# ---- block 1 ----
**Block 1: M2 wires**

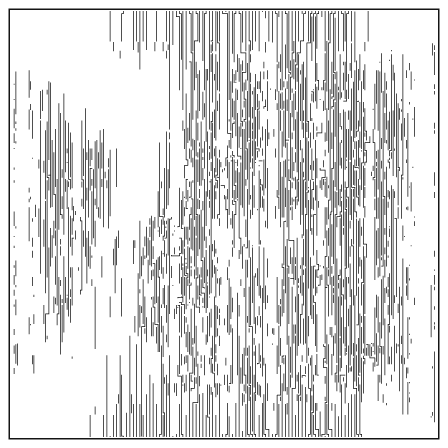

--- config.mk ---
export PLATFORM = sky130hd
export DESIGN_NAME = branch_ctrl
export DESIGN_NICKNAME = d
export VERILOG_FILES = /design/src/rtl/mips_defs.sv /design/src/rtl/branch_hazard_det.sv /design/src/rtl/branch_ctrl.sv
export SDC_FILE = /design/constraint.sdc
export NUM_CORES = 1
export LEC_CHECK = 0
export ABC_CLOCK_PERIOD_IN_PS = 2800
export CAP_MARGIN = 0
export CORE_MARGIN = 5
export CORE_UTILIZATION = 32
export CTS_BUF_LIST = sky130_fd_sc_hd__clkbuf_8 sky130_fd_sc_hd__clkbuf_16
export DETAILED_ROUTE_END_ITERATION = 8
export GPL_TIMING_DRIVEN = 0
export PLACE_DENSITY = 0.8
export SLEW_MARGIN = 20
export SYNTH_ARGS = -nofsm -noshare
export SYNTH_HDL_FRONTEND = slang
export SYNTH_HIERARCHICAL = 1
export SYNTH_SLANG_ARGS = --single-unit
--- constraint.sdc ---
create_clock -name clk -period 2.8 [get_ports clk]
set_input_delay 0.28 -clock clk [delete_from_list [all_inputs] [get_ports clk]]
set_output_delay 0.28 -clock clk [all_outputs]
set_load 0.02 [all_outputs]
--- src/rtl/mips_defs.sv ---
// Shared definitions for the ID-stage branch resolution slice.
// Pure package: no logic, no latency, no flow control.
// Holds FSM encodings, the zero-register id and jump-field width.
package mips_defs;

  typedef enum logic {
    ST_RUN   = 1'b0,
    ST_STALL = 1'b1
  } state_t;

  localparam int REG_ZERO = 0;
  localparam int JIDX_W   = 26;

  // Hazard depth codes returned by branch_hazard_det.
  localparam logic [1:0] N_NONE = 2'd0;
  localparam logic [1:0] N_ONE  = 2'd1;
  localparam logic [1:0] N_TWO  = 2'd2;

  // One-hot ID decode bundled as a packed struct.
  typedef struct packed {
    logic beq;
    logic bne;
    logic j;
    logic jal;
    logic jr;
  } br_op_t;

  function automatic logic [31:0] sat_inc(input logic [31:0] v);
    return (v == 32'hFFFF_FFFF) ? v : v + 32'd1;
  endfunction

endpackage

--- src/rtl/branch_hazard_det.sv ---
// Branch-operand hazard depth (0/1/2 stall cycles) from EX/MEM destination info.
// Latency: purely combinational, result valid in the same cycle.
// Backpressure: none; the caller decides whether to act on the depth.
module branch_hazard_det
  import mips_defs::*;
#(
  parameter int rmsb = 4
) (
  input  logic [rmsb:0] rs,
  input  logic [rmsb:0] rt,
  input  logic          use_rs,
  input  logic          use_rt,
  input  logic          idex_regwrite,
  input  logic          idex_memread,
  input  logic [rmsb:0] idex_rd,
  input  logic          exmem_memread,
  input  logic [rmsb:0] exmem_rd,
  output logic [1:0]    n
);

  localparam logic [rmsb:0] ZERO = (rmsb+1)'(REG_ZERO);

  logic rs_live;
  logic rt_live;
  logic ex_match;
  logic mem_match;

  assign rs_live = use_rs && (rs != ZERO);
  assign rt_live = use_rt && (rt != ZERO);

  assign ex_match  = (rs_live && (rs == idex_rd))  || (rt_live && (rt == idex_rd));
  assign mem_match = (rs_live && (rs == exmem_rd)) || (rt_live && (rt == exmem_rd));

  // EX stage is younger, so its answer wins over MEM.
  always_comb begin
    n = N_NONE;
    if (ex_match && idex_memread) begin
      n = N_TWO;
    end else if (ex_match && idex_regwrite) begin
      n = N_ONE;
    end else if (mem_match && exmem_memread) begin
      n = N_ONE;
    end
  end

endmodule

--- src/rtl/branch_ctrl.sv ---
// ID-stage branch/jump resolution: stalls on operand hazards, then redirects PC and flushes IF/ID.
// Latency: Mealy outputs in the same cycle; EX load costs 2 stall cycles, EX ALU / MEM load 1.
// Backpressure: stall holds PC and IF/ID while bubble_idex feeds NOPs; BRANCH_STATS_EN builds the counters.
module branch_ctrl
  import mips_defs::*;
#(
  parameter int msb  = 31,
  parameter int rmsb = 4
) (
  input  logic              clk,
  input  logic              reset,
  input  logic              valid_id,
  input  logic              is_beq,
  input  logic              is_bne,
  input  logic              is_j,
  input  logic              is_jal,
  input  logic              is_jr,
  input  logic [rmsb:0]     rs,
  input  logic [rmsb:0]     rt,
  input  logic              f_iguales,
  input  logic [msb:0]      rs_val,
  input  logic [msb:0]      pc_plus4,
  input  logic [msb:0]      imm,
  input  logic [JIDX_W-1:0] instr_index,
  input  logic              idex_regwrite,
  input  logic              idex_memread,
  input  logic [rmsb:0]     idex_rd,
  input  logic              exmem_memread,
  input  logic [rmsb:0]     exmem_rd,
  output logic              stall,
  output logic              bubble_idex,
  output logic              taken,
  output logic [msb:0]      target,
  output logic              flush_ifid,
  output logic [31:0]       n_branch,
  output logic [31:0]       n_taken,
  output logic [31:0]       n_stall
);

  br_op_t     op;
  state_t     state;
  state_t     state_nxt;
  logic       cnt;
  logic       cnt_nxt;
  logic [1:0] n;
  logic       branch_class;
  logic       any_op;
  logic       br_hazard;
  logic       resolve;
  logic       taken_c;
  logic [msb:0] br_tgt;
  logic [msb:0] jmp_tgt;
  logic [msb:0] tgt_sel;

  assign op           = '{beq: is_beq, bne: is_bne, j: is_j, jal: is_jal, jr: is_jr};
  assign branch_class = op.beq | op.bne | op.jr;
  assign any_op       = branch_class | op.j | op.jal;

  branch_hazard_det #(.rmsb(rmsb)) u_hazard (
    .rs            (rs),
    .rt            (rt),
    .use_rs        (branch_class),
    .use_rt        (op.beq | op.bne),
    .idex_regwrite (idex_regwrite),
    .idex_memread  (idex_memread),
    .idex_rd       (idex_rd),
    .exmem_memread (exmem_memread),
    .exmem_rd      (exmem_rd),
    .n             (n)
  );

  // Jumps never consult the hazard unit.
  assign br_hazard = valid_id && branch_class && (n != N_NONE);

  assign br_tgt  = pc_plus4 + (imm << 2);
  assign jmp_tgt = {pc_plus4[msb:msb-3], instr_index, 2'b00};

  always_comb begin
    tgt_sel = pc_plus4;
    if (op.beq || op.bne) begin
      tgt_sel = br_tgt;
    end else if (op.j || op.jal) begin
      tgt_sel = jmp_tgt;
    end else if (op.jr) begin
      tgt_sel = rs_val;
    end
  end

  always_ff @(posedge clk) begin
    if (reset) begin
      state <= ST_RUN;
      cnt   <= 1'b0;
    end else begin
      state <= state_nxt;
      cnt   <= cnt_nxt;
    end
  end

  // STALL keeps counting regardless of valid_id and never re-checks hazards.
  always_comb begin
    state_nxt = state;
    cnt_nxt   = cnt;
    case (state)
      ST_RUN: begin
        if (br_hazard && (n == N_TWO)) begin
          state_nxt = ST_STALL;
          cnt_nxt   = 1'b1;
        end
      end
      ST_STALL: begin
        cnt_nxt = (cnt != 1'b0) ? cnt - 1'b1 : 1'b0;
        if (cnt_nxt == 1'b0) begin
          state_nxt = ST_RUN;
        end
      end
      default: begin
        state_nxt = ST_RUN;
        cnt_nxt   = 1'b0;
      end
    endcase
  end

  always_comb begin
    stall       = 1'b0;
    bubble_idex = 1'b0;
    resolve     = 1'b0;
    taken_c     = 1'b0;
    if (!reset) begin
      case (state)
        ST_RUN: begin
          if (br_hazard) begin
            stall       = 1'b1;
            bubble_idex = 1'b1;
          end else if (valid_id && any_op) begin
            resolve = 1'b1;
            taken_c = (op.beq & f_iguales) | (op.bne & ~f_iguales) | op.j | op.jal | op.jr;
          end
        end
        ST_STALL: begin
          stall       = valid_id;
          bubble_idex = valid_id;
        end
        default: begin
          stall       = 1'b0;
          bubble_idex = 1'b0;
        end
      endcase
    end
  end

  assign taken      = taken_c;
  assign flush_ifid = taken_c;
  assign target     = reset ? '0 : (taken_c ? tgt_sel : pc_plus4);

`ifdef BRANCH_STATS_EN
  logic [31:0] n_branch_q;
  logic [31:0] n_taken_q;
  logic [31:0] n_stall_q;

  always_ff @(posedge clk) begin
    if (reset) begin
      n_branch_q <= '0;
      n_taken_q  <= '0;
      n_stall_q  <= '0;
    end else begin
      if (resolve) begin
        n_branch_q <= sat_inc(n_branch_q);
      end
      if (resolve && taken_c) begin
        n_taken_q <= sat_inc(n_taken_q);
      end
      if (stall) begin
        n_stall_q <= sat_inc(n_stall_q);
      end
    end
  end

  assign n_branch = reset ? '0 : n_branch_q;
  assign n_taken  = reset ? '0 : n_taken_q;
  assign n_stall  = reset ? '0 : n_stall_q;
`else
  assign n_branch = '0;
  assign n_taken  = '0;
  assign n_stall  = '0;
`endif

endmodule

# ---- block 2 ----
### src/rtl/rf_ctrl_pkg.sv
// Shared definitions for the register-file write controller: FSM encoding,
// register select codes and the default data width.
package rf_ctrl_pkg;

    localparam int DW_DEFAULT = 8;

    typedef enum logic [1:0] {
        ST_IDLE   = 2'd0,
        ST_WRITE  = 2'd1,
        ST_VERIFY = 2'd2
    } state_t;

    localparam logic SEL_R1 = 1'b0;
    localparam logic SEL_R2 = 1'b1;

endpackage

### src/rtl/sync_fifo.sv
// Single-clock FIFO with occupancy count; pushes when full and pops when empty are ignored.
// Read data is the head entry, available combinationally; no bypass from push to pop.
module sync_fifo #(
    parameter int DEPTH = 4,
    parameter int W     = 9
) (
    input  logic                   clk,
    input  logic                   rst,
    input  logic                   push,
    input  logic [W-1:0]           push_dat,
    input  logic                   pop,
    output logic [W-1:0]           pop_dat,
    output logic [$clog2(DEPTH):0] count,
    output logic                   full,
    output logic                   empty
);

    localparam int AW = $clog2(DEPTH);

    logic [W-1:0]  mem [DEPTH];
    logic [AW-1:0] wr_ptr;
    logic [AW-1:0] rd_ptr;
    logic          push_ok;
    logic          pop_ok;

    assign full    = (count == (AW+1)'(DEPTH));
    assign empty   = (count == '0);
    assign push_ok = push & ~full;
    assign pop_ok  = pop & ~empty;
    assign pop_dat = mem[rd_ptr];

    // Storage carries no reset; only pointers and count define validity.
    always_ff @(posedge clk) begin
        if (push_ok) begin
            mem[wr_ptr] <= push_dat;
        end
    end

    // DEPTH is a power of two, so pointers wrap by natural overflow.
    always_ff @(posedge clk or posedge rst) begin
        if (rst) begin
            wr_ptr <= '0;
            rd_ptr <= '0;
            count  <= '0;
        end else begin
            if (push_ok) begin
                wr_ptr <= wr_ptr + 1'b1;
            end
            if (pop_ok) begin
                rd_ptr <= rd_ptr + 1'b1;
            end
            case ({push_ok, pop_ok})
                2'b10:   count <= count + 1'b1;
                2'b01:   count <= count - 1'b1;
                default: count <= count;
            endcase
        end
    end

endmodule

### src/rtl/rf_write_ctrl.sv
// Queues register-file write requests and drains them as WRITE/VERIFY pairs, checking readback.
// Latency: accept at edge t -> RF_WR in cycle t+1, DONE in cycle t+2; REQ_READY low while queue full.
module rf_write_ctrl
    import rf_ctrl_pkg::*;
#(
    parameter int DEPTH = 4,
    parameter int DW    = DW_DEFAULT
) (
    input  logic                   CLK,
    input  logic                   RST,
    input  logic                   REQ_VALID,
    output logic                   REQ_READY,
    input  logic                   REQ_SEL,
    input  logic [DW-1:0]          REQ_DATA,
    output logic                   RF_SEL,
    output logic                   RF_WR,
    output logic [DW-1:0]          RF_DATA,
    input  logic [DW-1:0]          RF_RDATA,
    output logic                   DONE,
    output logic                   ERR,
    input  logic                   ERR_CLR,
    output logic [$clog2(DEPTH):0] COUNT,
    output logic                   BUSY
);

    state_t        state;
    state_t        state_nxt;
    logic          pop;
    logic          push;
    logic          fifo_full;
    logic          fifo_empty;
    logic [DW:0]   fifo_dat;
    logic          hsel;
    logic [DW-1:0] hdata;
    logic          mismatch;

    assign REQ_READY = ~fifo_full & ~RST;
    assign push      = REQ_VALID & REQ_READY;

    sync_fifo #(
        .DEPTH (DEPTH),
        .W     (DW + 1)
    ) u_fifo (
        .clk      (CLK),
        .rst      (RST),
        .push     (push),
        .push_dat ({REQ_SEL, REQ_DATA}),
        .pop      (pop),
        .pop_dat  (fifo_dat),
        .count    (COUNT),
        .full     (fifo_full),
        .empty    (fifo_empty)
    );

    // State register is async-reset, so RF_WR drops the moment RST rises.
    always_ff @(posedge CLK or posedge RST) begin
        if (RST) begin
            state <= ST_IDLE;
        end else begin
            state <= state_nxt;
        end
    end

    always_comb begin
        state_nxt = state;
        pop       = 1'b0;
        RF_WR     = 1'b0;
        DONE      = 1'b0;
        case (state)
            ST_IDLE: begin
                if (!fifo_empty) begin
                    state_nxt = ST_WRITE;
                    pop       = 1'b1;
                end
            end
            ST_WRITE: begin
                RF_WR     = 1'b1;
                state_nxt = ST_VERIFY;
            end
            ST_VERIFY: begin
                DONE = 1'b1;
                if (!fifo_empty) begin
                    state_nxt = ST_WRITE;
                    pop       = 1'b1;
                end else begin
                    state_nxt = ST_IDLE;
                end
            end
            default: begin
                state_nxt = ST_IDLE;
            end
        endcase
    end

    // Holding registers keep driving SEL/iData through VERIFY and IDLE.
    always_ff @(posedge CLK or posedge RST) begin
        if (RST) begin
            hsel  <= SEL_R1;
            hdata <= '0;
        end else if (pop) begin
            hsel  <= fifo_dat[DW];
            hdata <= fifo_dat[DW-1:0];
        end
    end

    assign RF_SEL  = hsel;
    assign RF_DATA = hdata;
    assign BUSY    = (state != ST_IDLE) | ~fifo_empty;

    assign mismatch = (state == ST_VERIFY) && (RF_RDATA != hdata);

    // A fresh mismatch outranks a clear on the same edge.
    always_ff @(posedge CLK or posedge RST) begin
        if (RST) begin
            ERR <= 1'b0;
        end else if (mismatch) begin
            ERR <= 1'b1;
        end else if (ERR_CLR) begin
            ERR <= 1'b0;
        end
    end

endmodule

### config.mk
export PLATFORM = sky130hd
export DESIGN_NAME = rf_write_ctrl
export DESIGN_NICKNAME = d
export VERILOG_FILES = /design/src/rtl/rf_ctrl_pkg.sv /design/src/rtl/sync_fifo.sv /design/src/rtl/rf_write_ctrl.sv
export SDC_FILE = /design/constraint.sdc
export NUM_CORES = 1
export LEC_CHECK = 0
export CORE_AREA = 2 2 79 81
export CTS_CLUSTER_DIAMETER = 40
export CTS_CLUSTER_SIZE = 10
export DETAILED_ROUTE_END_ITERATION = 16
export DIE_AREA = 0 0 81 83
export PLACE_DENSITY_LB_ADDON = 0.12
export SLEW_MARGIN = 25
export SYNTH_ARGS = -nofsm -noshare
export SYNTH_HDL_FRONTEND = slang
export SYNTH_SLANG_ARGS = --single-unit
### constraint.sdc
create_clock -name CLK -period 4.8 [get_ports CLK]
set_input_delay 1.44 -clock CLK [delete_from_list [all_inputs] [get_ports CLK]]
set_output_delay 1.44 -clock CLK [all_outputs]
set_load 0.01 [all_outputs]
**Block 2: routing congestion map**

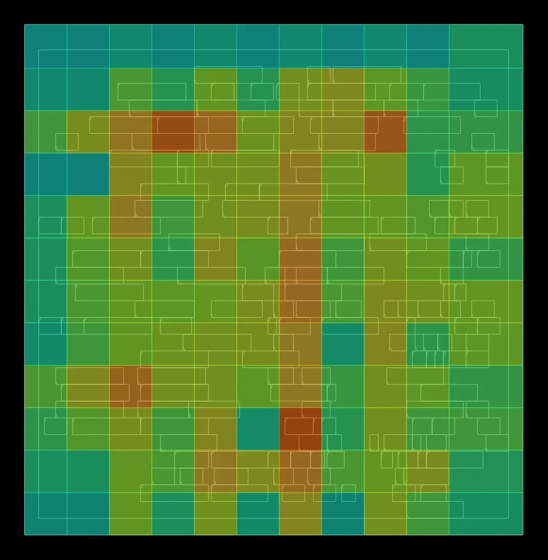
layer with the highest usage: met2
overall fraction of global-route tracks in use: 12.9%
global-route track usage on met2: 20.8%

==> reports/qor_table.md, block 2 <==
| Quantity | Reported |
| --- | --- |
| Post-detailed-placement cell area | 2730 µm² |
| Worst-case clock skew | 0.00675 ns |
| Arrival time worst endpoint | 2.76 ns |
| Fraction of final layout cells sized beyond drive strength 1 | 17.4% |
| Crit path kind | input pin to output port |
| Count of boundary I/O pins | 38 |
| Number of max-slew violations in the final report | 0 |
| Chip area estimate from yosys synthesis | 2280 µm² |
| Instance tally after logic synthesis | 124 |
| Detailed Place HPWL | 2750 µm |
| Largest net degree at the start of global routing | 20 |
| Critical Path Start Type | input pin |
| Cell Pwr Density | 595 nW/µm² |
| IO Port Bufs | 37 |
| Number of cells on the worst reg-to-reg path | 9 |
| AO/OA Area Share | 0.659% |
| Most frequent logic cell in the layout | sky130_fd_sc_hd__clkdlybuf4s50_1 |
| Relative contribution of sequential cells to total power | 45.0% |
| Ant. Diodes | 0 |
| Post-DR wirelength/cell | 16.5 µm |
| Worst r2r src | u_fifo.count[0] |
| Chip area | 6720 µm² |
| Number of buffers created by CTS | 5 |
| Final-report setup violation count | 0 |
| Category of the worst setup path capture point | output port |
| Number of warnings in the stage logs | 29 |
| Biggest area consumer among synthesized cells | sky130_fd_sc_hd__edfxtp_1 |
| Most repeated cell in the gate-level netlist after synthesis | sky130_fd_sc_hd__edfxtp_1 |
| Start point of the worst hold path | state[1] |
| Result of the run | finished clean |
| Shortest period the worst path allows | 4.20 ns |
| Grt total ovfl | 0 |
block 2: routing by layer:
metal	wire [µm]	share of wire, %	global-route usage [%]	up-vias
li1	-	-	-	540
met1	1730	43	16.8	580
met5	0	0	0	-
met4	25	0.63	3.70	0
met2	2000	50	20.8	37
met3	224	5.6	3.70	2
block 2: worst max-delay path: stages:
cell,delay (ns)
sky130_fd_sc_hd__clkdlybuf4s50_1,0.42
sky130_fd_sc_hd__a21oi_1,0.29
sky130_fd_sc_hd__clkdlybuf4s50_1,0.61
block 2: layout make-up:
| cell class | count | area share [%] |
|---|---|---|
| Clock buffer | 7 | 3.44 |
| Clock inverter | 1 | 0.309 |
| Inverter | 5 | 0.662 |
| Multi-Input combinational cell | 61 | 24.0 |
| Sequential cell | 55 | 54.9 |
| Tap cell | 75 | 3.31 |
| Timing Repair Buffer | 38 | 13.3 |
block 2: flip-flops by register name, summed over array words and instances, names as in the netlist:
register,cells
u_fifo.wr_ptr,2
u_fifo.mem,36
RF_DATA,8
ERR,1
u_fifo.count,3
state,2
RF_SEL,1
u_fifo.rd_ptr,2
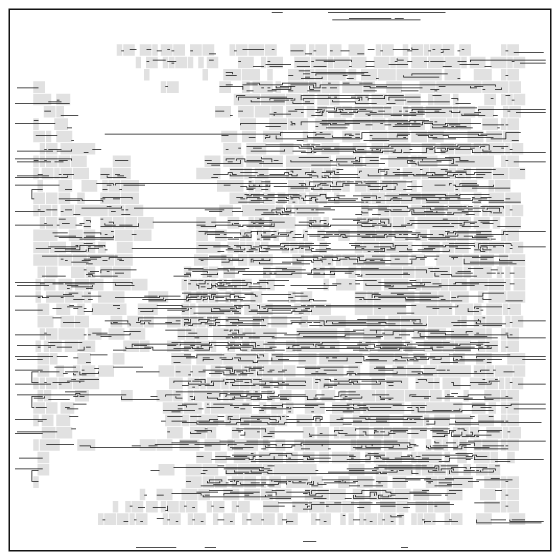
**Above:** block 1 (the metal 1 layer).
Cells faint in the background.
wire length on this layer: 7500 µm
nets with wire on the layer: 970
main direction: horizontal

## Picture notes: 'M2 wires' of block 1
main direction: vertical
longest straight run: 56.8 µm
nets with wire on the layer: 944
share of all routed wire: 51%
wire length on this layer: 10200 µm

==> reports/qor_table.md, block 1 <==
| Quantity | Reported |
| --- | --- |
| Grt total ovfl | 0 |
| Largest registers | state (1) |
| Top class by area | combinational gates |
| Final ANT Viol Nets | 0 |
| Start point of the worst hold path | state |
| Syn-to-layout area delta | 103% |
| Violations in the final reports | setup timing |
| Multi-input gates | 530 |
| Ys Warns | 6 |
| Fraction of final layout cells sized beyond drive strength 1 | 38.1% |
| Fp_density | 33.0% |
| Final-report setup violation count | 35 |
| Number of core rows | 39 |
| Total power of the final layout | 1.64 mW |
| Ant. Diodes | 0 |
| Period utilisation layout | 118% |
| Count of final hold-check violations | 0 |
| Reported leakage power | 3.40 nW |
| Worst setup path endpoint | target[30] |
| Largest net degree at the start of global routing | 11 |
| IO Port Bufs | 187 |
| Number of cells on the worst hold path | 2 |
| Maximum net fanout on the critical path | 5 |
| Yosys adder share | 10.1% |
| Result of the run | finished with violations |
| Core footprint | 11500 µm² |
| Most frequent cells after synthesis | 98 x sky130_fd_sc_hd__buf_4, 56 x sky130_fd_sc_hd__a21oi_1, 46 x sky130_fd_sc_hd__nor2_1 |
| Met3 WL post-DR | 1840 µm |
| Number of max-slew violations in the final report | 0 |
| Post-DR wirelength/cell | 18.8 µm |
| Worst path setup slack after routing | -0.507 ns |
| Detailed Place HPWL | 15000 µm |
| Hold crit path type | flop to flop |
| Vias in the first global route | 5304 |
-- block 1: per-stage QoR --
stage	TNS, ns	instance area, µm²	hold WS (ns)	utilization (%)
global route	-16.03	7730	0.630	67.1
finish	-12.44	7730	0.597	67.1
global placement	-53.70	6400	0.597	55.6
detailed placement	-54.85	6400	0.599	55.6
floorplan	-0.0138	4350	0.520	-
CTS	-11.13	7320	0.600	63.6
-- block 1: worst max-delay path, cell delays in order --
cell	delay [ns]
sky130_fd_sc_hd__clkdlybuf4s50_1	0.46
sky130_fd_sc_hd__ha_1	0.40
sky130_fd_sc_hd__nand3_1	0.28
sky130_fd_sc_hd__nor2_2	0.22
sky130_fd_sc_hd__o21ai_4	0.10
sky130_fd_sc_hd__o211ai_4	0.24
sky130_fd_sc_hd__a21oi_4	0.11
sky130_fd_sc_hd__o41ai_4	0.33
sky130_fd_sc_hd__mux2_4	0.35
sky130_fd_sc_hd__a21oi_4	0.12
sky130_fd_sc_hd__buf_6	0.13
-- block 1: where the power goes --
part           total [mW]  internal [mW]  switching, mW
Clock                   0              0              0
Sequential         0.0147         0.0147      0.0000442
Combinational        1.62          0.769          0.852
Total                1.64          0.784          0.852

# ---- block 3 ----
**Block 3: signal wires on met4**

Cells faint in the background.
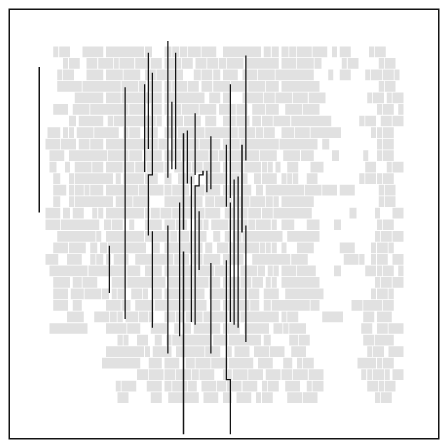

`config.mk`:
```
export PLATFORM = sky130hd
export DESIGN_NAME = exc_seq_ctrl
export DESIGN_NICKNAME = d
export VERILOG_FILES = /design/src/rtl/exc_pkg.sv /design/src/rtl/exc_wait_cnt.sv /design/src/rtl/exc_seq_ctrl.sv
export SDC_FILE = /design/constraint.sdc
export NUM_CORES = 1
export LEC_CHECK = 0
export CAP_MARGIN = 20
export CORE_MARGIN = 8
export CORE_UTILIZATION = 41
export DETAILED_ROUTE_END_ITERATION = 7
export GPL_ROUTABILITY_DRIVEN = 0
export GPL_TIMING_DRIVEN = 0
export PLACE_DENSITY_LB_ADDON = 0.3
export SYNTH_ARGS = -nofsm -noshare
export SYNTH_HDL_FRONTEND = slang
export SYNTH_SLANG_ARGS = --single-unit
```
`constraint.sdc`:
```
create_clock -name clk -period 2.3 [get_ports clk]
set_input_delay 0.345 -clock clk [delete_from_list [all_inputs] [get_ports clk]]
set_output_delay 0.345 -clock clk [all_outputs]
set_load 0.005 [all_outputs]
```
`src/rtl/exc_pkg.sv`:
```
// rtl/exc_pkg.sv - shared types and constants for the exception sequencer
package exc_pkg;

  typedef enum logic [2:0] {
    ST_IDLE,
    ST_SAVE_EPC,
    ST_MEM_REQ,
    ST_MEM_WAIT,
    ST_LOAD_PC,
    ST_DONE
  } exc_state_t;

  typedef enum logic [1:0] {
    CAUSE_NONE   = 2'b00,
    CAUSE_OPCODE = 2'b01,
    CAUSE_OVF    = 2'b10,
    CAUSE_DIV0   = 2'b11
  } exc_cause_t;

  localparam logic [2:0] SEL_PC  = 3'b000;
  localparam logic [2:0] SEL_VEC = 3'b110;

  localparam logic [7:0] VEC_OPCODE_DEF = 8'd253;
  localparam logic [7:0] VEC_OVF_DEF    = 8'd254;
  localparam logic [7:0] VEC_DIV0_DEF   = 8'd255;

endpackage

```
`src/rtl/exc_wait_cnt.sv`:
```
// rtl/exc_wait_cnt.sv - 4-bit loadable down-counter timing the memory wait
module exc_wait_cnt (
  input  logic       clk,
  input  logic       reset_n,
  input  logic       i_load,
  input  logic [3:0] i_load_val,
  input  logic       i_en,
  output logic       o_zero
);

  logic [3:0] r_count;

  always_ff @(posedge clk or negedge reset_n) begin
    if (!reset_n) begin
      r_count <= 4'd0;
    end else if (i_load) begin
      r_count <= i_load_val;
    end else if (i_en && (r_count != 4'd0)) begin
      r_count <= r_count - 4'd1;
    end
  end

  assign o_zero = (r_count == 4'd0);

endmodule

```
`src/rtl/exc_seq_ctrl.sv`:
```
// rtl/exc_seq_ctrl.sv - exception sequencer: save EPC, fetch handler byte, load PC
module exc_seq_ctrl
  import exc_pkg::*;
#(
  parameter int unsigned MEM_LATENCY = 2,
  parameter logic [7:0]  VEC_OPCODE  = VEC_OPCODE_DEF,
  parameter logic [7:0]  VEC_OVF     = VEC_OVF_DEF,
  parameter logic [7:0]  VEC_DIV0    = VEC_DIV0_DEF
) (
  input  logic        clk,
  input  logic        reset_n,
  input  logic        exc_opcode,
  input  logic        exc_overflow,
  input  logic        exc_div0,
  input  logic [31:0] pc_cur,
  input  logic [7:0]  mem_byte,
  output logic        busy,
  output logic        stall,
  output logic [2:0]  addr_sel,
  output logic [31:0] vector_addr,
  output logic        mem_rd,
  output logic        epc_wr,
  output logic [31:0] epc_data,
  output logic        pc_wr,
  output logic [31:0] pc_data,
  output logic [1:0]  exc_cause,
  output logic        done
);

  localparam logic [3:0] LAT_M1 = 4'(MEM_LATENCY - 1);

  exc_state_t  r_state, w_next;
  exc_cause_t  r_cause, w_cause;
  logic [31:0] r_pc;
  logic [7:0]  r_vec, w_vec;
  logic        w_req;
  logic        w_cnt_zero;

  assign w_req = exc_opcode | exc_overflow | exc_div0;

  // Fixed priority: opcode beats overflow beats divide-by-zero.
  always_comb begin
    w_cause = CAUSE_DIV0;
    w_vec   = VEC_DIV0;
    if (exc_opcode) begin
      w_cause = CAUSE_OPCODE;
      w_vec   = VEC_OPCODE;
    end else if (exc_overflow) begin
      w_cause = CAUSE_OVF;
      w_vec   = VEC_OVF;
    end
  end

  always_ff @(posedge clk or negedge reset_n) begin
    if (!reset_n) begin
      r_state <= ST_IDLE;
      r_cause <= CAUSE_NONE;
      r_pc    <= 32'd0;
      r_vec   <= 8'd0;
    end else begin
      r_state <= w_next;
      if ((r_state == ST_IDLE) && w_req) begin
        r_cause <= w_cause;
        r_pc    <= pc_cur;
        r_vec   <= w_vec;
      end
    end
  end

  exc_wait_cnt u_wait_cnt (
    .clk        (clk),
    .reset_n    (reset_n),
    .i_load     (r_state == ST_MEM_REQ),
    .i_load_val (LAT_M1),
    .i_en       (r_state == ST_MEM_WAIT),
    .o_zero     (w_cnt_zero)
  );

  always_comb begin
    w_next      = r_state;
    busy        = 1'b1;
    addr_sel    = SEL_PC;
    vector_addr = 32'd0;
    mem_rd      = 1'b0;
    epc_wr      = 1'b0;
    epc_data    = 32'd0;
    pc_wr       = 1'b0;
    pc_data     = 32'd0;
    done        = 1'b0;
    case (r_state)
      ST_IDLE: begin
        busy = 1'b0;
        if (w_req) w_next = ST_SAVE_EPC;
      end
      ST_SAVE_EPC: begin
        epc_wr   = 1'b1;
        epc_data = r_pc - 32'd4;
        w_next   = ST_MEM_REQ;
      end
      ST_MEM_REQ: begin
        mem_rd      = 1'b1;
        addr_sel    = SEL_VEC;
        vector_addr = {24'd0, r_vec};
        w_next      = ST_MEM_WAIT;
      end
      ST_MEM_WAIT: begin
        addr_sel    = SEL_VEC;
        vector_addr = {24'd0, r_vec};
        if (w_cnt_zero) w_next = ST_LOAD_PC;
      end
      ST_LOAD_PC: begin
        addr_sel    = SEL_VEC;
        vector_addr = {24'd0, r_vec};
        pc_wr       = 1'b1;
        pc_data     = {24'd0, mem_byte};
        w_next      = ST_DONE;
      end
      ST_DONE: begin
        done   = 1'b1;
        w_next = ST_IDLE;
      end
      default: begin
        busy   = 1'b0;
        w_next = ST_IDLE;
      end
    endcase
  end

  assign stall     = busy;
  assign exc_cause = r_cause;

endmodule
```
# ---- block 4 ----
[config.mk]
export PLATFORM = sky130hd
export DESIGN_NAME = snn_rate_decoder
export DESIGN_NICKNAME = d
export VERILOG_FILES = /design/src/rtl/snn_rate_decoder.sv
export SDC_FILE = /design/constraint.sdc
export NUM_CORES = 1
export LEC_CHECK = 0
export CORE_ASPECT_RATIO = 0.7
export CORE_MARGIN = 5
export CORE_UTILIZATION = 35
export CTS_CLUSTER_DIAMETER = 50
export DETAILED_ROUTE_END_ITERATION = 7
export PLACE_DENSITY = 0.55
export SYNTH_ARGS = -nofsm -noshare
export SYNTH_HDL_FRONTEND = slang
export SYNTH_SLANG_ARGS = --single-unit
[constraint.sdc]
create_clock -name clk -period 7.75 [get_ports clk]
set_input_delay 0.775 -clock clk [delete_from_list [all_inputs] [get_ports clk]]
set_output_delay 0.775 -clock clk [all_outputs]
set_load 0.01 [all_outputs]
[src/rtl/snn_rate_decoder.sv]
// Rate decoder for the snn_2layer spike vector: counts spikes per neuron over a
// window of enabled cycles, then holds counts, argmax, tie and silence for a valid/ready consumer.
module snn_rate_decoder #(
  parameter int N2     = 2,
  parameter int WINDOW = 16,
  parameter int CNT_W  = 8,
  parameter int IDX_W  = (N2 > 1) ? $clog2(N2) : 1
) (
  input  logic                  clk,
  input  logic                  reset,
  input  logic                  enable,
  input  logic                  clear,
  input  logic [N2-1:0]         spike_in,
  input  logic                  out_ready,
  output logic                  out_valid,
  output logic [N2*CNT_W-1:0]   count_out,
  output logic [IDX_W-1:0]      winner,
  output logic                  tie,
  output logic                  silent,
  output logic                  overrun
);

  localparam int               WIN_W   = $clog2(WINDOW);
  localparam logic [WIN_W-1:0] LAST    = WIN_W'(WINDOW - 1);
  localparam logic [CNT_W-1:0] CNT_MAX = '1;

  logic [CNT_W-1:0] acc [N2];
  logic [CNT_W-1:0] nxt [N2];
  logic [WIN_W-1:0] win_idx;
  logic [CNT_W-1:0] best;
  logic [IDX_W-1:0] best_idx;
  logic             multi_max;
  logic             all_zero;
  logic             window_end;

  // The snapshot is taken from the post-increment counts so the final cycle's spikes count.
  always_comb begin
    best       = '0;
    best_idx   = '0;
    multi_max  = 1'b0;
    all_zero   = 1'b1;
    window_end = enable && !clear && (win_idx == LAST);
    for (int i = 0; i < N2; i++) begin
      nxt[i] = (spike_in[i] && (acc[i] != CNT_MAX)) ? acc[i] + 1'b1 : acc[i];
    end
    for (int i = 0; i < N2; i++) begin
      if (nxt[i] > best) begin
        best     = nxt[i];
        best_idx = IDX_W'(i);
      end
    end
    for (int i = 0; i < N2; i++) begin
      if ((nxt[i] == best) && (IDX_W'(i) != best_idx)) multi_max = 1'b1;
      if (nxt[i] != '0) all_zero = 1'b0;
    end
  end

  always_ff @(posedge clk or posedge reset) begin
    if (reset) begin
      for (int i = 0; i < N2; i++) acc[i] <= '0;
      win_idx   <= '0;
      out_valid <= 1'b0;
      count_out <= '0;
      winner    <= '0;
      tie       <= 1'b0;
      silent    <= 1'b0;
      overrun   <= 1'b0;
    end else begin
      if (clear || window_end) begin
        for (int i = 0; i < N2; i++) acc[i] <= '0;
        win_idx <= '0;
      end else if (enable) begin
        for (int i = 0; i < N2; i++) acc[i] <= nxt[i];
        win_idx <= win_idx + 1'b1;
      end

      // A new snapshot wins over an accept at the same edge; overwriting an unread result is sticky.
      if (window_end) begin
        for (int i = 0; i < N2; i++) count_out[i*CNT_W +: CNT_W] <= nxt[i];
        winner    <= best_idx;
        tie       <= multi_max;
        silent    <= all_zero;
        out_valid <= 1'b1;
        if (out_valid && !out_ready) overrun <= 1'b1;
      end else if (out_valid && out_ready) begin
        out_valid <= 1'b0;
      end
    end
  end

endmodule

# ---- block 5 ----
`config.mk`:
```
export PLATFORM = sky130hd
export DESIGN_NAME = sbit_frame_serializer
export DESIGN_NICKNAME = d
export VERILOG_FILES = /design/src/rtl/trig_tx_pkg.sv /design/src/rtl/prbs7_gen.sv /design/src/rtl/sbit_frame_serializer.sv
export SDC_FILE = /design/constraint.sdc
export NUM_CORES = 1
export LEC_CHECK = 0
export ABC_AREA = 1
export CAP_MARGIN = 0
export CELL_PAD_IN_SITES_DETAIL_PLACEMENT = 0
export CELL_PAD_IN_SITES_GLOBAL_PLACEMENT = 1
export CORE_ASPECT_RATIO = 1.4
export CORE_UTILIZATION = 42
export CTS_CLUSTER_DIAMETER = 50
export DETAILED_ROUTE_END_ITERATION = 8
export PLACE_DENSITY = 0.86
export SLEW_MARGIN = 25
export SYNTH_ARGS = -nofsm -noshare
export SYNTH_HDL_FRONTEND = slang
export SYNTH_HIERARCHICAL = 1
export SYNTH_SLANG_ARGS = --single-unit
```
`constraint.sdc`:
```
create_clock -name clock -period 4.5 [get_ports clock]
set_clock_uncertainty 0.2 [all_clocks]
set_input_delay 1.125 -clock clock [delete_from_list [all_inputs] [get_ports clock]]
set_output_delay 1.125 -clock clock [all_outputs]
set_load 0.01 [all_outputs]
```
`src/rtl/trig_tx_pkg.sv`:
```
`default_nettype none
// ============================================================================
// Module   : trig_tx_pkg
// Brief    : Shared constants for the VFAT-side S-bit trigger transmitter.
// Revision : 1.0 - initial release
// ============================================================================
package trig_tx_pkg;

    localparam int FRAME_SLOTS = 8;

    localparam logic [1:0] MODE_SBITS = 2'd0;
    localparam logic [1:0] MODE_PRBS  = 2'd1;
    localparam logic [1:0] MODE_WALK  = 2'd2;
    localparam logic [1:0] MODE_ZERO  = 2'd3;

    localparam logic [1:0] ST_IDLE     = 2'd0;
    localparam logic [1:0] ST_PREAMBLE = 2'd1;
    localparam logic [1:0] ST_RUN      = 2'd2;

    localparam logic [6:0] PRBS7_SEED = 7'h7F;

    function automatic logic [15:0] sat_inc16(input logic [15:0] value);
        return (value == 16'hFFFF) ? value : value + 16'd1;
    endfunction

endpackage
`default_nettype wire

```
`src/rtl/prbs7_gen.sv`:
```
`default_nettype none
// ============================================================================
// Module   : prbs7_gen
// Brief    : x^7+x^6+1 PRBS generator producing 1 or 2 bits per advance.
// Revision : 1.0 - initial release
// ============================================================================
module prbs7_gen
    import trig_tx_pkg::*;
#(
    parameter logic [6:0] SEED = PRBS7_SEED,
    parameter int         STEP = 1
) (
    input  logic       clock,
    input  logic       reset_n,
    input  logic       advance,
    output logic [1:0] bits
);

    logic [6:0] r_state;
    logic [6:0] w_state_next;
    logic [6:0] w_s1;
    logic       w_b0;

    // bits[1] is always the earlier bit in time; bits[0] is the second bit of a 2-step advance
    assign w_b0 = r_state[6] ^ r_state[5];
    assign w_s1 = {r_state[5:0], w_b0};

    generate
        if (STEP == 2) begin : g_step2
            logic       w_b1;
            logic [6:0] w_s2;
            assign w_b1         = w_s1[6] ^ w_s1[5];
            assign w_s2         = {w_s1[5:0], w_b1};
            assign w_state_next = w_s2;
            assign bits         = {w_b0, w_b1};
        end else begin : g_step1
            assign w_state_next = w_s1;
            assign bits         = {w_b0, 1'b0};
        end
    endgenerate

    always_ff @(posedge clock or negedge reset_n) begin
        if (!reset_n) begin
            r_state <= SEED;
        end else if (advance) begin
            r_state <= w_state_next;
        end
    end

endmodule
`default_nettype wire

```
`src/rtl/sbit_frame_serializer.sv`:
```
`default_nettype none
// ============================================================================
// Module   : sbit_frame_serializer
// Brief    : Serializes one S-bit word per BX into 8-slot frames with SOT.
// Revision : 1.0 - initial release
// ============================================================================
module sbit_frame_serializer
    import trig_tx_pkg::*;
#(
    parameter int DDR             = 0,
    parameter int MXIO            = 8,
    parameter int MXSBITS         = 64 + 64 * DDR,
    parameter int WORD_SIZE       = MXSBITS / MXIO,
    parameter int PREAMBLE_FRAMES = 64
) (
    input  logic               clock,
    input  logic               reset_n,
    input  logic               enable,
    input  logic [1:0]         mode,
    input  logic [2:0]         sot_offset,
    input  logic [MXSBITS-1:0] sbits,
    input  logic               sbits_valid,
    output logic               sbits_ready,
    output logic [MXIO-1:0]    d0,
    output logic [MXIO-1:0]    d1,
    output logic               sot,
    output logic               running,
    output logic               underrun,
    output logic [15:0]        underrun_cnt
);

    localparam int                  c_STEP      = (DDR != 0) ? 2 : 1;
    localparam logic                c_DDR_EN    = (DDR != 0);
    localparam int                  c_WALK_W    = $clog2(MXSBITS);
    localparam logic [c_WALK_W-1:0] c_WALK_LAST = c_WALK_W'(MXSBITS - 1);
    localparam logic [11:0]         c_PRE_LAST  = 12'(PREAMBLE_FRAMES - 1);
    localparam logic [2:0]          c_LAST_SLOT = 3'(FRAME_SLOTS - 1);

    logic [1:0]          r_state;
    logic [2:0]          r_slot;
    logic [11:0]         r_pre_cnt;
    logic                r_stop;
    logic [2:0]          r_sot_ofs;
    logic                r_frame_prbs;
    logic [c_WALK_W-1:0] r_walk_idx;
    logic [WORD_SIZE-1:0] r_shift [MXIO];
    logic [MXIO-1:0]     r_d0;
    logic [MXIO-1:0]     r_d1;
    logic                r_sot;
    logic                r_running;
    logic                r_ready;
    logic                r_underrun;
    logic [15:0]         r_underrun_cnt;

    logic [1:0]          w_state_next;
    logic [2:0]          w_slot_next;
    logic                w_frame_end;
    logic                w_load;
    logic                w_stop;
    logic                w_out_on;
    logic                w_next_run;
    logic                w_next_prbs;
    logic                w_frame_prbs_next;
    logic                w_accept;
    logic                w_underrun_next;
    logic [2:0]          w_ofs_next;
    logic [MXSBITS-1:0]  w_word;
    logic [1:0]          w_prbs_bits;
    logic [WORD_SIZE-1:0] w_src        [MXIO];
    logic [WORD_SIZE-1:0] w_shift_next [MXIO];
    logic [MXIO-1:0]     w_d0_next;
    logic [MXIO-1:0]     w_d1_next;

    assign w_frame_end = (r_state != ST_IDLE) && (r_slot == c_LAST_SLOT);
    assign w_stop      = r_stop || !enable;
    assign w_load      = ((r_state == ST_IDLE) && enable) || w_frame_end;
    assign w_slot_next = (r_state == ST_IDLE) ? 3'd0 : r_slot + 3'd1;
    assign w_out_on    = (w_state_next != ST_IDLE);
    assign w_next_run  = w_frame_end && (w_state_next == ST_RUN);
    assign w_next_prbs = w_next_run && (mode == MODE_PRBS);
    assign w_accept    = r_ready && sbits_valid;
    assign w_ofs_next  = w_load ? sot_offset : r_sot_ofs;

    // A PRBS frame keeps pulling from the generator until its last slot
    assign w_frame_prbs_next = w_load ? w_next_prbs : r_frame_prbs;

    always_comb begin
        w_state_next = r_state;
        case (r_state)
            ST_IDLE: begin
                if (enable) begin
                    w_state_next = ST_PREAMBLE;
                end
            end
            ST_PREAMBLE: begin
                if (w_frame_end) begin
                    if (w_stop) begin
                        w_state_next = ST_IDLE;
                    end else if (r_pre_cnt == c_PRE_LAST) begin
                        w_state_next = ST_RUN;
                    end
                end
            end
            ST_RUN: begin
                if (w_frame_end && w_stop) begin
                    w_state_next = ST_IDLE;
                end
            end
            default: w_state_next = ST_IDLE;
        endcase
    end

    always_comb begin
        w_word          = '0;
        w_underrun_next = 1'b0;
        if (w_next_run) begin
            case (mode)
                MODE_SBITS: begin
                    if (w_accept) begin
                        w_word = sbits;
                    end else begin
                        w_underrun_next = 1'b1;
                    end
                end
                MODE_WALK: w_word[r_walk_idx] = 1'b1;
                default:   w_word = '0;
            endcase
        end
    end

    prbs7_gen #(
        .SEED (PRBS7_SEED),
        .STEP (c_STEP)
    ) u_prbs (
        .clock   (clock),
        .reset_n (reset_n),
        .advance (w_frame_prbs_next),
        .bits    (w_prbs_bits)
    );

    // Each pin streams its own WORD_SIZE slice MSB first; PRBS overrides all pins
    always_comb begin
        w_d0_next = '0;
        w_d1_next = '0;
        for (int p = 0; p < MXIO; p++) begin
            w_src[p]        = w_load ? w_word[p*WORD_SIZE +: WORD_SIZE] : r_shift[p];
            w_shift_next[p] = w_src[p] << c_STEP;
            if (w_frame_prbs_next) begin
                w_d0_next[p] = w_prbs_bits[1];
                w_d1_next[p] = w_prbs_bits[0] & c_DDR_EN;
            end else begin
                w_d0_next[p] = w_src[p][WORD_SIZE-1];
                w_d1_next[p] = w_src[p][WORD_SIZE-2] & c_DDR_EN;
            end
            if (!w_out_on) begin
                w_shift_next[p] = '0;
                w_d0_next[p]    = 1'b0;
                w_d1_next[p]    = 1'b0;
            end
        end
    end

    always_ff @(posedge clock or negedge reset_n) begin
        if (!reset_n) begin
            r_state        <= ST_IDLE;
            r_slot         <= 3'd0;
            r_pre_cnt      <= 12'd0;
            r_stop         <= 1'b0;
            r_sot_ofs      <= 3'd0;
            r_frame_prbs   <= 1'b0;
            r_walk_idx     <= '0;
            r_shift        <= '{default: '0};
            r_d0           <= '0;
            r_d1           <= '0;
            r_sot          <= 1'b0;
            r_running      <= 1'b0;
            r_ready        <= 1'b0;
            r_underrun     <= 1'b0;
            r_underrun_cnt <= 16'd0;
        end else begin
            r_state      <= w_state_next;
            r_slot       <= w_slot_next;
            r_stop       <= w_out_on && w_stop;
            r_sot_ofs    <= w_ofs_next;
            r_frame_prbs <= w_frame_prbs_next;
            r_shift      <= w_shift_next;
            r_d0         <= w_d0_next;
            r_d1         <= w_d1_next;
            r_sot        <= w_out_on && (w_slot_next == w_ofs_next);
            r_running    <= (w_state_next == ST_RUN);
            r_underrun   <= w_underrun_next;

            if (r_state == ST_IDLE) begin
                r_pre_cnt <= 12'd0;
            end else if (w_frame_end && (r_state == ST_PREAMBLE)) begin
                r_pre_cnt <= r_pre_cnt + 12'd1;
            end

            if (w_next_run && (mode == MODE_WALK)) begin
                r_walk_idx <= (r_walk_idx == c_WALK_LAST) ? '0 : r_walk_idx + 1'b1;
            end

            // Ready is decided one slot early so the handshake lands in slot 7
            r_ready <= (r_state != ST_IDLE) && (r_slot == c_LAST_SLOT - 3'd1) &&
                       (mode == MODE_SBITS) && !w_stop &&
                       ((r_state == ST_RUN) ||
                        ((r_state == ST_PREAMBLE) && (r_pre_cnt == c_PRE_LAST)));

            if (w_underrun_next) begin
                r_underrun_cnt <= sat_inc16(r_underrun_cnt);
            end
        end
    end

    assign d0           = r_d0;
    assign d1           = r_d1;
    assign sot          = r_sot;
    assign running      = r_running;
    assign sbits_ready  = r_ready;
    assign underrun     = r_underrun;
    assign underrun_cnt = r_underrun_cnt;

endmodule
`default_nettype wire

```
# ---- block 6 ----
==> config.mk <==
export PLATFORM = sky130hd
export DESIGN_NAME = ifetch_seq
export DESIGN_NICKNAME = d
export VERILOG_FILES = /design/src/rtl/y86_pkg.sv /design/src/rtl/ifetch_len_dec.sv /design/src/rtl/ifetch_seq.sv
export SDC_FILE = /design/constraint.sdc
export NUM_CORES = 1
export LEC_CHECK = 0
export CAP_MARGIN = 20
export CORE_MARGIN = 5
export CORE_UTILIZATION = 25
export DETAILED_ROUTE_END_ITERATION = 7
export GPL_ROUTABILITY_DRIVEN = 0
export MAX_ROUTING_LAYER = met4
export SYNTH_ARGS = -nofsm -noshare
export SYNTH_HDL_FRONTEND = slang
export SYNTH_SLANG_ARGS = --single-unit
export TNS_END_PERCENT = 100
==> constraint.sdc <==
create_clock -name clk -period 2.9 [get_ports clk]
set_clock_uncertainty 0.1 [all_clocks]
set_input_delay 0.58 -clock clk [delete_from_list [all_inputs] [get_ports clk]]
set_output_delay 0.58 -clock clk [all_outputs]
set_load 0.01 [all_outputs]
==> src/rtl/y86_pkg.sv <==
// ---------------------------------------------------------------------------
// y86_pkg
// Shared definitions for the Y86 fetch sequencer: instruction-code values,
// the "no register" specifier and the fetch FSM state encoding.
// ---------------------------------------------------------------------------
package y86_pkg;

    localparam logic [3:0] I_HALT   = 4'h0;
    localparam logic [3:0] I_NOP    = 4'h1;
    localparam logic [3:0] I_RRMOVQ = 4'h2;
    localparam logic [3:0] I_IRMOVQ = 4'h3;
    localparam logic [3:0] I_RMMOVQ = 4'h4;
    localparam logic [3:0] I_MRMOVQ = 4'h5;
    localparam logic [3:0] I_OPQ    = 4'h6;
    localparam logic [3:0] I_JXX    = 4'h7;
    localparam logic [3:0] I_CALL   = 4'h8;
    localparam logic [3:0] I_RET    = 4'h9;
    localparam logic [3:0] I_PUSHQ  = 4'hA;
    localparam logic [3:0] I_POPQ   = 4'hB;

    localparam logic [3:0] REG_NONE = 4'hF;

    typedef enum logic [2:0] {
        S_IDLE,
        S_OPC,
        S_REG,
        S_CONST,
        S_DONE
    } fetch_state_t;

endpackage

==> src/rtl/ifetch_len_dec.sv <==
// ---------------------------------------------------------------------------
// ifetch_len_dec
// Combinational instruction-format decoder: from the opcode's high nibble it
// derives the total instruction length and which optional fields follow.
// Ports:
//   icode    in   4  instruction code
//   len      out  4  instruction length in bytes (1, 2, 9 or 10)
//   has_reg  out  1  a register-specifier byte follows the opcode
//   has_valc out  1  an 8-byte constant follows
//   invalid  out  1  icode is not a defined Y86 instruction
// ---------------------------------------------------------------------------
module ifetch_len_dec
    import y86_pkg::*;
(
    input  logic [3:0] icode,
    output logic [3:0] len,
    output logic       has_reg,
    output logic       has_valc,
    output logic       invalid
);

    // NOTE: every output gets a default before the case so no path leaves a
    // variable unassigned, which would otherwise infer a latch.
    always_comb begin
        len      = 4'd1;
        has_reg  = 1'b0;
        has_valc = 1'b0;
        invalid  = 1'b0;
        case (icode)
            I_HALT, I_NOP, I_RET: begin
                len = 4'd1;
            end
            I_RRMOVQ, I_OPQ, I_PUSHQ, I_POPQ: begin
                len     = 4'd2;
                has_reg = 1'b1;
            end
            I_JXX, I_CALL: begin
                len      = 4'd9;
                has_valc = 1'b1;
            end
            I_IRMOVQ, I_RMMOVQ, I_MRMOVQ: begin
                len      = 4'd10;
                has_reg  = 1'b1;
                has_valc = 1'b1;
            end
            default: begin
                invalid = 1'b1;
            end
        endcase
    end

endmodule

==> src/rtl/ifetch_seq.sv <==
// ---------------------------------------------------------------------------
// ifetch_seq
// Byte-serial Y86 fetch sequencer. Reads one instruction byte per cycle from
// a combinational byte-wide memory, assembles icode/ifun/rA/rB/valC/valP and
// offers the result to decode over a valid/ready handshake. Undefined icodes
// and byte addresses >= MEM_BYTES are reported through ins_err.
// Ports:
//   clk, rst_n            clock (rising edge), asynchronous active-low reset
//   pc_valid/pc_ready     fetch request handshake, pc_in = start address
//   mem_addr/mem_byte     instruction memory read port (same-cycle data)
//   ins_valid/ins_ready   result handshake
//   icode, ifun, rA, rB   decoded opcode and register specifiers
//   valC, valP            constant and next sequential PC
//   ins_err               result is an error (invalid icode or bad address)
// Optional (macro IFETCH_PERF_EN):
//   perf_ins              saturating count of completed result handshakes
//   perf_stall            saturating count of cycles stalled by decode
// ---------------------------------------------------------------------------
module ifetch_seq
    import y86_pkg::*;
#(
    parameter int MEM_BYTES = 128
) (
    input  logic        clk,
    input  logic        rst_n,
    input  logic        pc_valid,
    output logic        pc_ready,
    input  logic [63:0] pc_in,
    output logic [63:0] mem_addr,
    input  logic [7:0]  mem_byte,
    output logic        ins_valid,
    input  logic        ins_ready,
    output logic [3:0]  icode,
    output logic [3:0]  ifun,
    output logic [3:0]  rA,
    output logic [3:0]  rB,
    output logic [63:0] valC,
    output logic [63:0] valP,
    output logic        ins_err
`ifdef IFETCH_PERF_EN
    ,
    output logic [31:0] perf_ins,
    output logic [31:0] perf_stall
`endif
);

    localparam logic [63:0] ADDR_LIMIT = 64'(MEM_BYTES);

    fetch_state_t state_q, state_d;
    logic [63:0]  addr_q;
    logic [2:0]   cbyte_q;      // index of the next valC byte

    logic [3:0]   dec_icode;
    logic [3:0]   dec_len;
    logic         dec_has_reg;
    logic         dec_has_valc;
    logic         dec_invalid;
    logic         oob;

    // In OPC the opcode is still on the memory bus; afterwards the captured
    // icode tells REG whether a constant follows.
    assign dec_icode = (state_q == S_OPC) ? mem_byte[7:4] : icode;

    ifetch_len_dec u_len_dec (
        .icode   (dec_icode),
        .len     (dec_len),
        .has_reg (dec_has_reg),
        .has_valc(dec_has_valc),
        .invalid (dec_invalid)
    );

    assign oob      = (addr_q >= ADDR_LIMIT);
    assign mem_addr = (state_q inside {S_OPC, S_REG, S_CONST}) ? addr_q : 64'd0;

    always_comb begin
        state_d   = state_q;
        pc_ready  = 1'b0;
        ins_valid = 1'b0;
        case (state_q)
            S_IDLE: begin
                pc_ready = 1'b1;
                if (pc_valid) state_d = S_OPC;
            end
            S_OPC: begin
                if (oob || dec_invalid || dec_len == 4'd1) state_d = S_DONE;
                else if (dec_has_reg)                      state_d = S_REG;
                else                                       state_d = S_CONST;
            end
            S_REG: begin
                if (oob || !dec_has_valc) state_d = S_DONE;
                else                      state_d = S_CONST;
            end
            S_CONST: begin
                if (oob || cbyte_q == 3'd7) state_d = S_DONE;
            end
            S_DONE: begin
                ins_valid = 1'b1;
                if (ins_ready) state_d = S_IDLE;
            end
            default: state_d = S_IDLE;
        endcase
    end

    // NOTE: sequential state uses non-blocking assignments so every register
    // samples the pre-edge values, independent of statement order.
    always_ff @(posedge clk or negedge rst_n) begin
        if (!rst_n) begin
            state_q <= S_IDLE;
            addr_q  <= 64'd0;
            cbyte_q <= 3'd0;
            icode   <= 4'h0;
            ifun    <= 4'h0;
            rA      <= REG_NONE;
            rB      <= REG_NONE;
            valC    <= 64'd0;
            valP    <= 64'd0;
            ins_err <= 1'b0;
        end else begin
            state_q <= state_d;
            case (state_q)
                S_IDLE: begin
                    if (pc_valid) begin
                        // Fresh instruction: clear all fields; valP = pc_in
                        // stands unless the fetch completes cleanly.
                        addr_q  <= pc_in;
                        valP    <= pc_in;
                        cbyte_q <= 3'd0;
                        icode   <= 4'h0;
                        ifun    <= 4'h0;
                        rA      <= REG_NONE;
                        rB      <= REG_NONE;
                        valC    <= 64'd0;
                        ins_err <= 1'b0;
                    end
                end
                S_OPC: begin
                    if (oob) begin
                        ins_err <= 1'b1;
                    end else begin
                        icode  <= mem_byte[7:4];
                        ifun   <= mem_byte[3:0];
                        addr_q <= addr_q + 64'd1;
                        if (dec_invalid)            ins_err <= 1'b1;
                        else if (dec_len == 4'd1)   valP    <= addr_q + 64'd1;
                    end
                end
                S_REG: begin
                    if (oob) begin
                        ins_err <= 1'b1;
                    end else begin
                        rA     <= mem_byte[7:4];
                        rB     <= mem_byte[3:0];
                        addr_q <= addr_q + 64'd1;
                        if (!dec_has_valc) valP <= addr_q + 64'd1;
                    end
                end
                S_CONST: begin
                    if (oob) begin
                        // An incomplete constant is reported as absent.
                        ins_err <= 1'b1;
                        valC    <= 64'd0;
                    end else begin
                        valC[{cbyte_q, 3'b000} +: 8] <= mem_byte;
                        addr_q  <= addr_q + 64'd1;
                        cbyte_q <= cbyte_q + 3'd1;
                        if (cbyte_q == 3'd7) valP <= addr_q + 64'd1;
                    end
                end
                S_DONE: begin
                    if (ins_ready) ins_err <= 1'b0;
                end
                default: ;
            endcase
        end
    end

`ifdef IFETCH_PERF_EN
    always_ff @(posedge clk or negedge rst_n) begin
        if (!rst_n) begin
            perf_ins   <= 32'd0;
            perf_stall <= 32'd0;
        end else begin
            if (ins_valid && ins_ready && perf_ins != 32'hFFFF_FFFF)
                perf_ins <= perf_ins + 32'd1;
            if (ins_valid && !ins_ready && perf_stall != 32'hFFFF_FFFF)
                perf_stall <= perf_stall + 32'd1;
        end
    end
`endif

endmodule


==> layout pictures side by side <==
Routing congestion map.
(a)
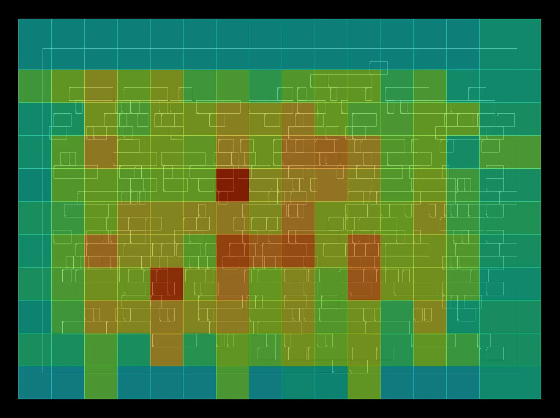
(b)
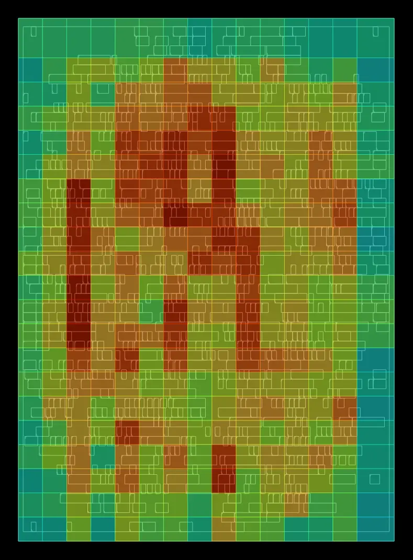
(c)
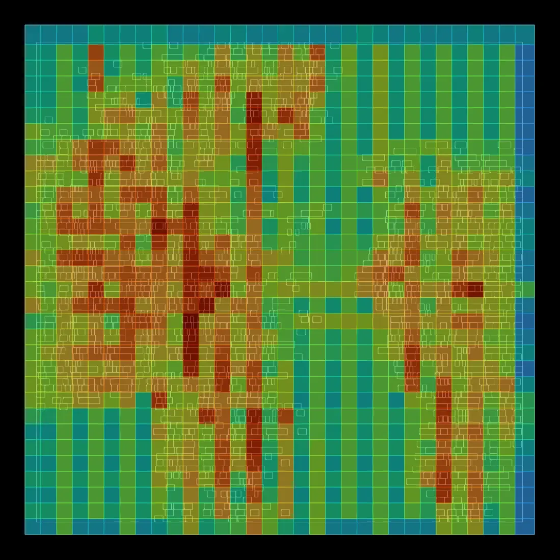
(d)
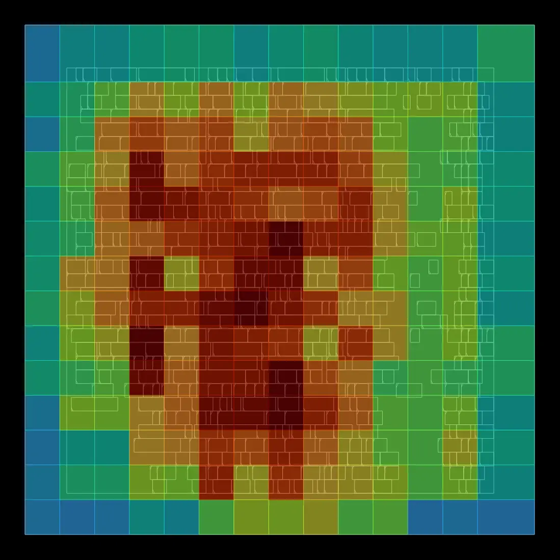
Of these, lowest track usage: (a)
Of these, highest utilization: (d)
| from | picture |
|---|---|
| block 4 | (a) |
| block 5 | (b) |
| block 6 | (c) |
| block 3 | (d) |

**Block 5: placement density heat map**

Scale bar: 20 µm. 11 x 15 tiles, from dark blue (low) to red (high), 0 to 100% covered.
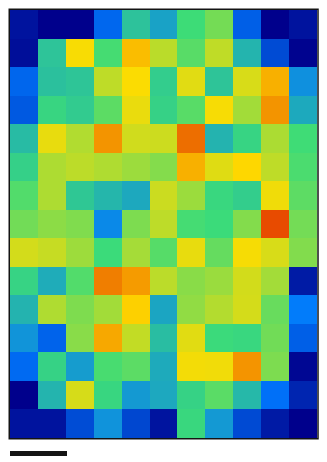
tiles over 75% full: 7.9%
mean over tiles: 49%
fullest tile: 91%
nearly empty tiles: 4.2%

==> reports/qor_table.md, block 5 <==
| Quantity | Reported |
| --- | --- |
| Result of the run | finished clean |
| Via count | 5851 |
| IO Port Bufs | 100 |
| Highest metal layer with signal wires | met4 |
| Reported leakage power | 4.09 nW |
| Length of routed met2 wiring | 9020 µm |
| Overall fraction of global-route tracks in use | 23.1% |
| Unrepaired setup endpoints after global routing | false |
| Chip area | 16000 µm² |
| Relative slew slack | 29.1% |
| Final-report setup violation count | 0 |
| Met3 routing resource usage after global routing | 4.81% |
| Number of buffers created by CTS | 17 |
| Number of warnings in the stage logs | 27 |
| Met1 usage in global routing | 27.5% |
| Routed via count divided by cell count | 5.04 |
-- block 5: worst max-delay path, delay by kind of cell --
kind                   cells  cell delay [ns]
AND/OR/NAND/NOR            8             1.57
buffers and inverters      1             0.48
AND-OR/OR-AND              1             0.17
-- block 5: cell type report --
class	instances	area (µm²)
flip-flops and latches	119	2990
repair buffers	108	1080
inverters	116	440
clock buffers	23	478
fillers	1447	6900
multi-input cells	594	2850
well taps	192	240
clock inverters	9	75.1
-- block 5: where the power goes --
| group | total [mW] | internal (mW) | switching [mW] |
|---|---|---|---|
| sequential | 1.15 | 1.12 | 0.0271 |
| combinational | 0.519 | 0.159 | 0.360 |
| clock | 1.28 | 0.796 | 0.487 |
-- block 5: path summary, 6_finish.rpt --
path	startpoint	endpoint	slack (ns)	cells past startpoint
max	enable	underrun_cnt[8]	1.25	10
min	u_prbs/r_state[1]	u_prbs/r_state[1]	0.26	2
max reg2reg	r_slot[0]	underrun_cnt[8]	1.39	11
min reg2reg	u_prbs/r_state[1]	u_prbs/r_state[1]	0.26	2
max in group asynchronous	reset_n	r_walk_idx[4]	2.78	2
min in group asynchronous	reset_n	r_pre_cnt[5]	0.52	1
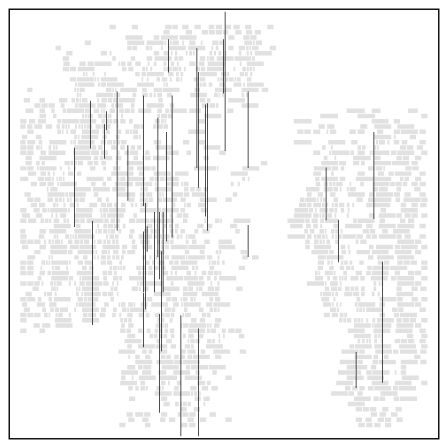
**Above:** block 6 (signal wires on met4).
Cells faint in the background.
share of all routed wire: 3.5%
main direction: vertical
wire length on this layer: 1560 µm

==> reports/qor_table.md, block 6 <==
| Quantity | Reported |
| --- | --- |
| Result of the run | finished clean |
| Number of instances in the placed design | 2119 |
| Number of core rows | 77 |
| Most repeated cell in the gate-level netlist after synthesis | sky130_fd_sc_hd__dfrtp_1 |
| Unrepaired setup endpoints after global routing | true |
| Start point of the worst hold path | valP[11] |
| Clock network fraction of total power | 20.6% |
| Final-report setup violation count | 0 |
| Relative contribution of sequential cells to total power | 31.1% |
| Max-cap check violation count | 0 |
| Utilization of the core after routing | 38.0% |
| Detailed Place HPWL | 34000 µm |
| Fp_density | 25.4% |
| Most frequent logic cell in the layout | sky130_fd_sc_hd__clkdlybuf4s50_1 |
| AO/OA Area Share | 18.0% |
| Category of the worst setup path capture point | output port |
| Final ANT Viol Nets | 0 |
| Clock transition at the registers of the reported paths | 0.06 ns |
| Top achievable clock speed | 352 MHz |
| IO Port Bufs | 286 |
| Chip area estimate from yosys synthesis | 11300 µm² |
| Ys Warns | 0 |
| Number of max-slew violations in the final report | 0 |
## block 6: metal layers
layer	part of all wire, %	routed length [µm]	track usage (%)	vias to the layer above
met1	43	19300	22.6	5289
met4	3.5	1560	5.22	0
li1	-	-	-	5026
met3	7.8	3500	4.92	77
met2	46	20600	27.9	473
met5	0	0	-	-
## block 6: sequential cells by signal, indices dropped and copies added, names as in the netlist
name and count:
addr_q 64, valC 64, valP 64, icode 4, ifun 4, rA 4, rB 4, cbyte_q 3
state_q 3, ins_err 1
## block 6: timing repair
item | in CTS | in global routing
hold buffers | 1 | 0
buffers inserted | 10 | 5
endpoints found under the setup margin | 155 | 128
pin swaps | 3 | 5
resized | 45 | 30
endpoints found under the hold margin | 68 | 0
cloned | 2 | 0
## block 6: area by class of cell
| type | count | area (µm²) | area share, % |
|---|---|---|---|
| inverter | 26 | 97.6 | 0.578 |
| sequential | 215 | 5390 | 31.9 |
| clock inverter | 14 | 131 | 0.778 |
| multi-input combinational | 861 | 5550 | 32.9 |
| antenna | 4 | 10.0 | 0.0593 |
| clock buffer | 32 | 702 | 4.16 |
| tap | 592 | 741 | 4.39 |
| timing repair buffer | 443 | 4260 | 25.2 |
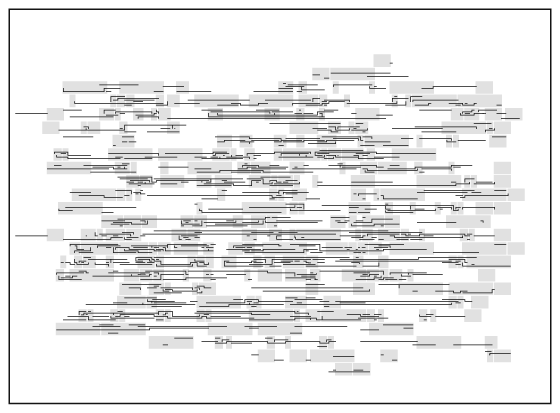
**Above:** block 4 (the metal 1 layer).
Cells faint in the background.
share of all routed wire: 55%
longest straight run: 47.4 µm
nets with wire on the layer: 259

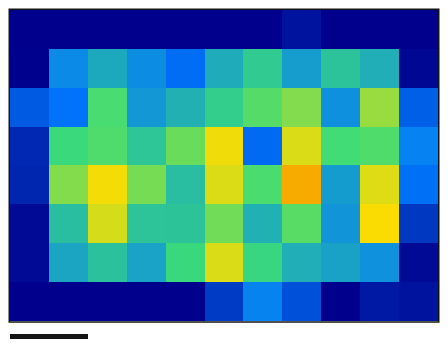
**Above:** block 4 (placement density heat map).
Scale bar: 20 µm. 11 x 8 tiles, from dark blue (low) to red (high), 0 to 100% covered.
densest ninth of the die: middle
mean over tiles: 32%
nearly empty tiles: 21%
emptiest ninth of the die: top left
fullest tile: 81%
tiles over 75% full: 1.1%

==> reports/qor_table.md, block 4 <==
| Quantity | Reported |
| --- | --- |
| Result of the run | finished clean |
| Clock root buffer | sky130_fd_sc_hd__clkbuf_8 |
| Instance tally after logic synthesis | 251 |
| Final GP Congestion | 0.861 |
| Most frequent cells after synthesis | 45 x sky130_fd_sc_hd__nand2_1, 41 x sky130_fd_sc_hd__dfrtp_1, 26 x sky130_fd_sc_hd__o21ai_0 |
| Core footprint | 6760 µm² |
| Sum of negative setup slack | 0 ns |
| Fin Hold WS | 0.472 ns |
| Final ANT Viol Nets | 0 |
| Power consumed by the clock network | 150 µW |
| Critical Path Start Type | flop |
| Routed via count divided by cell count | 5.07 |
| Shortest period the worst path allows | 3.09 ns |
| Worst setup slack after placement | 4.43 ns |
| Count of boundary I/O pins | 28 |
| Largest incremental delay on the critical path | 0.53 ns |
| Number of instances in the placed design | 365 |
| Clock transition at the registers of the reported paths | 0.09 ns |
| Final wirelength | 5750 µm |
| Post-synthesis share of cell area spent on xor and xnor gates | 5.68% |
| Cell Pwr Density | 142 nW/µm² |
## block 4: metal layers
metal / vias to the layer above / share of wire, % / GRT usage (%) / wire length (µm)
met5: - / 0 / 0 / 0
li1: 955 / - / - / -
met1: 891 / 55 / 22.0 / 3180
met2: 40 / 37 / 18.0 / 2130
met4: 0 / 1.2 / 5.23 / 70
met3: 4 / 6.4 / 3.23 / 367
## block 4: layout make-up
| cell class | count | area (µm²) |
|---|---|---|
| Fill cell | 709 | 3900 |
| Multi-Input combinational cell | 193 | 1300 |
| Sequential cell | 41 | 1030 |
| Timing Repair Buffer | 30 | 293 |
| Tap cell | 94 | 118 |
| Clock buffer | 6 | 82.6 |
| Inverter | 7 | 26.3 |
| Clock inverter | 2 | 13.8 |
## block 4: critical path: cells and delay by family (launching register included)
family	cells	cell delay, ns
AOI/OAI and AO/OA	5	0.88
adders and majority gates	2	0.69
DFF	1	0.47
muxes	1	0.53
and+or+nand+nor	3	0.40
## block 4: worst paths after layout
check / startpoint / endpoint
worst max-delay path: acc[8] / winner
worst min-delay path: overrun / overrun
worst max register to register: acc[8] / winner
worst min register to register: overrun / overrun
max in group asynchronous: reset / acc[2]
min in group asynchronous: reset / count_out[3]
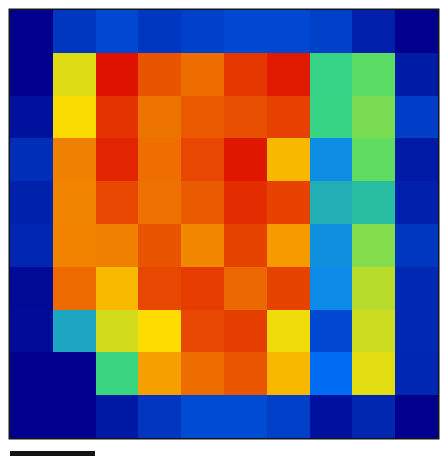
**Above:** block 3 (placement density heat map).
Scale bar: 20 µm. 10 x 10 tiles, from dark blue (low) to red (high), 0 to 100% covered.
tiles over 75% full: 40%
fullest tile: 98%
mean over tiles: 50%
nearly empty tiles: 8.0%
densest ninth of the die: middle

Notes on 'signal wires on met4' of block 3 above:
longest straight run: 54.4 µm
nets with wire on the layer: 30

==> reports/qor_table.md, block 3 <==
| Quantity | Reported |
| --- | --- |
| Filler Cell Count | 473 |
| Global-route wire length before repair | 16500 µm |
| Worst r2r src | r_state[2] |
| Register fraction of the total cell area | 20.2% |
| Synthesized area | 2960 µm² |
| Utilization of the core after routing | 73.7% |
| Core footprint | 7140 µm² |
| Count of library flops with an enable pin | 0 |
| Average size of a mapped cell | 8.89 µm² |
| Violations in the final reports | setup timing |
| Number of nets in the final layout | 596 |
| Biggest area consumer among synthesized cells | sky130_fd_sc_hd__dfrtp_1 |
| Count of final hold-check violations | 0 |
| Worst setup path endpoint | epc_data[17] |
| Met3 routing resource usage after global routing | 6.63% |
| Ant. Diodes | 0 |
| Category of the worst setup path capture point | output port |
| Number of flip-flops under the largest register name | 32 |
| Result of the run | finished with violations |
| Met1 usage in global routing | 22.9% |
| N_taps | 99 |
| Nonclk buf count | 230 |
| Peak VDD IR | 0.772 mV |
| Top register by number of flip-flops | r_pc |
| Instance tally after logic synthesis | 333 |
| Max-cap check violation count | 0 |
| Worst path setup slack after routing | -0.545 ns |
| Final-report setup violation count | 27 |
| Most frequent cells after synthesis | 59 x sky130_fd_sc_hd__buf_4, 42 x sky130_fd_sc_hd__dfrtp_1, 25 x sky130_fd_sc_hd__nor2_1 |
| Most instantiated flip-flop cell in the synthesis netlist | sky130_fd_sc_hd__dfrtp_1 |
| Chip area estimate from yosys synthesis | 2960 µm² |
| Number of cells on the worst reg-to-reg path | 6 |
==> block 3: cells by family (layout without fill, tap and decap cells) <==
kind of cell               count (synthesis)  in the layout  share of synthesized area (%)
and+or+nand+nor                          114            115                           21.5
other                                      1             49                          0.127
xor gates and xnor gates                   9              9                           2.66
adders and majority gates                  2              2                          0.845
buffers and inverters                     85            253                           19.0
muxes                                     26             26                           9.80
AOI/OAI and AO/OA                         54             54                           10.6
DFF                                       42             42                           35.5
==> block 3: critical path, stage by stage (launching register included) <==
cell                      delay [ns]
sky130_fd_sc_hd__dfrtp_1        0.42
sky130_fd_sc_hd__buf_6          0.14
sky130_fd_sc_hd__nor4_4         0.34
sky130_fd_sc_hd__buf_4          0.22
sky130_fd_sc_hd__nand3_4        0.13
sky130_fd_sc_hd__buf_6          0.17
sky130_fd_sc_hd__buf_6          0.11
sky130_fd_sc_hd__or3_4          0.36
sky130_fd_sc_hd__a21oi_2        0.15
sky130_fd_sc_hd__buf_2          0.13
==> block 3: report_power, final <==
part,total [mW],leakage (nW),switching [mW],internal (mW)
Combinational,3.94,1.86,1.83,2.11
Sequential,1.68,0.489,0.566,1.12
Clock,0.538,0.0447,0.318,0.220


==> gallery <==
M2 wires.
shot_01.png
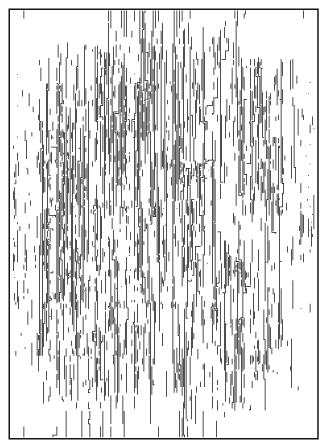
shot_02.png
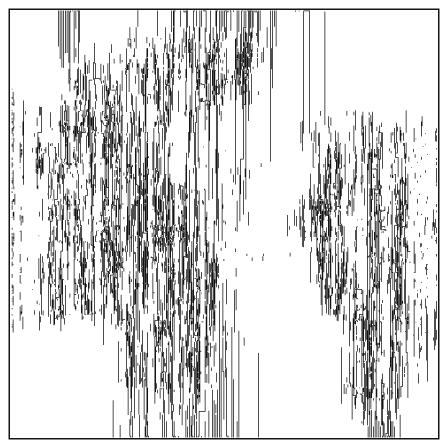
shot_03.png
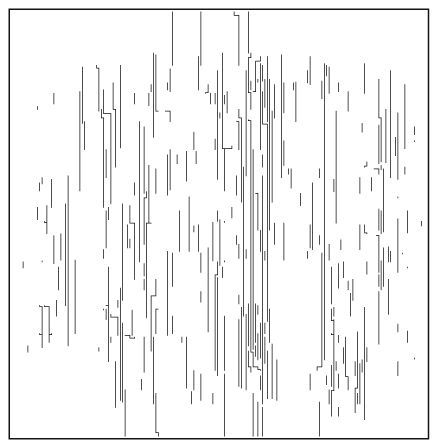
shot_04.png
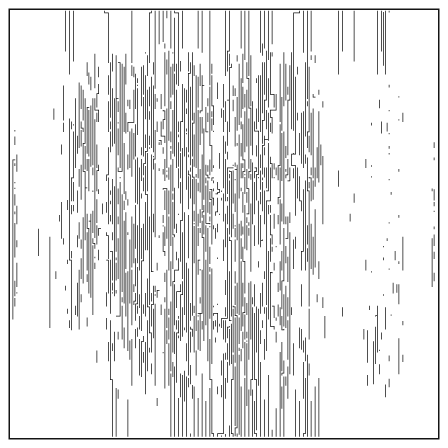
shot_05.png
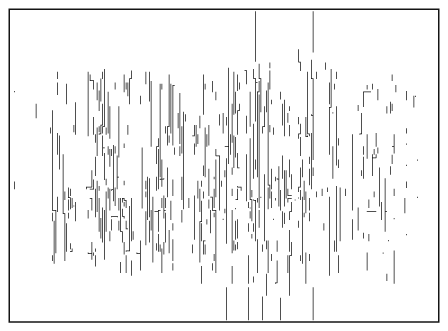
block 4: shot_05.png
block 6: shot_02.png
block 3: shot_04.png
block 2: shot_03.png
block 5: shot_01.png

Key to shot_02.png:
main direction: vertical
nets with wire on the layer: 1430


==> gallery <==
The metal 1 layer.
Cells faint in the background.
panel A
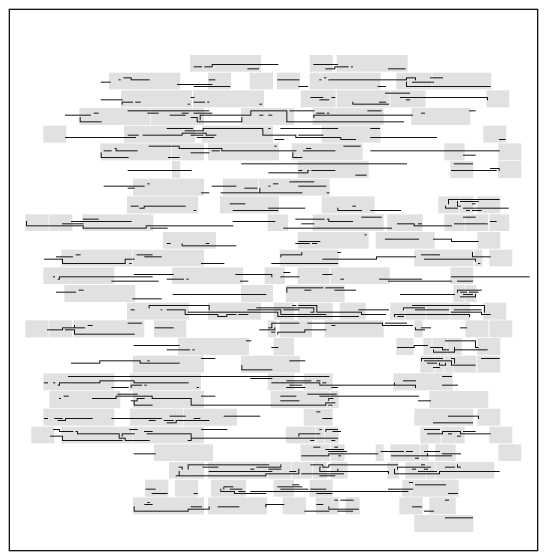
panel B
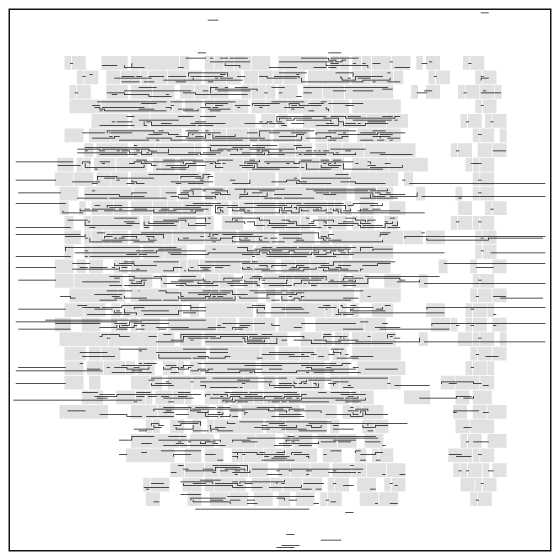
panel C
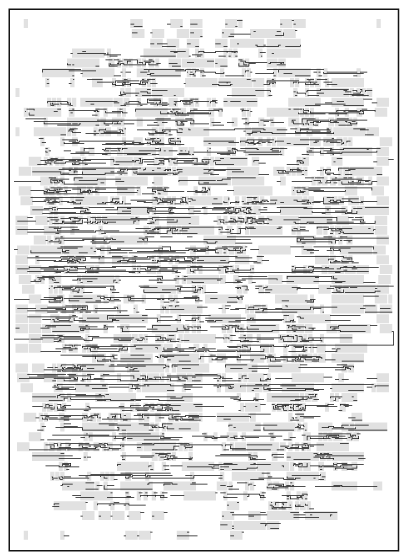
panel D
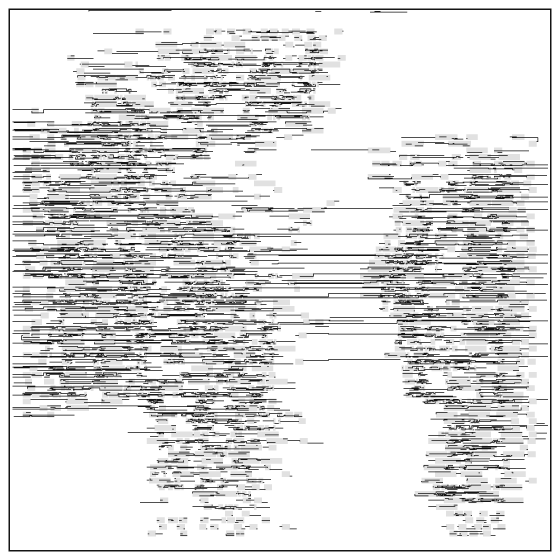
block 3 -> panel B
block 2 -> panel A
block 6 -> panel D
block 5 -> panel C

Power is estimated from default activity; no workload was simulated.
